=== block 1 ===
Fig. 1: block 1, wires at chosen ports, followed through buffers
(4 px per µm)
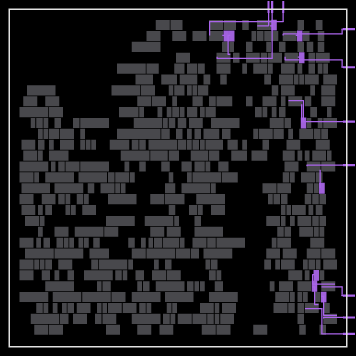

===== config.mk =====
export PLATFORM = sky130hd
export DESIGN_NAME = mem_arbiter
export DESIGN_NICKNAME = d
export VERILOG_FILES = /design/src/rtl/mem_arbiter_pkg.sv /design/src/rtl/arb_rr_pick.sv /design/src/rtl/mem_arbiter.sv
export SDC_FILE = /design/constraint.sdc
export NUM_CORES = 1
export LEC_CHECK = 0
export ABC_AREA = 1
export CORE_MARGIN = 2
export CORE_UTILIZATION = 30
export CTS_CLUSTER_SIZE = 10
export DETAILED_ROUTE_END_ITERATION = 10
export GPL_ROUTABILITY_DRIVEN = 0
export PLACE_DENSITY_LB_ADDON = 0.25
export SYNTH_ARGS = -nofsm -noshare
export SYNTH_HDL_FRONTEND = slang
export SYNTH_SLANG_ARGS = --single-unit
export TNS_END_PERCENT = 20

===== constraint.sdc =====
create_clock -name i_clk -period 1.85 [get_ports i_clk]
set_input_delay 0.185 -clock i_clk [delete_from_list [all_inputs] [get_ports i_clk]]
set_output_delay 0.185 -clock i_clk [all_outputs]
set_load 0.02 [all_outputs]

===== src/rtl/mem_arbiter_pkg.sv =====
// Shared definitions for the two-port memory arbiter: FSM encodings and
// last-served pointer values used by both the register core and the picker.
package mem_arbiter_pkg;

    typedef enum logic [1:0] {
        ARB_IDLE = 2'd0,
        ARB_GNT0 = 2'd1,
        ARB_GNT1 = 2'd2
    } arb_state_e;

    localparam logic LAST_P0 = 1'b0;
    localparam logic LAST_P1 = 1'b1;

    function automatic logic is_gnt(input arb_state_e s);
        return (s == ARB_GNT0) || (s == ARB_GNT1);
    endfunction

endpackage


===== src/rtl/arb_rr_pick.sv =====
// Combinational next-owner selection: lock hold with burst limit, then
// round-robin on contention, then single requester, else idle.
module arb_rr_pick
    import mem_arbiter_pkg::*;
(
    input  arb_state_e state_i,
    input  logic       req0_i,
    input  logic       req1_i,
    input  logic       lock0_i,
    input  logic       lock1_i,
    input  logic       last_i,
    input  logic       burst_max_i,
    output arb_state_e next_o
);

    logic hold0;
    logic hold1;

    // A locked owner keeps the grant unless the other port is waiting and the burst is spent.
    assign hold0 = (state_i == ARB_GNT0) && req0_i && lock0_i && (!req1_i || !burst_max_i);
    assign hold1 = (state_i == ARB_GNT1) && req1_i && lock1_i && (!req0_i || !burst_max_i);

    always_comb begin
        next_o = ARB_IDLE;
        if (hold0) begin
            next_o = ARB_GNT0;
        end else if (hold1) begin
            next_o = ARB_GNT1;
        end else if (req0_i && req1_i) begin
            next_o = (last_i == LAST_P0) ? ARB_GNT1 : ARB_GNT0;
        end else if (req0_i) begin
            next_o = ARB_GNT0;
        end else if (req1_i) begin
            next_o = ARB_GNT1;
        end
    end

endmodule


===== src/rtl/mem_arbiter.sv =====
// Two-port round-robin arbiter in front of a single-port data memory with
// lockable bursts and registered per-port read results.
//
//   state    | meaning
//   ---------+-----------------------------------------------
//   ARB_IDLE | no grant; memory outputs driven to zero
//   ARB_GNT0 | port 0 owns the memory, its transaction runs
//   ARB_GNT1 | port 1 owns the memory, its transaction runs
module mem_arbiter
    import mem_arbiter_pkg::*;
#(
    parameter int p_WORD_LEN  = 16,
    parameter int p_ADDR_LEN  = 10,
    parameter int p_MAX_BURST = 4
) (
    input  logic                  i_clk,
    input  logic                  i_rst_n,

    input  logic                  i_p0_req,
    input  logic                  i_p0_we,
    input  logic                  i_p0_lock,
    input  logic [p_ADDR_LEN-1:0] i_p0_addr,
    input  logic [p_WORD_LEN-1:0] i_p0_wr_data,
    output logic                  o_p0_ack,
    output logic [p_WORD_LEN-1:0] o_p0_rd_data,
    output logic                  o_p0_rd_valid,

    input  logic                  i_p1_req,
    input  logic                  i_p1_we,
    input  logic                  i_p1_lock,
    input  logic [p_ADDR_LEN-1:0] i_p1_addr,
    input  logic [p_WORD_LEN-1:0] i_p1_wr_data,
    output logic                  o_p1_ack,
    output logic [p_WORD_LEN-1:0] o_p1_rd_data,
    output logic                  o_p1_rd_valid,

    output logic                  o_mem_wr_en,
    output logic [p_ADDR_LEN-1:0] o_mem_addr,
    output logic [p_WORD_LEN-1:0] o_mem_wr_data,
    input  logic [p_WORD_LEN-1:0] i_mem_rd_data
);

    localparam int                BURST_W   = (p_MAX_BURST > 2) ? $clog2(p_MAX_BURST) : 1;
    localparam logic [BURST_W-1:0] BURST_SAT = BURST_W'(p_MAX_BURST - 1);

    arb_state_e         state_q;
    arb_state_e         state_d;
    arb_state_e         pick_next;
    logic               last_q;
    logic               last_d;
    logic [BURST_W-1:0] burst_q;
    logic [BURST_W-1:0] burst_d;
    logic               burst_max;

    logic                  rd_fire0;
    logic                  rd_fire1;
    logic [p_WORD_LEN-1:0] rd_data0_q;
    logic [p_WORD_LEN-1:0] rd_data0_d;
    logic [p_WORD_LEN-1:0] rd_data1_q;
    logic [p_WORD_LEN-1:0] rd_data1_d;
    logic                  rd_valid0_q;
    logic                  rd_valid1_q;

    logic                  mem_wr_en;
    logic [p_ADDR_LEN-1:0] mem_addr;
    logic [p_WORD_LEN-1:0] mem_wr_data;

    arb_rr_pick u_pick (
        .state_i     (state_q),
        .req0_i      (i_p0_req),
        .req1_i      (i_p1_req),
        .lock0_i     (i_p0_lock),
        .lock1_i     (i_p1_lock),
        .last_i      (last_q),
        .burst_max_i (burst_max),
        .next_o      (pick_next)
    );

    always_comb begin
        burst_max = (burst_q == BURST_SAT);
        state_d   = pick_next;

        last_d = last_q;
        if (state_d == ARB_GNT0) begin
            last_d = LAST_P0;
        end else if (state_d == ARB_GNT1) begin
            last_d = LAST_P1;
        end

        // Counts repeat grants to the same owner; any switch or idle restarts it.
        burst_d = '0;
        if (is_gnt(state_q) && (state_d == state_q)) begin
            burst_d = burst_max ? burst_q : burst_q + BURST_W'(1);
        end
    end

    always_comb begin
        rd_fire0   = (state_q == ARB_GNT0) && i_p0_req && !i_p0_we;
        rd_fire1   = (state_q == ARB_GNT1) && i_p1_req && !i_p1_we;
        rd_data0_d = rd_fire0 ? i_mem_rd_data : rd_data0_q;
        rd_data1_d = rd_fire1 ? i_mem_rd_data : rd_data1_q;
    end

    always_ff @(posedge i_clk) begin
        if (!i_rst_n) begin
            state_q     <= ARB_IDLE;
            last_q      <= LAST_P1;
            burst_q     <= '0;
            rd_data0_q  <= '0;
            rd_data1_q  <= '0;
            rd_valid0_q <= 1'b0;
            rd_valid1_q <= 1'b0;
        end else begin
            state_q     <= state_d;
            last_q      <= last_d;
            burst_q     <= burst_d;
            rd_data0_q  <= rd_data0_d;
            rd_data1_q  <= rd_data1_d;
            rd_valid0_q <= rd_fire0;
            rd_valid1_q <= rd_fire1;
        end
    end

    always_comb begin
        mem_wr_en   = 1'b0;
        mem_addr    = '0;
        mem_wr_data = '0;
        case (state_q)
            ARB_GNT0: begin
                mem_wr_en   = i_p0_req && i_p0_we;
                mem_addr    = i_p0_addr;
                mem_wr_data = i_p0_wr_data;
            end
            ARB_GNT1: begin
                mem_wr_en   = i_p1_req && i_p1_we;
                mem_addr    = i_p1_addr;
                mem_wr_data = i_p1_wr_data;
            end
            default: ;
        endcase
    end

    // Reset gates the write strobe combinationally so a grant cut short by reset never commits.
    assign o_mem_wr_en   = mem_wr_en && i_rst_n;
    assign o_mem_addr    = mem_addr;
    assign o_mem_wr_data = mem_wr_data;

    assign o_p0_ack      = (state_q == ARB_GNT0);
    assign o_p1_ack      = (state_q == ARB_GNT1);
    assign o_p0_rd_data  = rd_data0_q;
    assign o_p1_rd_data  = rd_data1_q;
    assign o_p0_rd_valid = rd_valid0_q;
    assign o_p1_rd_valid = rd_valid1_q;

endmodule


=== block 2 ===
$ cat config.mk
export PLATFORM = sky130hd
export DESIGN_NAME = uart_rx_flat
export DESIGN_NICKNAME = d
export VERILOG_FILES = /design/src/rtl/uart_rx_if.sv /design/src/rtl/uart_rx.sv /design/src/flat_wrapper.sv
export SDC_FILE = /design/constraint.sdc
export NUM_CORES = 1
export LEC_CHECK = 0
export CAP_MARGIN = 10
export CORE_MARGIN = 5
export CORE_UTILIZATION = 28
export CTS_CLUSTER_SIZE = 25
export DETAILED_ROUTE_END_ITERATION = 10
export SLEW_MARGIN = 0
export SYNTH_ARGS = -nofsm -noshare
export SYNTH_HDL_FRONTEND = slang
export SYNTH_SLANG_ARGS = --single-unit
$ cat constraint.sdc
create_clock -name CLK -period 8.5 [get_ports CLK]
set_input_delay 0.85 -clock CLK [delete_from_list [all_inputs] [get_ports CLK]]
set_output_delay 0.85 -clock CLK [all_outputs]
set_load 0.01 [all_outputs]
$ cat src/rtl/uart_rx_if.sv
// ---------------------------------------------------------------------------
// uart_rx_if -- bundle of the serial-receiver signals.
//
// Signals:
//   RX_IN          serial line (idle high), already synchronised to CLK
//   Prescale       oversampling ratio (8, 16 or 32)
//   PAR_EN         1 = frame carries a parity bit
//   PAR_TYP        0 = even parity, 1 = odd parity
//   P_DATA         last good received byte
//   data_valid     one-cycle pulse, P_DATA holds a good frame
//   parity_error   one-cycle pulse, parity mismatch
//   framing_error  one-cycle pulse, stop bit sampled low
//
// Modports:
//   master  drives the line and configuration, observes the results
//   slave   the receiver itself
// ---------------------------------------------------------------------------
interface uart_rx_if #(
  parameter int DATA_WIDTH     = 8,
  parameter int PRESCALE_WIDTH = 6
);
  logic                      RX_IN;
  logic [PRESCALE_WIDTH-1:0] Prescale;
  logic                      PAR_EN;
  logic                      PAR_TYP;
  logic [DATA_WIDTH-1:0]     P_DATA;
  logic                      data_valid;
  logic                      parity_error;
  logic                      framing_error;

  modport master (
    output RX_IN, Prescale, PAR_EN, PAR_TYP,
    input  P_DATA, data_valid, parity_error, framing_error
  );

  modport slave (
    input  RX_IN, Prescale, PAR_EN, PAR_TYP,
    output P_DATA, data_valid, parity_error, framing_error
  );
endinterface

$ cat src/rtl/uart_rx.sv
// ---------------------------------------------------------------------------
// uart_rx -- oversampling UART receiver.
//
// Frame: start bit, DATA_WIDTH data bits LSB first, optional parity bit,
// stop bit. Each bit is oversampled Prescale times; three mid-bit samples
// are majority-voted. A good frame updates P_DATA and pulses data_valid;
// parity / stop-bit faults pulse parity_error / framing_error instead.
//
// Ports:
//   CLK     oversampling clock (Prescale x baud)
//   RST     asynchronous active-low reset
//   rx_bus  uart_rx_if.slave: RX_IN, Prescale, PAR_EN, PAR_TYP in;
//           P_DATA, data_valid, parity_error, framing_error out
// ---------------------------------------------------------------------------
module uart_rx #(
  parameter int DATA_WIDTH     = 8,
  parameter int PRESCALE_WIDTH = 6
) (
  input  logic        CLK,
  input  logic        RST,
  uart_rx_if.slave    rx_bus
);

  localparam int BIT_CNT_W = (DATA_WIDTH > 1) ? $clog2(DATA_WIDTH) : 1;
  localparam logic [PRESCALE_WIDTH-1:0] PS_ONE   = PRESCALE_WIDTH'(1);
  localparam logic [BIT_CNT_W-1:0]      BC_ONE   = BIT_CNT_W'(1);
  localparam logic [BIT_CNT_W-1:0]      LAST_BIT = BIT_CNT_W'(DATA_WIDTH - 1);

  typedef enum logic [2:0] {IDLE, START, DATA, PARITY, STOP, DONE} state_t;

  state_t                    state_q, state_d;
  logic [PRESCALE_WIDTH-1:0] edge_cnt_q, edge_cnt_d;
  logic [BIT_CNT_W-1:0]      bit_cnt_q, bit_cnt_d;
  logic [DATA_WIDTH-1:0]     shift_q, shift_d;
  logic [1:0]                samp_q, samp_d;
  logic                      par_err_q, par_err_d;
  logic                      stp_err_q, stp_err_d;
  logic [PRESCALE_WIDTH-1:0] prescale_q, prescale_d;
  logic                      par_en_q, par_en_d;
  logic                      par_typ_q, par_typ_d;
  logic [DATA_WIDTH-1:0]     p_data_q, p_data_d;
  logic                      data_valid_q, data_valid_d;
  logic                      parity_error_q, parity_error_d;
  logic                      framing_error_q, framing_error_d;

  logic [PRESCALE_WIDTH-1:0] mid;
  logic at_s0, at_s1, at_s2, at_wrap, bit_val, rx;

  assign rx      = rx_bus.RX_IN;
  assign mid     = prescale_q >> 1;
  assign at_s0   = (edge_cnt_q == mid - PS_ONE);
  assign at_s1   = (edge_cnt_q == mid);
  assign at_s2   = (edge_cnt_q == mid + PS_ONE);
  assign at_wrap = (edge_cnt_q == prescale_q - PS_ONE);
  // Third sample is the live line value, so the vote resolves at mid+1.
  assign bit_val = (samp_q[0] & samp_q[1]) | (samp_q[0] & rx) | (samp_q[1] & rx);

  always_comb begin
    state_d         = state_q;
    edge_cnt_d      = edge_cnt_q;
    bit_cnt_d       = bit_cnt_q;
    shift_d         = shift_q;
    samp_d          = samp_q;
    par_err_d       = par_err_q;
    stp_err_d       = stp_err_q;
    prescale_d      = prescale_q;
    par_en_d        = par_en_q;
    par_typ_d       = par_typ_q;
    p_data_d        = p_data_q;
    data_valid_d    = 1'b0;
    parity_error_d  = 1'b0;
    framing_error_d = 1'b0;

    if (state_q != IDLE) begin
      edge_cnt_d = at_wrap ? '0 : edge_cnt_q + PS_ONE;
      if (at_s0) samp_d[0] = rx;
      if (at_s1) samp_d[1] = rx;
    end

    case (state_q)
      IDLE: begin
        prescale_d = rx_bus.Prescale;
        par_en_d   = rx_bus.PAR_EN;
        par_typ_d  = rx_bus.PAR_TYP;
        edge_cnt_d = '0;
        if (!rx) begin
          // This cycle is edge 0 of the start bit.
          state_d    = START;
          edge_cnt_d = PS_ONE;
          bit_cnt_d  = '0;
          par_err_d  = 1'b0;
          stp_err_d  = 1'b0;
        end
      end
      START: begin
        if (at_s2 && bit_val) begin
          state_d    = IDLE;
          edge_cnt_d = '0;
        end else if (at_wrap) begin
          state_d = DATA;
        end
      end
      DATA: begin
        if (at_s2) shift_d = {bit_val, shift_q[DATA_WIDTH-1:1]};
        if (at_wrap) begin
          if (bit_cnt_q == LAST_BIT) begin
            bit_cnt_d = '0;
            state_d   = par_en_q ? PARITY : STOP;
          end else begin
            bit_cnt_d = bit_cnt_q + BC_ONE;
          end
        end
      end
      PARITY: begin
        if (at_s2 && (bit_val != ((^shift_q) ^ par_typ_q))) par_err_d = 1'b1;
        if (at_wrap) state_d = STOP;
      end
      STOP: begin
        if (at_s2 && !bit_val) stp_err_d = 1'b1;
        if (at_wrap) begin
          // Outputs are registered here so the pulse coincides with DONE.
          state_d         = DONE;
          parity_error_d  = par_err_q;
          framing_error_d = stp_err_q;
          if (!par_err_q && !stp_err_q) begin
            data_valid_d = 1'b1;
            p_data_d     = shift_q;
          end
        end
      end
      DONE: begin
        if (!rx) begin
          // Back-to-back frame: this cycle is edge 0 of the next start bit.
          state_d    = START;
          edge_cnt_d = PS_ONE;
          bit_cnt_d  = '0;
          par_err_d  = 1'b0;
          stp_err_d  = 1'b0;
        end else begin
          state_d    = IDLE;
          edge_cnt_d = '0;
        end
      end
      default: begin
        state_d    = IDLE;
        edge_cnt_d = '0;
      end
    endcase
  end

  always_ff @(posedge CLK or negedge RST) begin
    if (!RST) begin
      state_q         <= IDLE;
      edge_cnt_q      <= '0;
      bit_cnt_q       <= '0;
      shift_q         <= '0;
      samp_q          <= '0;
      par_err_q       <= 1'b0;
      stp_err_q       <= 1'b0;
      prescale_q      <= '0;
      par_en_q        <= 1'b0;
      par_typ_q       <= 1'b0;
      p_data_q        <= '0;
      data_valid_q    <= 1'b0;
      parity_error_q  <= 1'b0;
      framing_error_q <= 1'b0;
    end else begin
      state_q         <= state_d;
      edge_cnt_q      <= edge_cnt_d;
      bit_cnt_q       <= bit_cnt_d;
      shift_q         <= shift_d;
      samp_q          <= samp_d;
      par_err_q       <= par_err_d;
      stp_err_q       <= stp_err_d;
      prescale_q      <= prescale_d;
      par_en_q        <= par_en_d;
      par_typ_q       <= par_typ_d;
      p_data_q        <= p_data_d;
      data_valid_q    <= data_valid_d;
      parity_error_q  <= parity_error_d;
      framing_error_q <= framing_error_d;
    end
  end

  assign rx_bus.P_DATA        = p_data_q;
  assign rx_bus.data_valid    = data_valid_q;
  assign rx_bus.parity_error  = parity_error_q;
  assign rx_bus.framing_error = framing_error_q;

endmodule

$ cat src/flat_wrapper.sv
// flat-port wrapper written by rule: the top's interface ports become plain ports
module uart_rx_flat 
#(
  parameter int DATA_WIDTH     = 8,
  parameter int PRESCALE_WIDTH = 6
)
  (CLK, RST, rx_bus_RX_IN, rx_bus_Prescale, rx_bus_PAR_EN, rx_bus_PAR_TYP, rx_bus_P_DATA, rx_bus_data_valid, rx_bus_parity_error, rx_bus_framing_error);
  uart_rx_if #(.DATA_WIDTH(DATA_WIDTH), .PRESCALE_WIDTH(PRESCALE_WIDTH)) rx_bus_i ();
  input  logic CLK;
  input  logic RST;
  input wire logic [$bits(rx_bus_i.RX_IN)-1:0] rx_bus_RX_IN;
  input wire logic [$bits(rx_bus_i.Prescale)-1:0] rx_bus_Prescale;
  input wire logic [$bits(rx_bus_i.PAR_EN)-1:0] rx_bus_PAR_EN;
  input wire logic [$bits(rx_bus_i.PAR_TYP)-1:0] rx_bus_PAR_TYP;
  output wire logic [$bits(rx_bus_i.P_DATA)-1:0] rx_bus_P_DATA;
  output wire logic [$bits(rx_bus_i.data_valid)-1:0] rx_bus_data_valid;
  output wire logic [$bits(rx_bus_i.parity_error)-1:0] rx_bus_parity_error;
  output wire logic [$bits(rx_bus_i.framing_error)-1:0] rx_bus_framing_error;
  assign rx_bus_i.RX_IN = rx_bus_RX_IN;
  assign rx_bus_i.Prescale = rx_bus_Prescale;
  assign rx_bus_i.PAR_EN = rx_bus_PAR_EN;
  assign rx_bus_i.PAR_TYP = rx_bus_PAR_TYP;
  assign rx_bus_P_DATA = rx_bus_i.P_DATA;
  assign rx_bus_data_valid = rx_bus_i.data_valid;
  assign rx_bus_parity_error = rx_bus_i.parity_error;
  assign rx_bus_framing_error = rx_bus_i.framing_error;
  uart_rx #(.DATA_WIDTH(DATA_WIDTH), .PRESCALE_WIDTH(PRESCALE_WIDTH)) u_core (.CLK(CLK), .RST(RST), .rx_bus(rx_bus_i));
endmodule
=== block 3 ===
<file path="src/rtl/au_seq_arbiter_pkg.sv">
// Shared types for the two-requester AU sequencer: FSM states, AU op codes,
// and the byte-chaining rule that maps a low-pass result onto the high-pass op.
package au_seq_arbiter_pkg;

  typedef enum logic [1:0] {ST_IDLE, ST_LO, ST_HI, ST_RESP} state_t;

  typedef logic [2:0] au_op_t;

  localparam au_op_t OP_PASSX = 3'b000;
  localparam au_op_t OP_INC   = 3'b001;
  localparam au_op_t OP_ADD   = 3'b010;
  localparam au_op_t OP_ADDC  = 3'b011;
  localparam au_op_t OP_SUB   = 3'b100;
  localparam au_op_t OP_SUBB  = 3'b101;
  localparam au_op_t OP_DEC   = 3'b110;
  localparam au_op_t OP_PASSY = 3'b111;

  typedef struct packed {
    au_op_t      op;
    logic        wide;
    logic [15:0] x;
    logic [15:0] y;
  } req_t;

  // Subtract mode inverts cin inside the AU, so the borrow is fed back as ~carry.
  // Decrement only propagates into the high byte when the low byte wrapped.
  function automatic au_op_t hi_op(input au_op_t op, input logic c_lo);
    case (op[2:1])
      2'b00:   return {2'b00, c_lo};
      2'b01:   return {2'b01, c_lo};
      2'b10:   return {2'b10, ~c_lo};
      default: return op[0] ? OP_PASSY : (c_lo ? OP_PASSX : OP_DEC);
    endcase
  endfunction

endpackage

</file>
<file path="src/rtl/au_seq_arbiter_if.sv">
// Request, response and AU-drive signals between the sequencer (slave) and
// its surroundings (master: requesters, result consumer, AU instance).
interface au_seq_arbiter_if;
  logic        a_valid, a_ready, a_wide;
  logic [2:0]  a_op;
  logic [15:0] a_x, a_y;
  logic        b_valid, b_ready, b_wide;
  logic [2:0]  b_op;
  logic [15:0] b_x, b_y;
  logic        rsp_valid, rsp_ready, rsp_id, rsp_cout;
  logic [15:0] rsp_f;
  logic        au_sel1, au_sel0, au_cin, au_cout;
  logic [7:0]  au_x, au_y, au_f;

  modport slave (
    input  a_valid, a_op, a_wide, a_x, a_y,
    input  b_valid, b_op, b_wide, b_x, b_y,
    input  rsp_ready, au_f, au_cout,
    output a_ready, b_ready, rsp_valid, rsp_id, rsp_f, rsp_cout,
    output au_sel1, au_sel0, au_cin, au_x, au_y
  );

  modport master (
    output a_valid, a_op, a_wide, a_x, a_y,
    output b_valid, b_op, b_wide, b_x, b_y,
    output rsp_ready, au_f, au_cout,
    input  a_ready, b_ready, rsp_valid, rsp_id, rsp_f, rsp_cout,
    input  au_sel1, au_sel0, au_cin, au_x, au_y
  );
endinterface

</file>
<file path="src/rtl/au_seq_arbiter_arb.sv">
// Two-input arbiter: round-robin on acceptance, or fixed A-first priority.
module au_rr_arb2 #(
  parameter int unsigned FIXED_PRIO = 0
) (
  input  logic clk,
  input  logic rst_n,
  input  logic en,
  input  logic req_a,
  input  logic req_b,
  output logic gnt_a,
  output logic gnt_b
);

  logic ptr_b;  // 1: B was not served last and wins a tie

  always_comb begin
    gnt_a = 1'b0;
    gnt_b = 1'b0;
    if (en) begin
      if (req_a && req_b) begin
        if (FIXED_PRIO != 0 || !ptr_b) gnt_a = 1'b1;
        else                           gnt_b = 1'b1;
      end else begin
        gnt_a = req_a;
        gnt_b = req_b;
      end
    end
  end

  always_ff @(posedge clk or negedge rst_n) begin
    if (!rst_n)     ptr_b <= 1'b0;
    else if (gnt_a) ptr_b <= 1'b1;
    else if (gnt_b) ptr_b <= 1'b0;
  end

endmodule

</file>
<file path="src/rtl/au_seq_arbiter.sv">
// Shares one 8-bit combinational AU between requesters A and B; wide ops run
// as a low pass then a carry-chained high pass before the result is offered.
module au_seq_arbiter
  import au_seq_arbiter_pkg::*;
#(
  parameter int unsigned FIXED_PRIO = 0
) (
  input  logic           clk,
  input  logic           rst_n,
  au_seq_arbiter_if.slave bus
);

  state_t      state, state_nxt;
  req_t        cur, cur_nxt, req_a, req_b, req_sel;
  logic        id, id_nxt;
  logic [7:0]  lo, lo_nxt;
  au_op_t      au_op, au_op_nxt;
  logic [7:0]  au_x, au_x_nxt, au_y, au_y_nxt;
  logic [15:0] rsp_f, rsp_f_nxt;
  logic        rsp_cout, rsp_cout_nxt;
  logic        gnt_a, gnt_b, idle;

  assign idle    = (state == ST_IDLE);
  assign req_a   = '{op: bus.a_op, wide: bus.a_wide, x: bus.a_x, y: bus.a_y};
  assign req_b   = '{op: bus.b_op, wide: bus.b_wide, x: bus.b_x, y: bus.b_y};
  assign req_sel = gnt_b ? req_b : req_a;

  au_rr_arb2 #(.FIXED_PRIO(FIXED_PRIO)) u_arb (
    .clk   (clk),
    .rst_n (rst_n),
    .en    (idle),
    .req_a (bus.a_valid),
    .req_b (bus.b_valid),
    .gnt_a (gnt_a),
    .gnt_b (gnt_b)
  );

  always_comb begin
    state_nxt    = state;
    cur_nxt      = cur;
    id_nxt       = id;
    lo_nxt       = lo;
    au_op_nxt    = au_op;
    au_x_nxt     = au_x;
    au_y_nxt     = au_y;
    rsp_f_nxt    = rsp_f;
    rsp_cout_nxt = rsp_cout;
    case (state)
      ST_IDLE: begin
        if (gnt_a || gnt_b) begin
          cur_nxt   = req_sel;
          id_nxt    = gnt_b;
          au_op_nxt = req_sel.op;
          au_x_nxt  = req_sel.x[7:0];
          au_y_nxt  = req_sel.y[7:0];
          state_nxt = ST_LO;
        end
      end
      ST_LO: begin
        lo_nxt = bus.au_f;
        if (cur.wide) begin
          au_op_nxt = hi_op(cur.op, bus.au_cout);
          au_x_nxt  = cur.x[15:8];
          au_y_nxt  = cur.y[15:8];
          state_nxt = ST_HI;
        end else begin
          rsp_f_nxt    = {8'h00, bus.au_f};
          rsp_cout_nxt = (cur.op == OP_PASSY) ? 1'b0 : bus.au_cout;
          state_nxt    = ST_RESP;
        end
      end
      ST_HI: begin
        rsp_f_nxt = {bus.au_f, lo};
        // The high pass of a decrement may be a plain pass, so its carry
        // is meaningless; the true no-borrow flag is simply x != 0.
        case (cur.op)
          OP_DEC:   rsp_cout_nxt = |cur.x;
          OP_PASSY: rsp_cout_nxt = 1'b0;
          default:  rsp_cout_nxt = bus.au_cout;
        endcase
        state_nxt = ST_RESP;
      end
      ST_RESP: begin
        if (bus.rsp_ready) state_nxt = ST_IDLE;
      end
      default: state_nxt = ST_IDLE;
    endcase
  end

  always_ff @(posedge clk or negedge rst_n) begin
    if (!rst_n) begin
      state    <= ST_IDLE;
      cur      <= '0;
      id       <= 1'b0;
      lo       <= 8'h00;
      au_op    <= OP_PASSX;
      au_x     <= 8'h00;
      au_y     <= 8'h00;
      rsp_f    <= 16'h0000;
      rsp_cout <= 1'b0;
    end else begin
      state    <= state_nxt;
      cur      <= cur_nxt;
      id       <= id_nxt;
      lo       <= lo_nxt;
      au_op    <= au_op_nxt;
      au_x     <= au_x_nxt;
      au_y     <= au_y_nxt;
      rsp_f    <= rsp_f_nxt;
      rsp_cout <= rsp_cout_nxt;
    end
  end

  assign bus.a_ready   = idle & gnt_a;
  assign bus.b_ready   = idle & gnt_b;
  assign bus.rsp_valid = (state == ST_RESP);
  assign bus.rsp_id    = id;
  assign bus.rsp_f     = rsp_f;
  assign bus.rsp_cout  = rsp_cout;
  assign bus.au_sel1   = au_op[2];
  assign bus.au_sel0   = au_op[1];
  assign bus.au_cin    = au_op[0];
  assign bus.au_x      = au_x;
  assign bus.au_y      = au_y;

endmodule

</file>
<file path="src/flat_wrapper.sv">
// flat-port wrapper written by rule: the top's interface ports become plain ports
module au_seq_arbiter_flat import au_seq_arbiter_pkg::*;
#(
  parameter int unsigned FIXED_PRIO = 0
)
  (clk, rst_n, bus_a_valid, bus_a_op, bus_a_wide, bus_a_x, bus_a_y, bus_b_valid, bus_b_op, bus_b_wide, bus_b_x, bus_b_y, bus_rsp_ready, bus_au_f, bus_au_cout, bus_a_ready, bus_b_ready, bus_rsp_valid, bus_rsp_id, bus_rsp_f, bus_rsp_cout, bus_au_sel1, bus_au_sel0, bus_au_cin, bus_au_x, bus_au_y);
  au_seq_arbiter_if bus_i ();
  input  logic clk;
  input  logic rst_n;
  input wire logic [$bits(bus_i.a_valid)-1:0] bus_a_valid;
  input wire logic [$bits(bus_i.a_op)-1:0] bus_a_op;
  input wire logic [$bits(bus_i.a_wide)-1:0] bus_a_wide;
  input wire logic [$bits(bus_i.a_x)-1:0] bus_a_x;
  input wire logic [$bits(bus_i.a_y)-1:0] bus_a_y;
  input wire logic [$bits(bus_i.b_valid)-1:0] bus_b_valid;
  input wire logic [$bits(bus_i.b_op)-1:0] bus_b_op;
  input wire logic [$bits(bus_i.b_wide)-1:0] bus_b_wide;
  input wire logic [$bits(bus_i.b_x)-1:0] bus_b_x;
  input wire logic [$bits(bus_i.b_y)-1:0] bus_b_y;
  input wire logic [$bits(bus_i.rsp_ready)-1:0] bus_rsp_ready;
  input wire logic [$bits(bus_i.au_f)-1:0] bus_au_f;
  input wire logic [$bits(bus_i.au_cout)-1:0] bus_au_cout;
  output wire logic [$bits(bus_i.a_ready)-1:0] bus_a_ready;
  output wire logic [$bits(bus_i.b_ready)-1:0] bus_b_ready;
  output wire logic [$bits(bus_i.rsp_valid)-1:0] bus_rsp_valid;
  output wire logic [$bits(bus_i.rsp_id)-1:0] bus_rsp_id;
  output wire logic [$bits(bus_i.rsp_f)-1:0] bus_rsp_f;
  output wire logic [$bits(bus_i.rsp_cout)-1:0] bus_rsp_cout;
  output wire logic [$bits(bus_i.au_sel1)-1:0] bus_au_sel1;
  output wire logic [$bits(bus_i.au_sel0)-1:0] bus_au_sel0;
  output wire logic [$bits(bus_i.au_cin)-1:0] bus_au_cin;
  output wire logic [$bits(bus_i.au_x)-1:0] bus_au_x;
  output wire logic [$bits(bus_i.au_y)-1:0] bus_au_y;
  assign bus_i.a_valid = bus_a_valid;
  assign bus_i.a_op = bus_a_op;
  assign bus_i.a_wide = bus_a_wide;
  assign bus_i.a_x = bus_a_x;
  assign bus_i.a_y = bus_a_y;
  assign bus_i.b_valid = bus_b_valid;
  assign bus_i.b_op = bus_b_op;
  assign bus_i.b_wide = bus_b_wide;
  assign bus_i.b_x = bus_b_x;
  assign bus_i.b_y = bus_b_y;
  assign bus_i.rsp_ready = bus_rsp_ready;
  assign bus_i.au_f = bus_au_f;
  assign bus_i.au_cout = bus_au_cout;
  assign bus_a_ready = bus_i.a_ready;
  assign bus_b_ready = bus_i.b_ready;
  assign bus_rsp_valid = bus_i.rsp_valid;
  assign bus_rsp_id = bus_i.rsp_id;
  assign bus_rsp_f = bus_i.rsp_f;
  assign bus_rsp_cout = bus_i.rsp_cout;
  assign bus_au_sel1 = bus_i.au_sel1;
  assign bus_au_sel0 = bus_i.au_sel0;
  assign bus_au_cin = bus_i.au_cin;
  assign bus_au_x = bus_i.au_x;
  assign bus_au_y = bus_i.au_y;
  au_seq_arbiter #(.FIXED_PRIO(FIXED_PRIO)) u_core (.clk(clk), .rst_n(rst_n), .bus(bus_i));
endmodule
</file>
<file path="config.mk">
export PLATFORM = sky130hd
export DESIGN_NAME = au_seq_arbiter_flat
export DESIGN_NICKNAME = d
export VERILOG_FILES = /design/src/rtl/au_seq_arbiter_pkg.sv /design/src/rtl/au_seq_arbiter_if.sv /design/src/rtl/au_seq_arbiter_arb.sv /design/src/rtl/au_seq_arbiter.sv /design/src/flat_wrapper.sv
export SDC_FILE = /design/constraint.sdc
export NUM_CORES = 1
export LEC_CHECK = 0
export CAP_MARGIN = 30
export CORE_MARGIN = 3
export CORE_UTILIZATION = 45
export DETAILED_ROUTE_END_ITERATION = 10
export GPL_TIMING_DRIVEN = 0
export HOLD_SLACK_MARGIN = 0.12
export PLACE_DENSITY = 0.78
export SLEW_MARGIN = 20
export SYNTH_ARGS = -nofsm -noshare
export SYNTH_HDL_FRONTEND = slang
export SYNTH_SLANG_ARGS = --single-unit
export TNS_END_PERCENT = 5
</file>
<file path="constraint.sdc">
create_clock -name clk -period 2.82 [get_ports clk]
set_input_delay 0.564 -clock clk [delete_from_list [all_inputs] [get_ports clk]]
set_output_delay 0.564 -clock clk [all_outputs]
set_load 0.1 [all_outputs]
</file>
=== block 4 ===
===== src/rtl/pc_sequencer.sv =====
// LEGv8 program-counter sequencer: PC register, PC+4 / branch-target adders,
// next-PC select and the IDLE/RUN/FLUSH/HALT fetch control FSM.
module pc_sequencer #(
    parameter int unsigned       WIDTH    = 32,
    parameter logic [WIDTH-1:0]  RESET_PC = '0
) (
    input  logic              clk,
    input  logic              reset,
    input  logic              start,
    input  logic              stall,
    input  logic              halt_req,
    input  logic              branch,
    input  logic              cbz,
    input  logic              zero_flag,
    input  logic [WIDTH-1:0]  branch_offset,
    output logic [WIDTH-1:0]  pc,
    output logic [WIDTH-1:0]  adder_1,
    output logic [WIDTH-1:0]  adder_2,
    output logic              mux_1_control,
    output logic              fetch_valid,
    output logic [1:0]        state,
    output logic [15:0]       branch_count
);

    typedef enum logic [1:0] {
        IDLE  = 2'd0,
        RUN   = 2'd1,
        FLUSH = 2'd2,
        HALT  = 2'd3
    } state_t;

    state_t             r_state;
    state_t             w_state_next;
    logic [WIDTH-1:0]   r_pc;
    logic [WIDTH-1:0]   w_pc_next;
    logic [15:0]        r_branch_count;
    logic [15:0]        w_branch_count_next;
    logic [WIDTH-1:0]   w_sum;
    logic               w_taken;
    logic               w_sel_target;

    // Both adders wrap modulo 2^WIDTH; the target is forced word-aligned.
    assign adder_1 = r_pc + WIDTH'(4);
    assign w_sum   = r_pc + branch_offset;
    assign adder_2 = {w_sum[WIDTH-1:2], 2'b00};

    assign w_taken = branch | (cbz & zero_flag);

    always_ff @(posedge clk or posedge reset) begin
        if (reset) begin
            r_state        <= IDLE;
            r_pc           <= RESET_PC;
            r_branch_count <= '0;
        end else begin
            r_state        <= w_state_next;
            r_pc           <= w_pc_next;
            r_branch_count <= w_branch_count_next;
        end
    end

    always_comb begin
        w_state_next        = r_state;
        w_pc_next           = r_pc;
        w_branch_count_next = r_branch_count;
        w_sel_target        = 1'b0;
        unique case (r_state)
            IDLE: begin
                if (start) w_state_next = RUN;
            end
            RUN: begin
                // halt_req > stall > taken > sequential
                if (halt_req) begin
                    w_state_next = HALT;
                end else if (stall) begin
                    w_state_next = RUN;
                end else if (w_taken) begin
                    w_sel_target        = 1'b1;
                    w_pc_next           = adder_2;
                    w_branch_count_next = r_branch_count + 16'd1;
                    w_state_next        = FLUSH;
                end else begin
                    w_pc_next = adder_1;
                end
            end
            FLUSH: begin
                w_state_next = halt_req ? HALT : RUN;
            end
            HALT: begin
                if (start) w_state_next = RUN;
            end
            default: w_state_next = IDLE;
        endcase
    end

    assign pc            = r_pc;
    assign mux_1_control = w_sel_target;
    assign fetch_valid   = (r_state == RUN);
    assign state         = r_state;
    assign branch_count  = r_branch_count;

endmodule


===== config.mk =====
export PLATFORM = sky130hd
export DESIGN_NAME = pc_sequencer
export DESIGN_NICKNAME = d
export VERILOG_FILES = /design/src/rtl/pc_sequencer.sv
export SDC_FILE = /design/constraint.sdc
export NUM_CORES = 1
export LEC_CHECK = 0
export ABC_CLOCK_PERIOD_IN_PS = 7600
export CORE_MARGIN = 8
export CORE_UTILIZATION = 43
export DETAILED_ROUTE_END_ITERATION = 10
export PLACE_DENSITY = 0.77
export SETUP_SLACK_MARGIN = 0.2
export SLEW_MARGIN = 20
export SYNTH_ARGS = -nofsm -noshare
export SYNTH_HDL_FRONTEND = slang
export SYNTH_SLANG_ARGS = --single-unit
export TNS_END_PERCENT = 50

===== constraint.sdc =====
create_clock -name clk -period 7.6 [get_ports clk]
set_input_delay 1.52 -clock clk [delete_from_list [all_inputs] [get_ports clk]]
set_output_delay 1.52 -clock clk [all_outputs]
set_load 0.01 [all_outputs]


==> gallery <==
Wires at chosen ports, followed through buffers.
panel A
(4 px per µm)
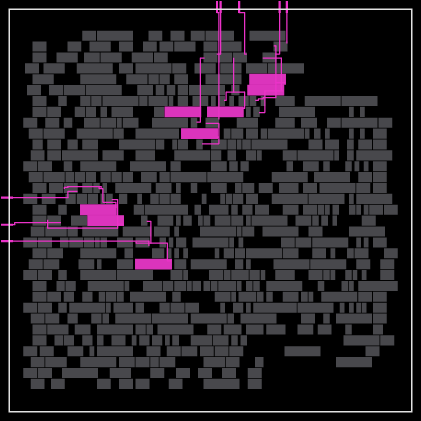
panel B
(4 px per µm)
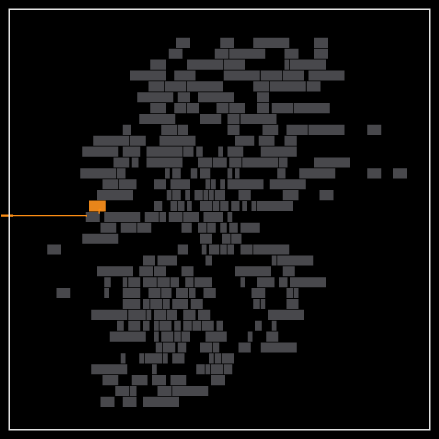
panel C
(3 px per µm)
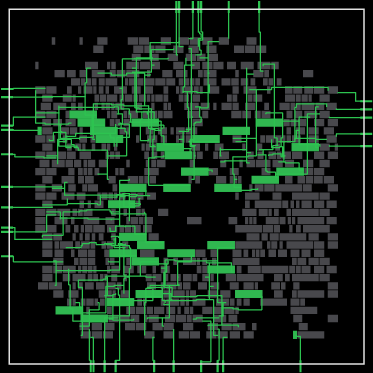
| from | picture |
|---|---|
| block 3 | panel A |
| block 4 | panel C |
| block 2 | panel B |
- largest die: panel C
- fewest cells: panel B

Key to panel C:
- pc: green (bits 32; direction output; edge 10 bottom, 10 left, 7 top, 5 right; end cells 32; buffers 30; wire 2420 µm)

Fig. 2: block 3, clock wiring as the flow saved it
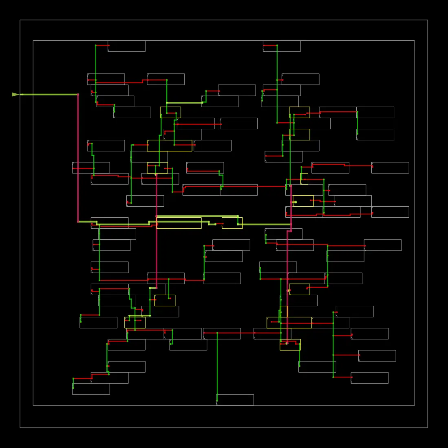
number of CTS-inserted buffers: 9
clk pwr: 992 µW
# clock sinks: 76

==> flow_summary.yaml, block 3 <==
# flow metrics
run_status:
  status: "finished clean"
clock_tree:
  htreeDepth: 3
  cts_tree: "done"
  post_cts_resized: 8
  cts.path.max_buffers: 2
  cts_hold_buf: 0
cells_and_area:
  final_cells: 607
  final.fill_count: 695
  utilization_pct: 67.0
  mostFrequentLayoutCell: "clkdlybuf4s50_1"
  stdcell_area_mm2: 0.00565
worst_setup_path:
  r2r-start: "u_core.state[1]"
  max_stage_delay_ps: 1130
  cp_cell_sequence: "ha_1 -> clkdlybuf4s50_1"
  cp_data_arrival_time_ps: 2080
  crit_family: "buffers and inverters"
  cp.depth: 2
  cp_max_fo: 5
timing:
  rsz0062_at_grt: "false"
  slew_viol_final: 0
  finalClockSkew_ps: 9.30
  hold_viol_final: 0
pwr:
  peakVddDrop_uv: 830
  sw_frac_of_total_pct: 50.8
  leakagePower_nw: 2.55
  p_per_area_mw_per_mm2: 1350
synthesis:
  floorplan.nets: 452
  synth-adder-area-share_pct: 1.56
  netlist_top_cells_area: "dfrtp_1 48%, mux2_4 9.0%, mux2_2 8.4%, o21ai_0 3.8%, a211oi_1 3.0%"
  top_cells_by_count: "76 x dfrtp_1, 32 x nand2_1, 30 x mux2_2, 30 x o21ai_0, 24 x mux2_4"
  mux_share_pct: 19.7
detailed_routing:
  wl_per_cell_um: 18.2
  wl_met1_um: 4520
grt:
  grt_busiest_layer: "met2"
  met2_usage_pct: 38.6
block 3: flip-flops by register name, indices dropped and copies added (netlist names), 2 cells and up:
signal	flops
u_core.cur	28
u_core.bus.rsp_f	16
u_core.bus.au_x	8
u_core.bus.au_y	8
u_core.lo	8
u_core.au_op	3
u_core.state	2
block 3: final cells by class:
type                       instances  share of cell area [%]
inverter                           5                   0.377
clock buffer                      10                    2.44
buffer                            26                    2.68
multi-input combinational        254                    34.1
clock inverter                     5                    1.77
timing repair buffer             126                    22.6
tap                              105                    2.33
sequential                        76                    33.7
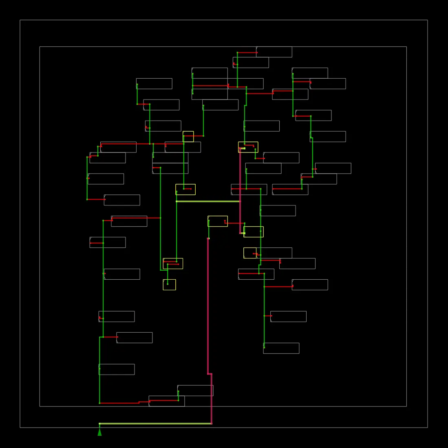
Fig. 3. Clock wiring as the flow saved it (block 2).
clk pwr: 133 µW
Flops: 43
CLK BUF: 5
number of CTS-inserted buffers: 5
Worst Clk Skew: 9.76 ps

Fig. 4: block 2, the metal 2 layer
(4 px per µm) Cells faint in the background.
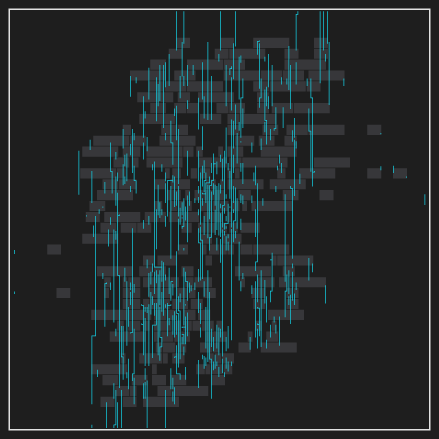
- nets with wire on the layer: 221
- longest straight run: 31.6 µm
- share of all routed wire: 46%
- wire length on this layer: 2270 µm
- main direction: vertical

==> flow_summary.yaml, block 2 <==
# flow metrics
run_status:
  status: "finished clean"
grt:
  antenna_found_initial: 0
  track_usage_pct: 9.43
  grt_pass1_vias: 1821
pwr:
  finalPower_uw: 859
  p_clk_share_pct: 15.5
synthesis:
  ys_seq_share_pct: 42.8
  avgSynthCellArea_um2: 10.8
  yosys.area.top_type: "dfrtp_1"
  syn_inst: 233
  ys_sh_xor_pct: 11.5
  synth_warnings: 0
  ys_area_mm2: 0.00251
cells_and_area:
  num_antenna_cells: 0
  final_cell_mix: "43 x dfrtp_1, 21 x xnor2_1, 20 x clkdlybuf4s50_1, 18 x mux2_2, 15 x nor2_1"
  logic_gate_count: 170
  seq_share_pct: 37.3
worst_setup_path:
  crit_start: "u_core.prescale_q[1]"
  r2r-start: "u_core.prescale_q[1]"
  cp_max_fo: 9
placed_design:
  routabilityCongestion: 0.842
floorplan:
  ios: 22
timing:
  setup-tns-final_ps: 0
  finalSetupViolations: 0
detailed_routing:
  wl_per_cell_um: 13.7
clock_tree:
  cts.path.max_buffers: 2
  cts_hold_buf: 0
## block 2: per-layer routing
layer | routed length [µm] | global-route usage [%] | vias up
met1 | 2370 | 12.7 | 832
met2 | 2270 | 14.9 | 30
met4 | 80 | 3.65 | 0
li1 | - | - | 849
met5 | 0 | 0 | -
met3 | 179 | 1.91 | 7
## block 2: power groups by stage
stage / Combinational (mW) / Clock [mW] / Sequential [mW]
global placement: 0.393 / 0 / 0.330
finish: 0.398 / 0.133 / 0.327
detailed placement: 0.399 / 0 / 0.332
floorplan: 0.365 / 0 / 0.284
CTS: 0.402 / 0.142 / 0.328
global route: 0.450 / 0.150 / 0.338
Fig. 5: block 4, clock wiring as the flow saved it
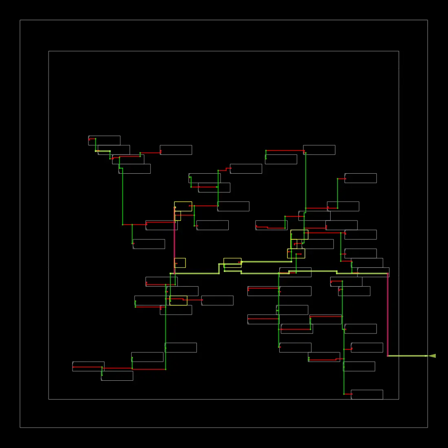
# clock sinks: 48
number of CTS-inserted buffers: 5
CLK BUF: 5
Worst Clk Skew: 6.88 ps

==> flow_summary.yaml, block 4 <==
# flow metrics
floorplan:
  rows: 37
  dieArea_mm2: 0.0139
  die_w_um: 118
  die_y_um: 118
  taps: 136
  ios: 156
run_status:
  status: "finished clean"
worst_setup_path:
  reg2reg_slack_ps: 4550
  r2r-end: "pc[27]"
  cp.depth: 9
synthesis:
  ys_sh_aoi_pct: 22.2
  synth_warnings: 0
  yosys_cells: 550
  synth-adder-area-share_pct: 9.27
  synth_area_mm2: 0.00446
  top_cells_by_count: "51 x nand2_1, 48 x a21oi_1, 48 x dfrtp_1"
  logic_family: "AND-OR/OR-AND gates"
detailed_routing:
  topRoutingLayerUsed: "met4"
  route.met2.wl_um: 7220
  dr.pass1.iters: 5
cells_and_area:
  area_delta_synth_final_pct: 37.1
  logic_gate_count: 459
  final-comb-area_mm2: 0.00307
  n_all_inverters: 20
  nonClkBufAreaFrac_pct: 24.6
placed_design:
  port_buffers: 147
grt:
  grt_first_pass_wirelength_um: 24600
  use_met1_pct: 26.0
  track_usage_pct: 21.0
timing:
  finalSetupViolations: 0
## block 4: power by group
part           internal, mW  total [mW]  switching, mW
Sequential            0.342       0.534          0.192
Combinational          1.01        1.97          0.959
Clock                0.0644       0.154         0.0900
Total                  1.42        2.66           1.24
## block 4: worst min path at each step
stage                                  end             start  cells after the start
after floorplan           branch_count[15]  branch_count[15]                      1
after global placement    branch_count[15]  branch_count[15]                      1
after detailed placement  branch_count[14]  branch_count[14]                      1
after CTS                 branch_count[14]  branch_count[14]                      1
after global routing      branch_count[15]  branch_count[15]                      1
final                     branch_count[15]  branch_count[15]                      1
Fig. 6: block 1, the metal 2 layer
(6 px per µm) Cells faint in the background.
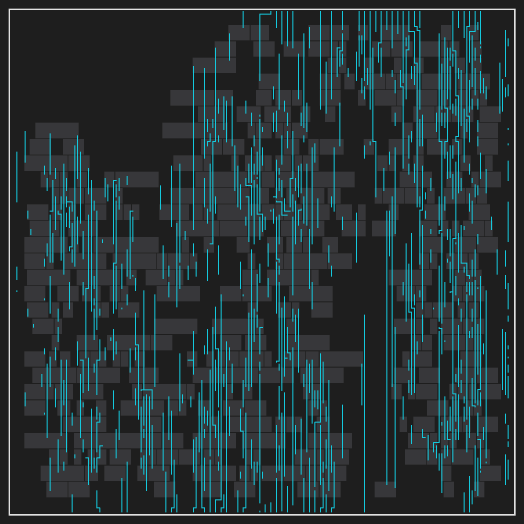
- main direction: vertical
- longest straight run: 45.6 µm
via count: 2370
WL final: 6750 µm

Fig. 7: block 1, cell classes on the final placement
(4 px per µm) Fill, decap, tap and diode cells in gray.
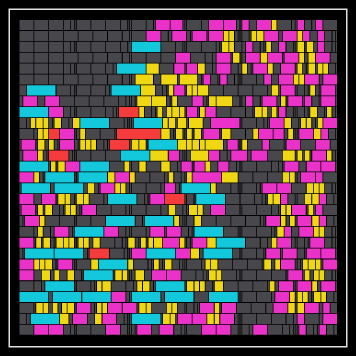
- remaining logic cells: yellow (cells 221; share of their area 31%)
- clock drivers and dummy loads: red (cells 7; share of their area 3.2%)
- remaining buffers and delay cells: magenta (cells 157; share of their area 42%)
- sequential cells: cyan (cells 39; share of their area 23%)

About Fig. 1:
- i_p0_addr: purple (bits 10; direction input; edge 7 right, 3 top; end cells 10; buffers 10; wire 186 µm)

==> flow_summary.yaml, block 1 <==
# flow metrics
grt:
  use_met1_pct: 21.8
  grt_busiest_layer: "met2"
  grt_first_pass_wirelength_um: 11000
  met2_usage_pct: 33.8
pwr:
  top_power_group: "registers"
  comb_power_share_pct: 27.4
  p_seq_uw: 890
  internal-power_mw: 1.57
timing:
  finalClockPeriodUsage_pct: 99.4
  setup-tns-final_ps: 0
  min_period_ps: 1840
  worst_pin_slew_ps: 348
synthesis:
  ys_area_mm2: 0.00192
  netlist_top_cells_area: "dfxtp_1 41%, nor2_1 12%, nand2_1 12%, o21ai_1 8.1%, a21oi_1 7.6%"
  logic_family: "simple AND/OR/NAND/NOR gates"
  synth_cell_types: 25
  synth_area_mm2: 0.00192
  ys_sh_simple_pct: 32.5
  yosysMostFrequentCell: "nor2_1"
  synth-adder-area-share_pct: 2.61
worst_setup_path:
  critPathCapture: "last_q"
  cp.depth: 9
  worstSetupPathType: "flop to flop"
clock_tree:
  cts_tree: "done"
  clock-root-buffer: "clkbuf_8"
hold_path:
  holdPathStages: 2
run:
  timing.max_cap.violations: 0
cells_and_area:
  stdcell_area_mm2: 0.00346
  drive_gt1_share_pct: 18.4
  final.fill_count: 615
placed_design:
  placed_cells: 494
run_status:
  status: "finished clean"
detailed_routing:
  route.met2.wl_um: 3300
  drc_errors: 0
floorplan:
  die_y_um: 84.0
  ios: 139
-- block 1: final cells by class --
cell class | instances | area (µm²) | area share, %
Clock buffer | 5 | 68.8 | 1.99
Multi-Input combinational cell | 213 | 1020 | 29.4
Clock inverter | 2 | 37.5 | 1.08
Timing Repair Buffer | 157 | 1430 | 41.2
Tap cell | 77 | 96.3 | 2.78
Inverter | 8 | 32.5 | 0.939
Sequential cell | 39 | 781 | 22.5
-- block 1: repair_timing --
action	4_1_cts	5_1_grt
pin swaps	0	0
hold endpoints to repair	0	0
endpoints found under the setup margin	30	31
resized	75	28

=== block 5 ===
Fig. 8: block 5, the metal 2 layer
(4 px per µm) Cells faint in the background.
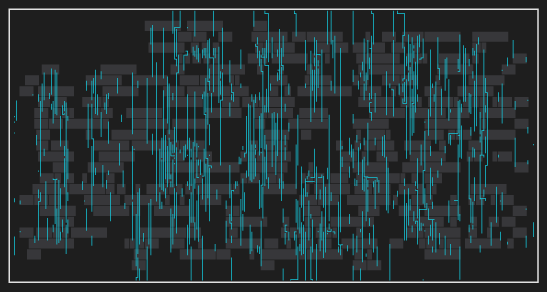

===== config.mk =====
export PLATFORM = sky130hd
export DESIGN_NAME = spectrum_peak_scanner
export DESIGN_NICKNAME = d
export VERILOG_FILES = /design/src/rtl/dav_pkg.sv /design/src/rtl/peak_tracker.sv /design/src/rtl/spectrum_peak_scanner.sv
export SDC_FILE = /design/constraint.sdc
export NUM_CORES = 1
export LEC_CHECK = 0
export CAP_MARGIN = 10
export CELL_PAD_IN_SITES_DETAIL_PLACEMENT = 0
export CELL_PAD_IN_SITES_GLOBAL_PLACEMENT = 1
export CORE_ASPECT_RATIO = 0.5
export CORE_MARGIN = 2
export CORE_UTILIZATION = 38
export DETAILED_ROUTE_END_ITERATION = 6
export HOLD_SLACK_MARGIN = 0.15
export PLACE_DENSITY_LB_ADDON = 0.1
export SLEW_MARGIN = 20
export SYNTH_ARGS = -nofsm -noshare
export SYNTH_HDL_FRONTEND = slang
export SYNTH_SLANG_ARGS = --single-unit

===== constraint.sdc =====
create_clock -name clk -period 3.4 [get_ports clk]
set_input_delay 0.85 -clock clk [delete_from_list [all_inputs] [get_ports clk]]
set_output_delay 0.85 -clock clk [all_outputs]
set_load 0.02 [all_outputs]

===== src/rtl/dav_pkg.sv =====
// dav_pkg: shared scanner state encoding, default sizes and address-width helper
package dav_pkg;
   localparam int DEF_SAMPLES = 32;
   localparam int DEF_MAG_W   = 16;

   function automatic int addr_w(input int n);
      return $clog2(n);
   endfunction

   localparam int DEF_AW = addr_w(DEF_SAMPLES);

   typedef enum logic [1:0] {IDLE, SCAN, DRAIN} state_t;
endpackage


===== src/rtl/peak_tracker.sv =====
// peak_tracker: running maximum of returned magnitudes plus the published result registers
module peak_tracker #(
   parameter int AW    = 5,
   parameter int MAG_W = 16
) (
   input  logic             clk,
   input  logic             reset_n,
   input  logic             init,
   input  logic             valid,
   input  logic             load,
   input  logic [MAG_W-1:0] data,
   input  logic [AW-1:0]    idx,
   output logic [MAG_W-1:0] peak_mag,
   output logic [AW-1:0]    peak_idx
);
   logic [MAG_W-1:0] max_mag, nxt_mag;
   logic [AW-1:0]    max_idx, nxt_idx;
   logic             take;

   // first sample seeds the max; later ones win only when strictly greater, so ties keep the lowest bin
   always_comb begin
      take    = init | (data > max_mag);
      nxt_mag = take ? data : max_mag;
      nxt_idx = take ? idx : max_idx;
   end

   // the running max follows every returned sample; results capture the final max including the last sample
   always_ff @(posedge clk or negedge reset_n) begin
      if (!reset_n) begin
         max_mag  <= '0;
         max_idx  <= '0;
         peak_mag <= '0;
         peak_idx <= '0;
      end else begin
         if (valid) begin
            max_mag <= nxt_mag;
            max_idx <= nxt_idx;
         end
         if (load) begin
            peak_mag <= nxt_mag;
            peak_idx <= nxt_idx;
         end
      end
   end
endmodule


===== src/rtl/spectrum_peak_scanner.sv =====
// spectrum_peak_scanner: scans each completed ping-pong spectrum frame for its dominant bin
module spectrum_peak_scanner
   import dav_pkg::*;
#(
   parameter int SAMPLES = DEF_SAMPLES,
   parameter int MAG_W   = DEF_MAG_W,
   parameter bit SKIP_DC = 1'b1,
   localparam int AW     = addr_w(SAMPLES)
) (
   input  logic             clk,
   input  logic             reset_n,
   input  logic             frame_ready,
   input  logic             frame_ram,
   output logic             rd_en,
   output logic             rd_sel,
   output logic [AW-1:0]    rd_addr,
   input  logic [MAG_W-1:0] rd_data,
   output logic [AW-1:0]    index_holder,
   output logic             whichRAM,
   output logic [MAG_W-1:0] peak_mag,
   output logic             done,
   output logic             result_pulse,
   output logic             busy,
   output logic             overrun
);
   localparam logic [AW-1:0] START = AW'(SKIP_DC);
   localparam logic [AW-1:0] LAST  = AW'(SAMPLES - 1);

   state_t        state, nxt;
   logic          pend, pend_ram;
   logic          v_d;
   logic [AW-1:0] a_d;
   logic          accept, launch;

   assign accept = (state != SCAN);
   assign launch = accept & (frame_ready | pend);

   // state register
   always_ff @(posedge clk or negedge reset_n) begin
      if (!reset_n) state <= IDLE;
      else          state <= nxt;
   end

   // IDLE and DRAIN both launch a scan when work is available; SCAN ends after issuing the last bin
   always_comb begin
      nxt = (state == SCAN) ? ((rd_addr == LAST) ? DRAIN : SCAN)
                            : ((frame_ready | pend) ? SCAN : IDLE);
   end

   // Moore outputs decoded from the registered state
   always_comb begin
      rd_en        = (state == SCAN);
      busy         = (state != IDLE);
      result_pulse = (state == DRAIN);
   end

   // address counter, RAM select, pending slot and result bookkeeping
   always_ff @(posedge clk or negedge reset_n) begin
      if (!reset_n) begin
         rd_sel   <= 1'b0;
         rd_addr  <= '0;
         pend     <= 1'b0;
         pend_ram <= 1'b0;
         overrun  <= 1'b0;
         v_d      <= 1'b0;
         a_d      <= '0;
         whichRAM <= 1'b0;
         done     <= 1'b0;
      end else begin
         v_d <= rd_en;
         a_d <= rd_addr;
         if (launch) begin
            rd_sel  <= pend ? pend_ram : frame_ram;
            rd_addr <= START;
         end else if (rd_en) begin
            rd_addr <= rd_addr + 1'b1;
         end
         // a queued frame is older than one arriving now, so it is served first and the new one waits
         if (accept) begin
            pend <= pend & frame_ready;
         end else if (frame_ready) begin
            pend    <= 1'b1;
            overrun <= overrun | pend;
         end
         if (frame_ready) pend_ram <= frame_ram;
         if (result_pulse) begin
            whichRAM <= rd_sel;
            done     <= 1'b1;
         end
      end
   end

   peak_tracker #(.AW(AW), .MAG_W(MAG_W)) u_trk (
      .clk      (clk),
      .reset_n  (reset_n),
      .init     (v_d & (a_d == START)),
      .valid    (v_d),
      .load     (result_pulse),
      .data     (rd_data),
      .idx      (a_d),
      .peak_mag (peak_mag),
      .peak_idx (index_holder)
   );
endmodule


=== block 6 ===
File: src/rtl/vga_if_pkg.sv
// vga_if_pkg: shared constants for the VGA interface timing block.
//   CNT_W          - width of the raster counters and coordinate ports
//   vga_timing_t   - one complete timing set (porches, sync widths, polarities)
//   VGA_640X480_60 - 25.175 MHz mode
//   VGA_800X600_60 - 40 MHz mode (the block's default)
//   bar_rgb()      - colour for one of the eight vertical test bars
package vga_if_pkg;

  localparam int CNT_W    = 11;
  localparam int NUM_BARS = 8;

  typedef logic [23:0] rgb_t;

  typedef struct packed {
    int   h_disp;
    int   h_fp;
    int   h_sync;
    int   h_bp;
    int   v_disp;
    int   v_fp;
    int   v_sync;
    int   v_bp;
    logic hs_pol;
    logic vs_pol;
  } vga_timing_t;

  localparam vga_timing_t VGA_640X480_60 = '{
    h_disp: 640, h_fp: 16, h_sync: 96,  h_bp: 48,
    v_disp: 480, v_fp: 10, v_sync: 2,   v_bp: 33,
    hs_pol: 1'b0, vs_pol: 1'b0
  };

  localparam vga_timing_t VGA_800X600_60 = '{
    h_disp: 800, h_fp: 40, h_sync: 128, h_bp: 88,
    v_disp: 600, v_fp: 1,  v_sync: 4,   v_bp: 23,
    hs_pol: 1'b1, vs_pol: 1'b1
  };

  localparam rgb_t BAR_WHITE   = 24'hFFFFFF;
  localparam rgb_t BAR_YELLOW  = 24'hFFFF00;
  localparam rgb_t BAR_CYAN    = 24'h00FFFF;
  localparam rgb_t BAR_GREEN   = 24'h00FF00;
  localparam rgb_t BAR_MAGENTA = 24'hFF00FF;
  localparam rgb_t BAR_RED     = 24'hFF0000;
  localparam rgb_t BAR_BLUE    = 24'h0000FF;
  localparam rgb_t BAR_BLACK   = 24'h000000;

  function automatic rgb_t bar_rgb(input logic [2:0] idx);
    case (idx)
      3'd0:    return BAR_WHITE;
      3'd1:    return BAR_YELLOW;
      3'd2:    return BAR_CYAN;
      3'd3:    return BAR_GREEN;
      3'd4:    return BAR_MAGENTA;
      3'd5:    return BAR_RED;
      3'd6:    return BAR_BLUE;
      default: return BAR_BLACK;
    endcase
  endfunction

endpackage

File: src/rtl/vga_if_dly.sv
// vga_if_dly: N-deep, W-wide register delay line.
//   VGA_CLK  in     - clock
//   RST_N    in     - async active-low reset, every stage loads RST_VAL
//   din      in  W  - value entering the line
//   dout     out W  - din delayed by N clocks
module vga_if_dly #(
  parameter int             N       = 3,
  parameter int             W       = 1,
  parameter logic [W-1:0]   RST_VAL = '0
) (
  input  logic         VGA_CLK,
  input  logic         RST_N,
  input  logic [W-1:0] din,
  output logic [W-1:0] dout
);

  logic [N-1:0][W-1:0] sr;

  always_ff @(posedge VGA_CLK or negedge RST_N) begin
    if (!RST_N) begin
      for (int i = 0; i < N; i++) sr[i] <= RST_VAL;
    end else begin
      sr[0] <= din;
      for (int i = 1; i < N; i++) sr[i] <= sr[i-1];
    end
  end

  assign dout = sr[N-1];

endmodule

File: src/rtl/vga_if_timing.sv
// vga_if_timing: VGA raster timing generator and DAC output stage.
//   VGA_CLK, RST_N          - pixel clock, async active-low reset
//   VGA_BUF_RGB     in  24  - pixel from the display block, one cycle after CURRENT_X/Y
//   VGA_IF_RGBEN_1  out     - active-video enable (stage 1)
//   CURRENT_X/Y     out 11  - raster counters (stage 1, also valid in blanking)
//   DISPLAY_X/Y     out 11  - active resolution constants
//   VGA_HS/VS/BLANK_N/FRAME - pin controls, aligned with VGA_R/G/B (stage 3)
//   VGA_R/G/B       out 8   - DAC data, zero outside active video
// Build option: VGA_IF_TEST_PATTERN_EN replaces VGA_BUF_RGB with eight
// vertical colour bars derived from the delayed x coordinate.
// H_TOT and V_TOT must each fit in the 11-bit counters (<= 2047).
module vga_if_timing
  import vga_if_pkg::*;
#(
  parameter int   H_DISP = VGA_800X600_60.h_disp,
  parameter int   H_FP   = VGA_800X600_60.h_fp,
  parameter int   H_SYNC = VGA_800X600_60.h_sync,
  parameter int   H_BP   = VGA_800X600_60.h_bp,
  parameter int   V_DISP = VGA_800X600_60.v_disp,
  parameter int   V_FP   = VGA_800X600_60.v_fp,
  parameter int   V_SYNC = VGA_800X600_60.v_sync,
  parameter int   V_BP   = VGA_800X600_60.v_bp,
  parameter logic HS_POL = VGA_800X600_60.hs_pol,
  parameter logic VS_POL = VGA_800X600_60.vs_pol
) (
  input  logic             VGA_CLK,
  input  logic             RST_N,
  input  logic [23:0]      VGA_BUF_RGB,
  output logic             VGA_IF_RGBEN_1,
  output logic [CNT_W-1:0] CURRENT_X,
  output logic [CNT_W-1:0] CURRENT_Y,
  output logic [CNT_W-1:0] DISPLAY_X,
  output logic [CNT_W-1:0] DISPLAY_Y,
  output logic             VGA_HS,
  output logic             VGA_VS,
  output logic             VGA_BLANK_N,
  output logic [7:0]       VGA_R,
  output logic [7:0]       VGA_G,
  output logic [7:0]       VGA_B,
  output logic             VGA_FRAME
);

  localparam int H_TOT = H_DISP + H_FP + H_SYNC + H_BP;
  localparam int V_TOT = V_DISP + V_FP + V_SYNC + V_BP;

  localparam logic [CNT_W-1:0] H_LAST  = CNT_W'(H_TOT - 1);
  localparam logic [CNT_W-1:0] V_LAST  = CNT_W'(V_TOT - 1);
  localparam logic [CNT_W-1:0] H_ACT   = CNT_W'(H_DISP);
  localparam logic [CNT_W-1:0] V_ACT   = CNT_W'(V_DISP);
  // Sync windows as [on, off): off is one past the last sync count.
  localparam logic [CNT_W-1:0] HS_ON   = CNT_W'(H_DISP + H_FP);
  localparam logic [CNT_W-1:0] HS_OFF  = CNT_W'(H_DISP + H_FP + H_SYNC);
  localparam logic [CNT_W-1:0] VS_ON   = CNT_W'(V_DISP + V_FP);
  localparam logic [CNT_W-1:0] VS_OFF  = CNT_W'(V_DISP + V_FP + V_SYNC);

  // Pin-side control bundle, packed as {frame, blank_n, vs, hs}.
  localparam logic [3:0] CTL_RST = {1'b0, 1'b0, ~VS_POL, ~HS_POL};

  logic [CNT_W-1:0] h_cnt, v_cnt;
  logic             active;
  logic [3:0]       ctl_raw, ctl_pin;
  logic [1:0]       vld_pipe;   // [0] stage 1 active, [1] stage 2 active
  rgb_t             pix_d, rgb_q;

  assign DISPLAY_X = H_ACT;
  assign DISPLAY_Y = V_ACT;

  // ---- raster counters ----
  always_ff @(posedge VGA_CLK or negedge RST_N) begin
    if (!RST_N) begin
      h_cnt <= '0;
      v_cnt <= '0;
    end else if (h_cnt == H_LAST) begin
      h_cnt <= '0;
      v_cnt <= (v_cnt == V_LAST) ? '0 : v_cnt + CNT_W'(1);
    end else begin
      h_cnt <= h_cnt + CNT_W'(1);
    end
  end

  assign active = (h_cnt < H_ACT) && (v_cnt < V_ACT);

  always_comb begin
    ctl_raw    = CTL_RST;
    ctl_raw[0] = (h_cnt >= HS_ON && h_cnt < HS_OFF) ? HS_POL : ~HS_POL;
    ctl_raw[1] = (v_cnt >= VS_ON && v_cnt < VS_OFF) ? VS_POL : ~VS_POL;
    ctl_raw[2] = active;
    ctl_raw[3] = (h_cnt == '0) && (v_cnt == '0);
  end

  // ---- stage 1: coordinates and enable to the display block ----
  always_ff @(posedge VGA_CLK or negedge RST_N) begin
    if (!RST_N) begin
      vld_pipe  <= '0;
      CURRENT_X <= '0;
      CURRENT_Y <= '0;
    end else begin
      vld_pipe  <= {vld_pipe[0], active};
      CURRENT_X <= h_cnt;
      CURRENT_Y <= v_cnt;
    end
  end

  assign VGA_IF_RGBEN_1 = vld_pipe[0];

  // ---- stage 3: pixel source ----
`ifdef VGA_IF_TEST_PATTERN_EN
  logic [CNT_W-1:0] x_2;   // x lined up with stage 2
  int               bar_idx;

  always_ff @(posedge VGA_CLK or negedge RST_N) begin
    if (!RST_N) x_2 <= '0;
    else        x_2 <= CURRENT_X;
  end

  always_comb begin
    bar_idx = (int'(x_2) * NUM_BARS) / H_DISP;
    pix_d   = (bar_idx < NUM_BARS) ? bar_rgb(3'(bar_idx)) : BAR_BLACK;
  end
`else
  assign pix_d = VGA_BUF_RGB;
`endif

  always_ff @(posedge VGA_CLK or negedge RST_N) begin
    if (!RST_N) rgb_q <= '0;
    else        rgb_q <= vld_pipe[1] ? pix_d : '0;
  end

  assign {VGA_R, VGA_G, VGA_B} = rgb_q;

  // Controls are taken straight from the counters, so three registers put
  // them in the same cycle as the stage-3 RGB register.
  vga_if_dly #(.N(3), .W(4), .RST_VAL(CTL_RST)) u_ctl_dly (
    .VGA_CLK (VGA_CLK),
    .RST_N   (RST_N),
    .din     (ctl_raw),
    .dout    (ctl_pin)
  );

  assign VGA_HS      = ctl_pin[0];
  assign VGA_VS      = ctl_pin[1];
  assign VGA_BLANK_N = ctl_pin[2];
  assign VGA_FRAME   = ctl_pin[3];

endmodule

File: config.mk
export PLATFORM = sky130hd
export DESIGN_NAME = vga_if_timing
export DESIGN_NICKNAME = d
export VERILOG_FILES = /design/src/rtl/vga_if_pkg.sv /design/src/rtl/vga_if_dly.sv /design/src/rtl/vga_if_timing.sv
export SDC_FILE = /design/constraint.sdc
export NUM_CORES = 1
export LEC_CHECK = 0
export ABC_AREA = 1
export CAP_MARGIN = 20
export CORE_UTILIZATION = 45
export CTS_CLUSTER_SIZE = 28
export DETAILED_ROUTE_END_ITERATION = 10
export GPL_TIMING_DRIVEN = 1
export PLACE_DENSITY = 0.75
export SYNTH_ARGS = -nofsm -noshare
export SYNTH_HDL_FRONTEND = slang
export SYNTH_SLANG_ARGS = --single-unit
File: constraint.sdc
create_clock -name VGA_CLK -period 2.14 [get_ports VGA_CLK]
set_clock_uncertainty 0.1 [all_clocks]
set_input_delay 0.428 -clock VGA_CLK [delete_from_list [all_inputs] [get_ports VGA_CLK]]
set_output_delay 0.428 -clock VGA_CLK [all_outputs]
set_load 0.01 [all_outputs]
=== block 7 ===
**config.mk**
```make
export PLATFORM = sky130hd
export DESIGN_NAME = rxdet_sched
export DESIGN_NICKNAME = d
export VERILOG_FILES = /design/src/rtl/rxdet_sched.sv
export SDC_FILE = /design/constraint.sdc
export NUM_CORES = 1
export LEC_CHECK = 0
export CAP_MARGIN = 10
export CORE_MARGIN = 3
export CORE_UTILIZATION = 45
export CTS_CLUSTER_DIAMETER = 30
export DETAILED_ROUTE_END_ITERATION = 7
export DONT_BUFFER_PORTS = 1
export PLACE_DENSITY_LB_ADDON = 0.08
export SKIP_LAST_GASP = 1
export SLEW_MARGIN = 20
export SYNTH_ARGS = -nofsm -noshare
export SYNTH_HDL_FRONTEND = slang
export SYNTH_SLANG_ARGS = --single-unit
```
**constraint.sdc**
```tcl
create_clock -name clk -period 2.68 [get_ports clk]
set_clock_uncertainty 0.2 [all_clocks]
set_input_delay 0.402 -clock clk [delete_from_list [all_inputs] [get_ports clk]]
set_output_delay 0.402 -clock clk [all_outputs]
set_load 0.03 [all_outputs]
```
**src/rtl/rxdet_sched.sv**
```systemverilog
// Round-robin scheduler of per-lane receiver-detect requests onto one engine.
// Optional: RXDET_SCHED_RETRY_EN adds one retry after a negative result.
module rxdet_sched #(
  parameter int NUM_LANES   = 4,
  parameter int SETTLE_CYC  = 16,
  parameter int TIMEOUT_CYC = 1024,
  localparam int LW = (NUM_LANES > 1) ? $clog2(NUM_LANES) : 1
) (
  input  logic                 clk,
  input  logic                 rst,
  input  logic [NUM_LANES-1:0] lane_req,
  output logic [NUM_LANES-1:0] lane_ack,
  output logic [NUM_LANES-1:0] lane_det,
  output logic                 eng_start,
  output logic [LW-1:0]        eng_lane,
  input  logic                 eng_done,
  input  logic                 eng_result,
  output logic                 busy,
  output logic                 timeout_err
);

  localparam int SW = $clog2(SETTLE_CYC + 1);
  localparam int TW = $clog2(TIMEOUT_CYC);

  typedef enum logic [2:0] {
    IDLE, SETTLE, START, WAIT, RESP
  } state_t;

  state_t          state, state_n;
  logic [LW-1:0]   ptr;
  logic [LW-1:0]   gnt;
  logic            found;
  logic [SW-1:0]   scnt;
  logic [TW-1:0]   tcnt;
  logic            drop;
  logic            settle_end;
  logic            tmo;
  logic            finish;
  logic            keep;
  logic [LW-1:0]   lane_nxt;
`ifdef RXDET_SCHED_RETRY_EN
  logic            retried;
  logic            neg;
`endif

  // First requesting lane at or above the pointer, wrapping.
  always_comb begin
    gnt   = '0;
    found = 1'b0;
    for (int i = 0; i < NUM_LANES; i++) begin
      if (!found && lane_req[(int'(ptr) + i) % NUM_LANES]) begin
        found = 1'b1;
        gnt   = LW'((int'(ptr) + i) % NUM_LANES);
      end
    end
  end

  assign settle_end = (scnt == SW'(SETTLE_CYC - 1));
  assign tmo        = (tcnt == TW'(TIMEOUT_CYC - 1));
  assign finish     = eng_done || tmo;
  assign keep       = !drop && lane_req[eng_lane];
  assign lane_nxt   = (eng_lane == LW'(NUM_LANES - 1)) ? '0 : eng_lane + 1'b1;
  assign eng_start  = (state == START);
  assign busy       = (state != IDLE);
`ifdef RXDET_SCHED_RETRY_EN
  assign neg        = eng_done ? !eng_result : 1'b1;
`endif

  always_ff @(posedge clk) begin
    if (rst) state <= IDLE;
    else     state <= state_n;
  end

  always_comb begin
    state_n = state;
    unique case (state)
      IDLE:    if (found) state_n = SETTLE;
      SETTLE:  if (settle_end) state_n = START;
      START:   state_n = WAIT;
      WAIT: begin
        if (finish) begin
          state_n = RESP;
`ifdef RXDET_SCHED_RETRY_EN
          if (neg && !retried) state_n = SETTLE;
`endif
        end
      end
      RESP:    state_n = IDLE;
      default: state_n = IDLE;
    endcase
  end

  always_ff @(posedge clk) begin
    if (rst) begin
      ptr         <= '0;
      eng_lane    <= '0;
      scnt        <= '0;
      tcnt        <= '0;
      drop        <= 1'b0;
      lane_ack    <= '0;
      lane_det    <= '0;
      timeout_err <= 1'b0;
`ifdef RXDET_SCHED_RETRY_EN
      retried     <= 1'b0;
`endif
    end else begin
      lane_ack <= '0;
      if ((state == SETTLE || state == START || state == WAIT) &&
          !lane_req[eng_lane])
        drop <= 1'b1;
      unique case (state)
        IDLE: begin
          if (found) begin
            eng_lane <= gnt;
            scnt     <= '0;
            drop     <= 1'b0;
`ifdef RXDET_SCHED_RETRY_EN
            retried  <= 1'b0;
`endif
          end
        end
        SETTLE: scnt <= scnt + 1'b1;
        START:  tcnt <= '0;
        WAIT: begin
          tcnt <= tcnt + 1'b1;
          if (finish && !eng_done) timeout_err <= 1'b1;
          if (state_n == SETTLE) begin
            scnt <= '0;
`ifdef RXDET_SCHED_RETRY_EN
            retried <= 1'b1;
`endif
          end else if (finish && keep) begin
            // Ack and result become visible together in RESP.
            lane_ack           <= NUM_LANES'(1) << eng_lane;
            lane_det[eng_lane] <= eng_done & eng_result;
          end
        end
        RESP:    ptr <= lane_nxt;
        default: ;
      endcase
    end
  end

endmodule
```
=== block 8 ===
<file path="config.mk">
export PLATFORM = sky130hd
export DESIGN_NAME = mul_iter16
export DESIGN_NICKNAME = d
export VERILOG_FILES = /design/src/rtl/mul_iter16.sv
export SDC_FILE = /design/constraint.sdc
export NUM_CORES = 1
export LEC_CHECK = 0
export ABC_CLOCK_PERIOD_IN_PS = 4200
export CELL_PAD_IN_SITES_DETAIL_PLACEMENT = 1
export CELL_PAD_IN_SITES_GLOBAL_PLACEMENT = 1
export CORE_MARGIN = 2
export CORE_UTILIZATION = 33
export DETAILED_ROUTE_END_ITERATION = 6
export GPL_TIMING_DRIVEN = 0
export PLACE_DENSITY = 0.88
export SYNTH_ARGS = -nofsm -noshare
export SYNTH_HDL_FRONTEND = slang
export SYNTH_SLANG_ARGS = --single-unit
</file>
<file path="constraint.sdc">
create_clock -name clk -period 4.2 [get_ports clk]
set_input_delay 0.84 -clock clk [delete_from_list [all_inputs] [get_ports clk]]
set_output_delay 0.84 -clock clk [all_outputs]
set_load 0.02 [all_outputs]
</file>
<file path="src/rtl/mul_iter16.sv">
// mul_iter16: iterative 16x16 unsigned shift-and-add multiplier.
// Produces a 32-bit product in 16 iteration cycles behind a start/busy/done
// handshake. Each iteration uses the external shared 16-bit adder: this block
// drives its operands and carry-in, then consumes its sum and carry-out.
// Optional build macro: MUL_ADDER_GATE_EN. When it is defined, the adder
// operands and carry-in are forced to zero outside RUN, so the shared adder
// stays quiet.
module mul_iter16 (
    input  logic        clk,
    input  logic        rst,
    input  logic        start,
    input  logic [15:0] opA,
    input  logic [15:0] opB,
    output logic        busy,
    output logic        done,
    output logic [15:0] prodHi,
    output logic [15:0] prodLo,
    output logic [15:0] addA,
    output logic [15:0] addB,
    output logic        addI,
    input  logic [15:0] addS,
    input  logic        addO
);

    typedef enum logic [1:0] {
        IDLE = 2'd0,
        RUN  = 2'd1,
        DONE = 2'd2
    } state_t;

    state_t      state_q, state_d;
    logic [15:0] mcand_q, mcand_d;
    logic [15:0] hi_q, hi_d;
    logic [15:0] lo_q, lo_d;
    logic [4:0]  cnt_q, cnt_d;
    logic        busy_q, busy_d;
    logic        done_q, done_d;
    logic [15:0] add_b_raw;

    // Next-state logic: accept operands in IDLE/DONE, otherwise run one shift-add step.
    always_comb begin
        state_d = state_q;
        mcand_d = mcand_q;
        hi_d    = hi_q;
        lo_d    = lo_q;
        cnt_d   = cnt_q;
        case (state_q)
            IDLE, DONE: begin
                // DONE accepts a new start just like IDLE, so products can run
                // back to back with no idle cycle in between.
                if (start) begin
                    mcand_d = opA;
                    lo_d    = opB;
                    hi_d    = 16'h0000;
                    cnt_d   = 5'd0;
                    state_d = RUN;
                end else begin
                    state_d = IDLE;
                end
            end
            RUN: begin
                // The adder's carry-out is bit 16 of the partial sum. Shifting it into
                // hi keeps the accumulator exact. The sum's low bit becomes the next
                // product bit, and it shifts into lo as the multiplier bits shift out.
                hi_d  = {addO, addS[15:1]};
                lo_d  = {addS[0], lo_q[15:1]};
                cnt_d = cnt_q + 5'd1;
                if (cnt_q == 5'd15) begin
                    state_d = DONE;
                end
            end
            default: begin
                state_d = IDLE;
            end
        endcase
        busy_d = (state_d == RUN);
        done_d = (state_d == DONE);
    end

    // Register all state and the handshake outputs. Reset aborts any multiply in flight.
    always_ff @(posedge clk or posedge rst) begin
        if (rst) begin
            state_q <= IDLE;
            mcand_q <= 16'h0000;
            hi_q    <= 16'h0000;
            lo_q    <= 16'h0000;
            cnt_q   <= 5'd0;
            busy_q  <= 1'b0;
            done_q  <= 1'b0;
        end else begin
            state_q <= state_d;
            mcand_q <= mcand_d;
            hi_q    <= hi_d;
            lo_q    <= lo_d;
            cnt_q   <= cnt_d;
            busy_q  <= busy_d;
            done_q  <= done_d;
        end
    end

    // Select the adder's B operand: add the multiplicand only when the current multiplier bit is set.
    always_comb begin
        add_b_raw = lo_q[0] ? mcand_q : 16'h0000;
    end

`ifdef MUL_ADDER_GATE_EN
    // Drive the adder from registers only while running; outside RUN it sees zero.
    always_comb begin
        addA = 16'h0000;
        addB = 16'h0000;
        addI = 1'b0;
        if (state_q == RUN) begin
            addA = hi_q;
            addB = add_b_raw;
        end
    end
`else
    // Drive the adder from registers at all times. Its result is only consumed in RUN.
    always_comb begin
        addA = hi_q;
        addB = add_b_raw;
        addI = 1'b0;
    end
`endif

    assign busy   = busy_q;
    assign done   = done_q;
    assign prodHi = hi_q;
    assign prodLo = lo_q;

endmodule

</file>
Fig. 9: block 8, routed clock nets over the placement
(4 px per µm)
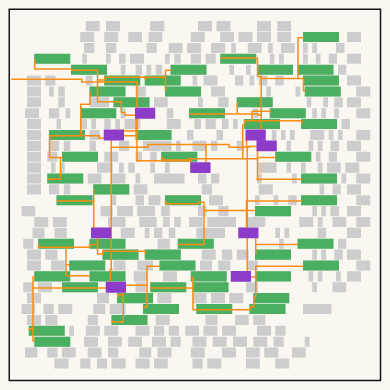
- clock-net drivers: purple (count 9)
- clock wires: orange (length 781 µm)
- flip-flops: green (count 57)
- flops lie: widely spread
- routed clock nets: 10

==> flow_summary.yaml, block 8 <==
# flow metrics
worst_setup_path:
  cp_slowest_cell: "clkdlybuf4s50_1"
  cp.buffers_inverters: 2
  worstSetupPathType: "flop to output port"
  critPathCapture: "addB[11]"
  max_stage_delay_ps: 610
  cp-start-kind: "flop"
  r2r-end: "cnt_q[4]"
  crit_start: "prodLo[0]"
cells_and_area:
  largest_class: "non-clock buffers"
  clkbuf_count: 13
  signal_buffers: 151
  nonClkBufAreaFrac_pct: 35.6
  area_delta_synth_final_pct: 57.6
  logic_gate_count: 152
placed_design:
  placed_cells: 464
  dp_hpwl_um: 5550
  routabilityCongestion: 0.772
pwr:
  p_seq_mw: 1.00
  p_per_area_mw_per_mm2: 812
  finalPower_mw: 3.30
detailed_routing:
  wl_per_cell_um: 15.2
  ant_nets: 0
  drt_iter0_markers: 37
synthesis:
  netlist_top_cells_area: "dfrtp_1 55%, nand2_1 9.6%, a22o_1 5.8%, buf_4 5.5%, a22oi_1 4.4%"
  synth_warnings: 0
  mux_share_pct: 1.21
  top_cells_by_count: "66 x nand2_1, 57 x dfrtp_1, 19 x buf_4"
  yosysMostFrequentCell: "nand2_1"
  ys_sh_aoi_pct: 11.9
  synth_area_mm2: 0.00258
clock_tree:
  path_clk_slew_ps: 60
  cts.path.max_buffers: 2
  post_cts_resized: 0
  cts_tree: "done"
grt:
  antenna_found_initial: 0
timing:
  finalClockPeriodUsage_pct: 65.5
  finalSetupViolations: 0
hold_path:
  min_path_type: "flop to flop"
floorplan:
  rows: 32
  die_w_um: 92.4
  die_y_um: 92.4
run_status:
  status: "finished clean"
block 8: per-stage QoR:
step	hold WS (ps)	area (µm²)
after floorplan	437	2580
after global placement	450	3880
after detailed placement	455	3900
after CTS	471	4070
after global routing	494	4070
final	465	4070
block 8: registers in the layout, indices dropped and copies added, names as in the netlist:
register and flops:
prodLo 16, busy 1, cnt_q 5, mcand_q 16, state_q 2, done 1
addA 16
block 8: per-layer routing:
layer	wire (µm)	vias up	track usage [%]	share of wire, %
met2	3880	62	32.5	54
met3	307	9	4.23	4.2
li1	-	1055	-	-
met5	0	-	0	0
met1	2970	1070	22.8	41
met4	85	0	5.22	1.2
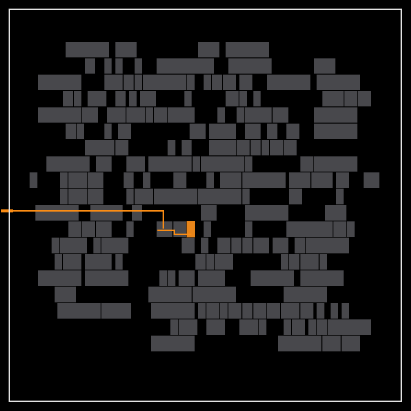
Fig. 10. Wires at chosen ports, followed through buffers (block 7).
(6 px per µm)
- eng_start: orange (bits 1; direction output; edge left; end cells 1; buffers 1; wire 34.2 µm)

Fig. 11: block 7, the metal 2 layer
(8 px per µm) Cells faint in the background.
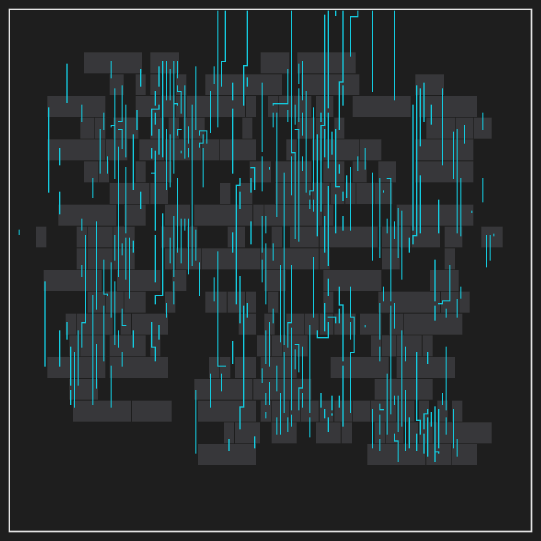
- share of all routed wire: 45%
- longest straight run: 21.4 µm
- wire length on this layer: 1390 µm
- nets with wire on the layer: 165
- main direction: vertical

==> flow_summary.yaml, block 7 <==
# flow metrics
pwr:
  finalPower_uw: 845
clock_tree:
  cts_sinks: 32
  clock-root-buffer: "clkbuf_4"
worst_setup_path:
  worstSetupEndpointType: "flop"
  crit_family: "multiplexers"
  crit_start: "eng_lane[0]"
  cp_max_fo: 10
  cp_cell_sequence: "mux4_1 -> and2_1 -> nand4_1 -> mux2i_1"
  reg2reg_slack_ps: 510
cells_and_area:
  n_all_inverters: 12
  largest_class: "logic gates"
  flop_area_um2: 641
  layout.nets: 199
  signal_buffers: 4
timing:
  rsz0062_at_grt: "false"
  finalClockPeriodUsage_pct: 81.0
floorplan:
  die_y_um: 65.1
  rows: 20
  taps: 44
grt:
  gr-total-overflow: 0
synthesis:
  floorplan.nets: 194
  ys_seq_share_pct: 40.8
run_status:
  status: "finished clean"
block 7: flip-flops by register name, summed over array words and instances (netlist names):
register     flops
drop             1
eng_lane         2
lane_ack         4
lane_det         4
ptr              2
scnt             5
state            3
tcnt            10
timeout_err      1
block 7: layer usage:
metal  global-route usage (%)  vias up  wire length, µm
met2                     25.7       26             1390
met1                     22.5      601             1480
met5                        0        -                0
met3                     5.81        3              187
li1                         -      632                -
met4                     3.89        0               19
block 7: power by group:
part           leakage, nW  switching (mW)  internal (mW)  total, mW
sequential           0.259          0.0110          0.480      0.491
clock               0.0374           0.156          0.149      0.305
combinational        0.375          0.0272         0.0218     0.0490
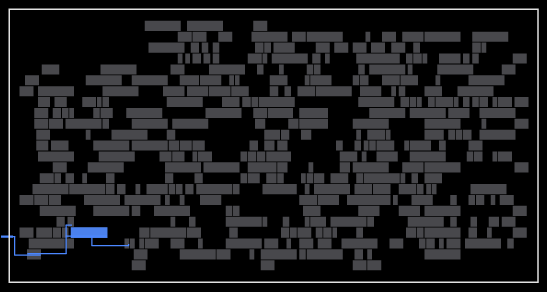
Fig. 12. Wires at chosen ports, followed through buffers (block 5).
(4 px per µm)
- rd_sel: blue (bits 1; direction output; edge left; end cells 1; buffers 1; wire 51.9 µm)
I/O Buffers: 52
Ports: 53

Fig. 13: block 5, cell classes on the final placement
(4 px per µm) Fill, decap, tap and diode cells in gray.
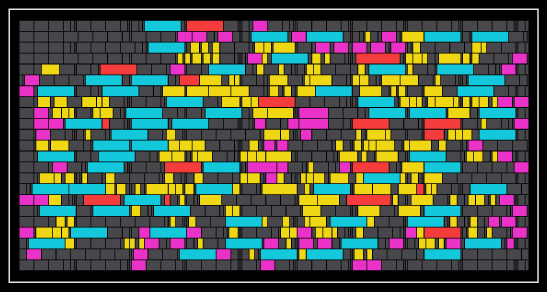
- sequential cells: cyan (cells 61; share of their area 38%)
- remaining logic cells: yellow (cells 208; share of their area 37%)
- clock drivers and dummy loads: red (cells 16; share of their area 8.2%)
- remaining buffers and delay cells: magenta (cells 66; share of their area 16%)

## Picture notes: Fig. 8
- nets with wire on the layer: 324
- wire length on this layer: 3230 µm
- main direction: vertical
- longest straight run: 45.9 µm
- share of all routed wire: 45%

==> flow_summary.yaml, block 5 <==
# flow metrics
run_status:
  status: "finished clean"
synthesis:
  syn_inst: 282
  synth-adder-area-share_pct: 7.58
  numSynthFlops: 61
  yosys.area.top_type: "dfrtp_1"
  synth_warnings: 0
  synth-edff-count: 0
  synth_cell_types: 42
cells_and_area:
  seq_share_pct: 36.9
  layout.nets: 384
  sh_comb_area_pct: 34.3
  num_antenna_cells: 0
  signal_buffers: 66
  mostFrequentLayoutCell: "dfrtp_1"
clock_tree:
  cts_hold_buf: 0
  path_clk_slew_ps: 50
detailed_routing:
  drc_errors: 0
  vias: 2372
grt:
  antenna_found_initial: 0
  gr-total-overflow: 0
  track_usage_pct: 18.2
  grt_first_pass_wirelength_um: 12400
floorplan:
  fp_util_pct: 38.9
  rows: 23
worst_setup_path:
  reg2reg_depth: 9
  worstSetupEndpointType: "flop"
  cp_slowest_cell: "clkdlybuf4s50_1"
  max_stage_delay_ps: 440
  crit_family: "simple AND/OR/NAND/NOR gates"
timing:
  finalClockPeriodUsage_pct: 89.9
pwr:
  comb_power_share_pct: 44.0
==> block 5: per-layer routing <==
layer,global-route usage [%],vias up,share of wire [%]
li1,-,1144,-
met3,6.59,10,4.9
met5,0,-,0
met4,6.11,0,0.87
met2,28.5,65,45
met1,23.9,1153,50
==> block 5: sequential cells by signal, indices dropped and copies added (netlist names) <==
signal          flops
u_trk.max_mag      16
overrun             1
u_trk.max_idx       5
u_trk.peak_mag     16
pend_ram            1
rd_sel              1
v_d                 1
state               2
pend                1
u_trk.peak_idx      5
done                1
rd_addr             5
whichRAM            1
a_d                 5
Fig. 14: block 6, cell classes on the final placement
(4 px per µm) Fill, decap, tap and diode cells in gray.
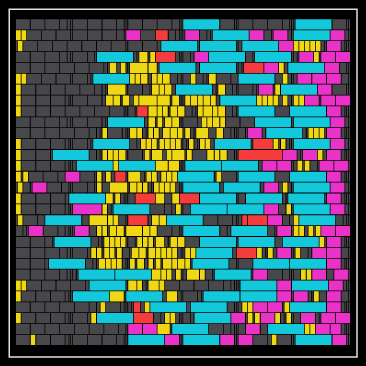
- clock drivers and dummy loads: red (cells 15; share of their area 4.6%)
- sequential cells: cyan (cells 80; share of their area 49%)
- remaining logic cells: yellow (cells 244; share of their area 27%)
- remaining buffers and delay cells: magenta (cells 78; share of their area 19%)

==> flow_summary.yaml, block 6 <==
# flow metrics
run_status:
  status: "finished clean"
clock_tree:
  cts-buffers-inserted: 9
  clock_latency_ps: 340
  clock-root-buffer: "clkbuf_8"
  cts_sinks: 80
  cts_tree: "done"
synthesis:
  synth_area_mm2: 0.00322
  ys_sh_xor_pct: 1.63
  synth_top_area_share_pct: 62.2
  yosys_cells: 330
  ys_seq_share_pct: 62.2
  avgSynthCellArea_um2: 9.75
  top_cells_by_count: "80 x dfrtp_1, 70 x nand2_1, 54 x inv_1"
  synth_warnings: 0
cells_and_area:
  logic_gate_count: 187
  clk_share_pct: 4.44
  area_delta_synth_final_pct: 30.5
  final-comb-area_um2: 882
  signal_buffers: 78
detailed_routing:
  drt_iter0_markers: 89
  wl_met3_um: 618
  routed_wl_um: 6020
worst_setup_path:
  cp_max_fo: 1
  cp_cell_sequence: "clkdlybuf4s50_1"
  reg2reg_slack_ps: 480
  crit_family: "buffers and inverters"
  cp.buffers_inverters: 1
grt:
  grt_pass1_vias: 2123
placed_design:
  dp_slack_ps: 483
floorplan:
  dieArea_mm2: 0.00749
  fp_util_pct: 47.1
  die_w_um: 86.6
pwr:
  internal-power_mw: 2.16
  finalPower_mw: 2.77
hold_path:
  holdPathStages: 0
timing:
  hold_viol_final: 0
[block 6: cells in the final DEF, fill, tap and decap left out, drive strengths merged]
master,instances
a21oi,3
buf,2
bufinv,1
clkbuf,10
clkdlybuf4s50,75
clkinv,3
clkinvlp,2
conb,22
dfrtp,80
dlygate4sd3,1
ha,5
inv,56
nand2,71
nand3,22
nand3b,3
nand4,6
nor2,27
nor3,8
nor4,1
o21ai,12
o21bai,1
xor2,6
[block 6: per-layer routing]
layer / global-route usage [%] / vias up
met2: 27.5 / 120
met4: 7.73 / 0
li1: - / 1127
met1: 21.0 / 1080
met5: 0 / -
met3: 5.33 / 8

## Gallery

Clock wiring as the flow saved it.
picture 1
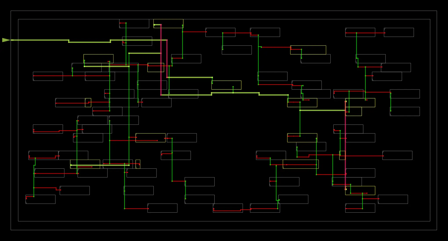
picture 2
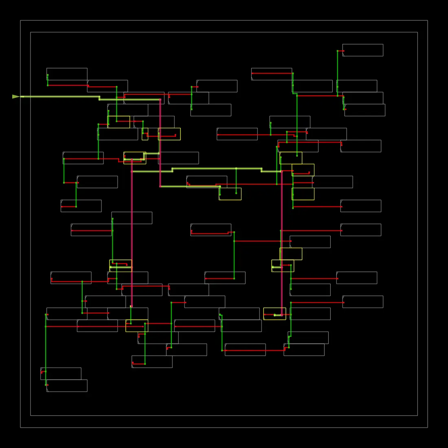
picture 3
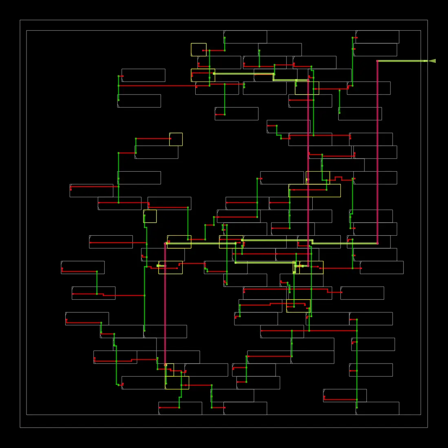
The one with the most sequential cells is picture 3.
Block 5 is picture 1.
Block 8 is picture 2.
Block 6 is picture 3.


=== block 9 ===
<file path="config.mk">
export PLATFORM = sky130hd
export DESIGN_NAME = key_capture
export DESIGN_NICKNAME = d
export VERILOG_FILES = /design/src/rtl/key_capture.sv
export SDC_FILE = /design/constraint.sdc
export NUM_CORES = 1
export LEC_CHECK = 0
export ABC_AREA = 1
export CORE_ASPECT_RATIO = 0.8
export CORE_UTILIZATION = 35
export DETAILED_ROUTE_END_ITERATION = 12
export GPL_TIMING_DRIVEN = 0
export SLEW_MARGIN = 10
export SYNTH_ARGS = -nofsm -noshare
export SYNTH_HDL_FRONTEND = slang
export SYNTH_SLANG_ARGS = --single-unit
</file>
<file path="constraint.sdc">
create_clock -name clk -period 1.79 [get_ports clk]
set_clock_uncertainty 0.2 [all_clocks]
set_input_delay 0.179 -clock clk [delete_from_list [all_inputs] [get_ports clk]]
set_output_delay 0.179 -clock clk [all_outputs]
set_load 0.05 [all_outputs]
</file>
<file path="src/rtl/key_capture.sv">
// rtl/key_capture.sv - debounced push-button capture feeding a one-hot-to-binary encoder
module key_capture #(
    parameter int N          = 3,
    parameter int DEB_CYC    = 50000,
    parameter bit ACTIVE_LOW = 1'b1
) (
    input  logic              clk,
    input  logic              rst_n,
    input  logic [2**N-1:0]   keys_in,
    output logic [2**N-1:0]   X,
    output logic              strobe,
    output logic              busy
);

    localparam int W  = 2**N;
    localparam int CW = ($clog2(DEB_CYC) < 1) ? 1 : $clog2(DEB_CYC);
    localparam logic [CW-1:0] CNT_MAX  = CW'(DEB_CYC - 1);
    // Raw level of a released key; also the pressed-polarity inversion mask.
    localparam logic [W-1:0]  UNPRESSED = {W{ACTIVE_LOW}};

    typedef enum logic {
        IDLE   = 1'b0,
        SETTLE = 1'b1
    } state_t;

    state_t         state, state_n;
    logic [W-1:0]   sync1, sync2;
    logic [W-1:0]   s;
    logic [W-1:0]   cand, cand_n;
    logic [CW-1:0]  cnt, cnt_n;
    logic [W-1:0]   x_n;
    logic           strobe_n;

    // Two-flop synchronizer, parked at the released level so reset release is quiet.
    always_ff @(posedge clk or negedge rst_n) begin
        if (!rst_n) begin
            sync1 <= UNPRESSED;
            sync2 <= UNPRESSED;
        end else begin
            sync1 <= keys_in;
            sync2 <= sync1;
        end
    end

    // 1 = pressed regardless of board polarity.
    assign s = sync2 ^ UNPRESSED;

    // State register together with the debounce datapath and registered outputs.
    always_ff @(posedge clk or negedge rst_n) begin
        if (!rst_n) begin
            state  <= IDLE;
            cand   <= '0;
            cnt    <= '0;
            X      <= '0;
            strobe <= 1'b0;
            busy   <= 1'b0;
        end else begin
            state  <= state_n;
            cand   <= cand_n;
            cnt    <= cnt_n;
            X      <= x_n;
            strobe <= strobe_n;
            busy   <= (state_n == SETTLE);
        end
    end

    // Next-state: track a candidate pattern until it has held for DEB_CYC clocks.
    always_comb begin
        state_n  = state;
        cand_n   = cand;
        cnt_n    = cnt;
        x_n      = X;
        strobe_n = 1'b0;
        case (state)
            IDLE: begin
                if (s != X) begin
                    cand_n  = s;
                    cnt_n   = '0;
                    state_n = SETTLE;
                end
            end
            SETTLE: begin
                if (s == X) begin
                    // Bounced back to the accepted pattern: drop the candidate.
                    state_n = IDLE;
                end else if (s != cand) begin
                    cand_n = s;
                    cnt_n  = '0;
                end else if (cnt == CNT_MAX) begin
                    x_n      = cand;
                    strobe_n = |cand;
                    state_n  = IDLE;
                end else begin
                    cnt_n = cnt + 1'b1;
                end
            end
            default: state_n = IDLE;
        endcase
    end

endmodule

</file>
Fig. 15: block 9, the metal 2 layer
(4 px per µm) Cells faint in the background.
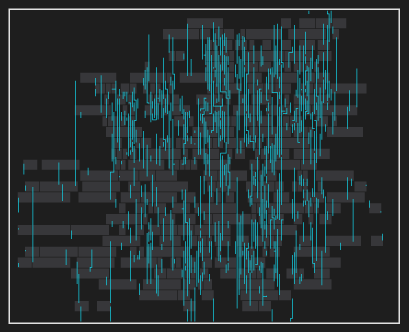
- main direction: vertical
- nets with wire on the layer: 285

==> flow_summary.yaml <==
# flow metrics
cells_and_area:
  nonClkBufAreaFrac_pct: 16.0
  num_antenna_cells: 0
  top_register: "cnt"
  final_cells: 438
pwr:
  finalPower_mw: 2.07
  internal-power_mw: 1.54
floorplan:
  fp_util_pct: 36.4
  rows: 27
timing:
  finalSetupViolations: 34
  setup_slack_ps: -108
  setup-tns-final_ps: -2670
  finalClockPeriodUsage_pct: 106
placed_design:
  routabilityCongestion: 0.812
clock_tree:
  cts_tree: "done"
  cts-buffers-inserted: 5
worst_setup_path:
  cp_slowest_cell: "dfrtp_1"
  max_stage_delay_ps: 370
synthesis:
  flop_cell: "dfrtp_1"
  synth-adder-area-share_pct: 0.494
  synth_cell_types: 29
  yosys.area.top_type: "dfrtp_1"
run_status:
  violations: "negative setup slack"
  status: "complete, but fails checks"
grt:
  track_usage_pct: 15.8
detailed_routing:
  wl_per_cell_um: 13.0
Fig. 16: block 9, routed clock nets over the placement
(4 px per µm)
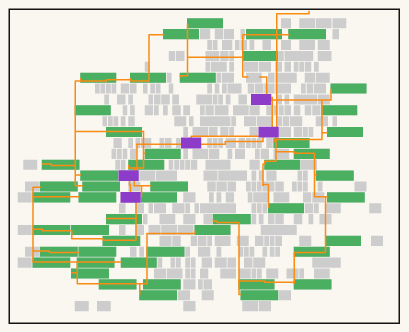
- flip-flops: green (count 50)
- clock wires: orange (length 639 µm)
- clock-net drivers: purple (count 5)
- routed clock nets: 6
clk pwr: 716 µW
Clk pwr share: 34.6%

[cell usage in the layout, fill, tap and decap left out, types with 10 or more instances in the layout]
master,instances
o21ai_2,15
nand4_1,12
nand2_4,10
buf_6,11
nand3_1,11
nand2_2,11
buf_4,15
inv_1,41
nand2_1,56
dfrtp_1,25
dlygate4sd2_1,10
dfstp_2,16
nor2_1,23
[routing by layer]
layer	vias to the layer above	global-route usage (%)	share of wire, %
met5	-	0	0
li1	1042	-	-
met4	0	5.07	0.95
met2	37	24.4	45
met1	997	22.5	50
met3	6	3.03	3.7


==> gallery <==
The metal 2 layer.
image #1
(4 px per µm) Cells faint in the background.
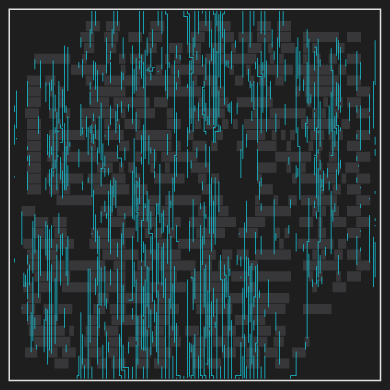
image #2
(4 px per µm) Cells faint in the background.
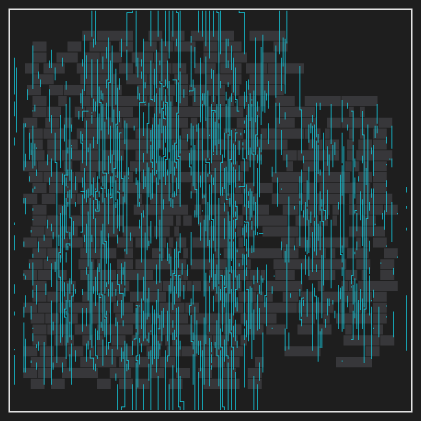
image #3
(4 px per µm) Cells faint in the background.
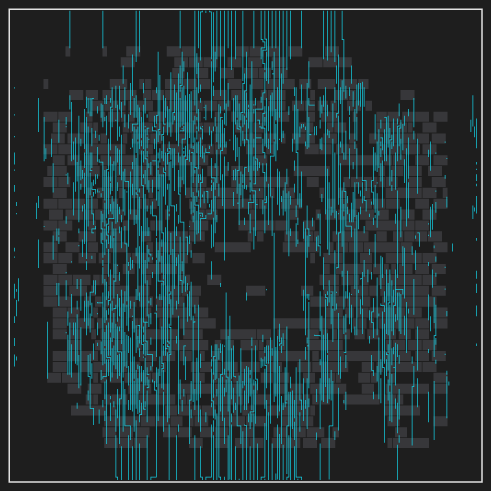
image #4
(6 px per µm) Cells faint in the background.
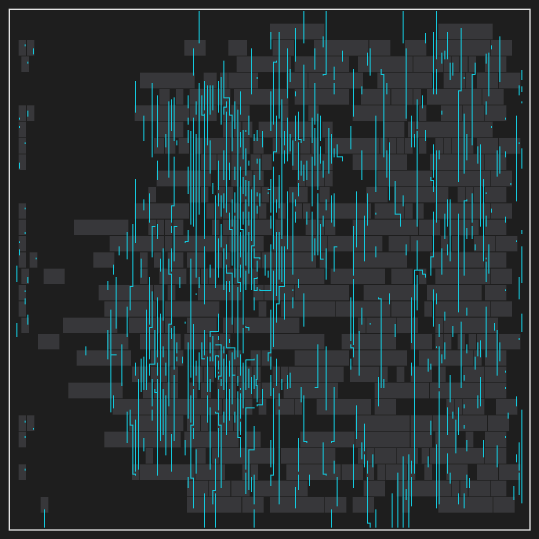
- largest die: image #3
- image #1 = block 8
- image #4 = block 6
- image #3 = block 4
- image #2 = block 3

Key to image #4:
- main direction: vertical
- nets with wire on the layer: 355
- wire length on this layer: 2660 µm
- share of all routed wire: 44%


==> layout pictures side by side <==
Wires at chosen ports, followed through buffers.
(4 px per µm)
(a)
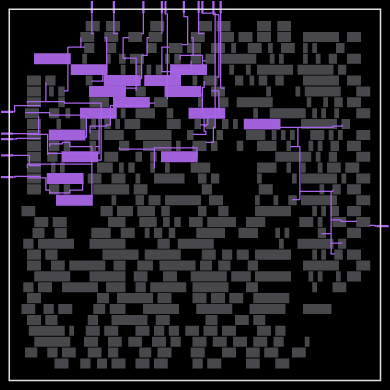
(b)
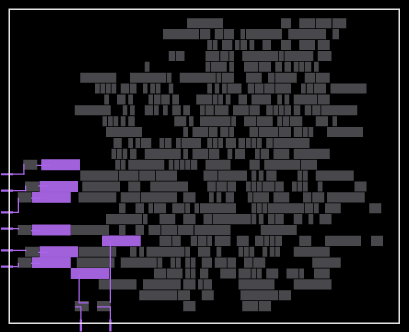
(c)
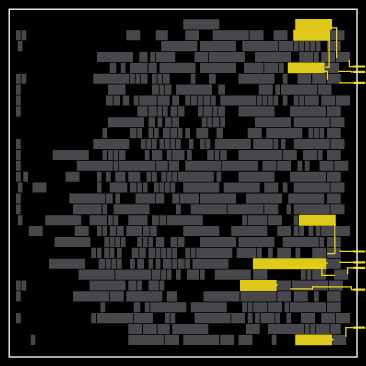
block 6: (c)
block 8: (a)
block 9: (b)

Key to (c):
- VGA_G: yellow (bits 8; direction output; edge right; end cells 8; buffers 8; wire 87.2 µm)

Power and IR drop assume default switching activity.
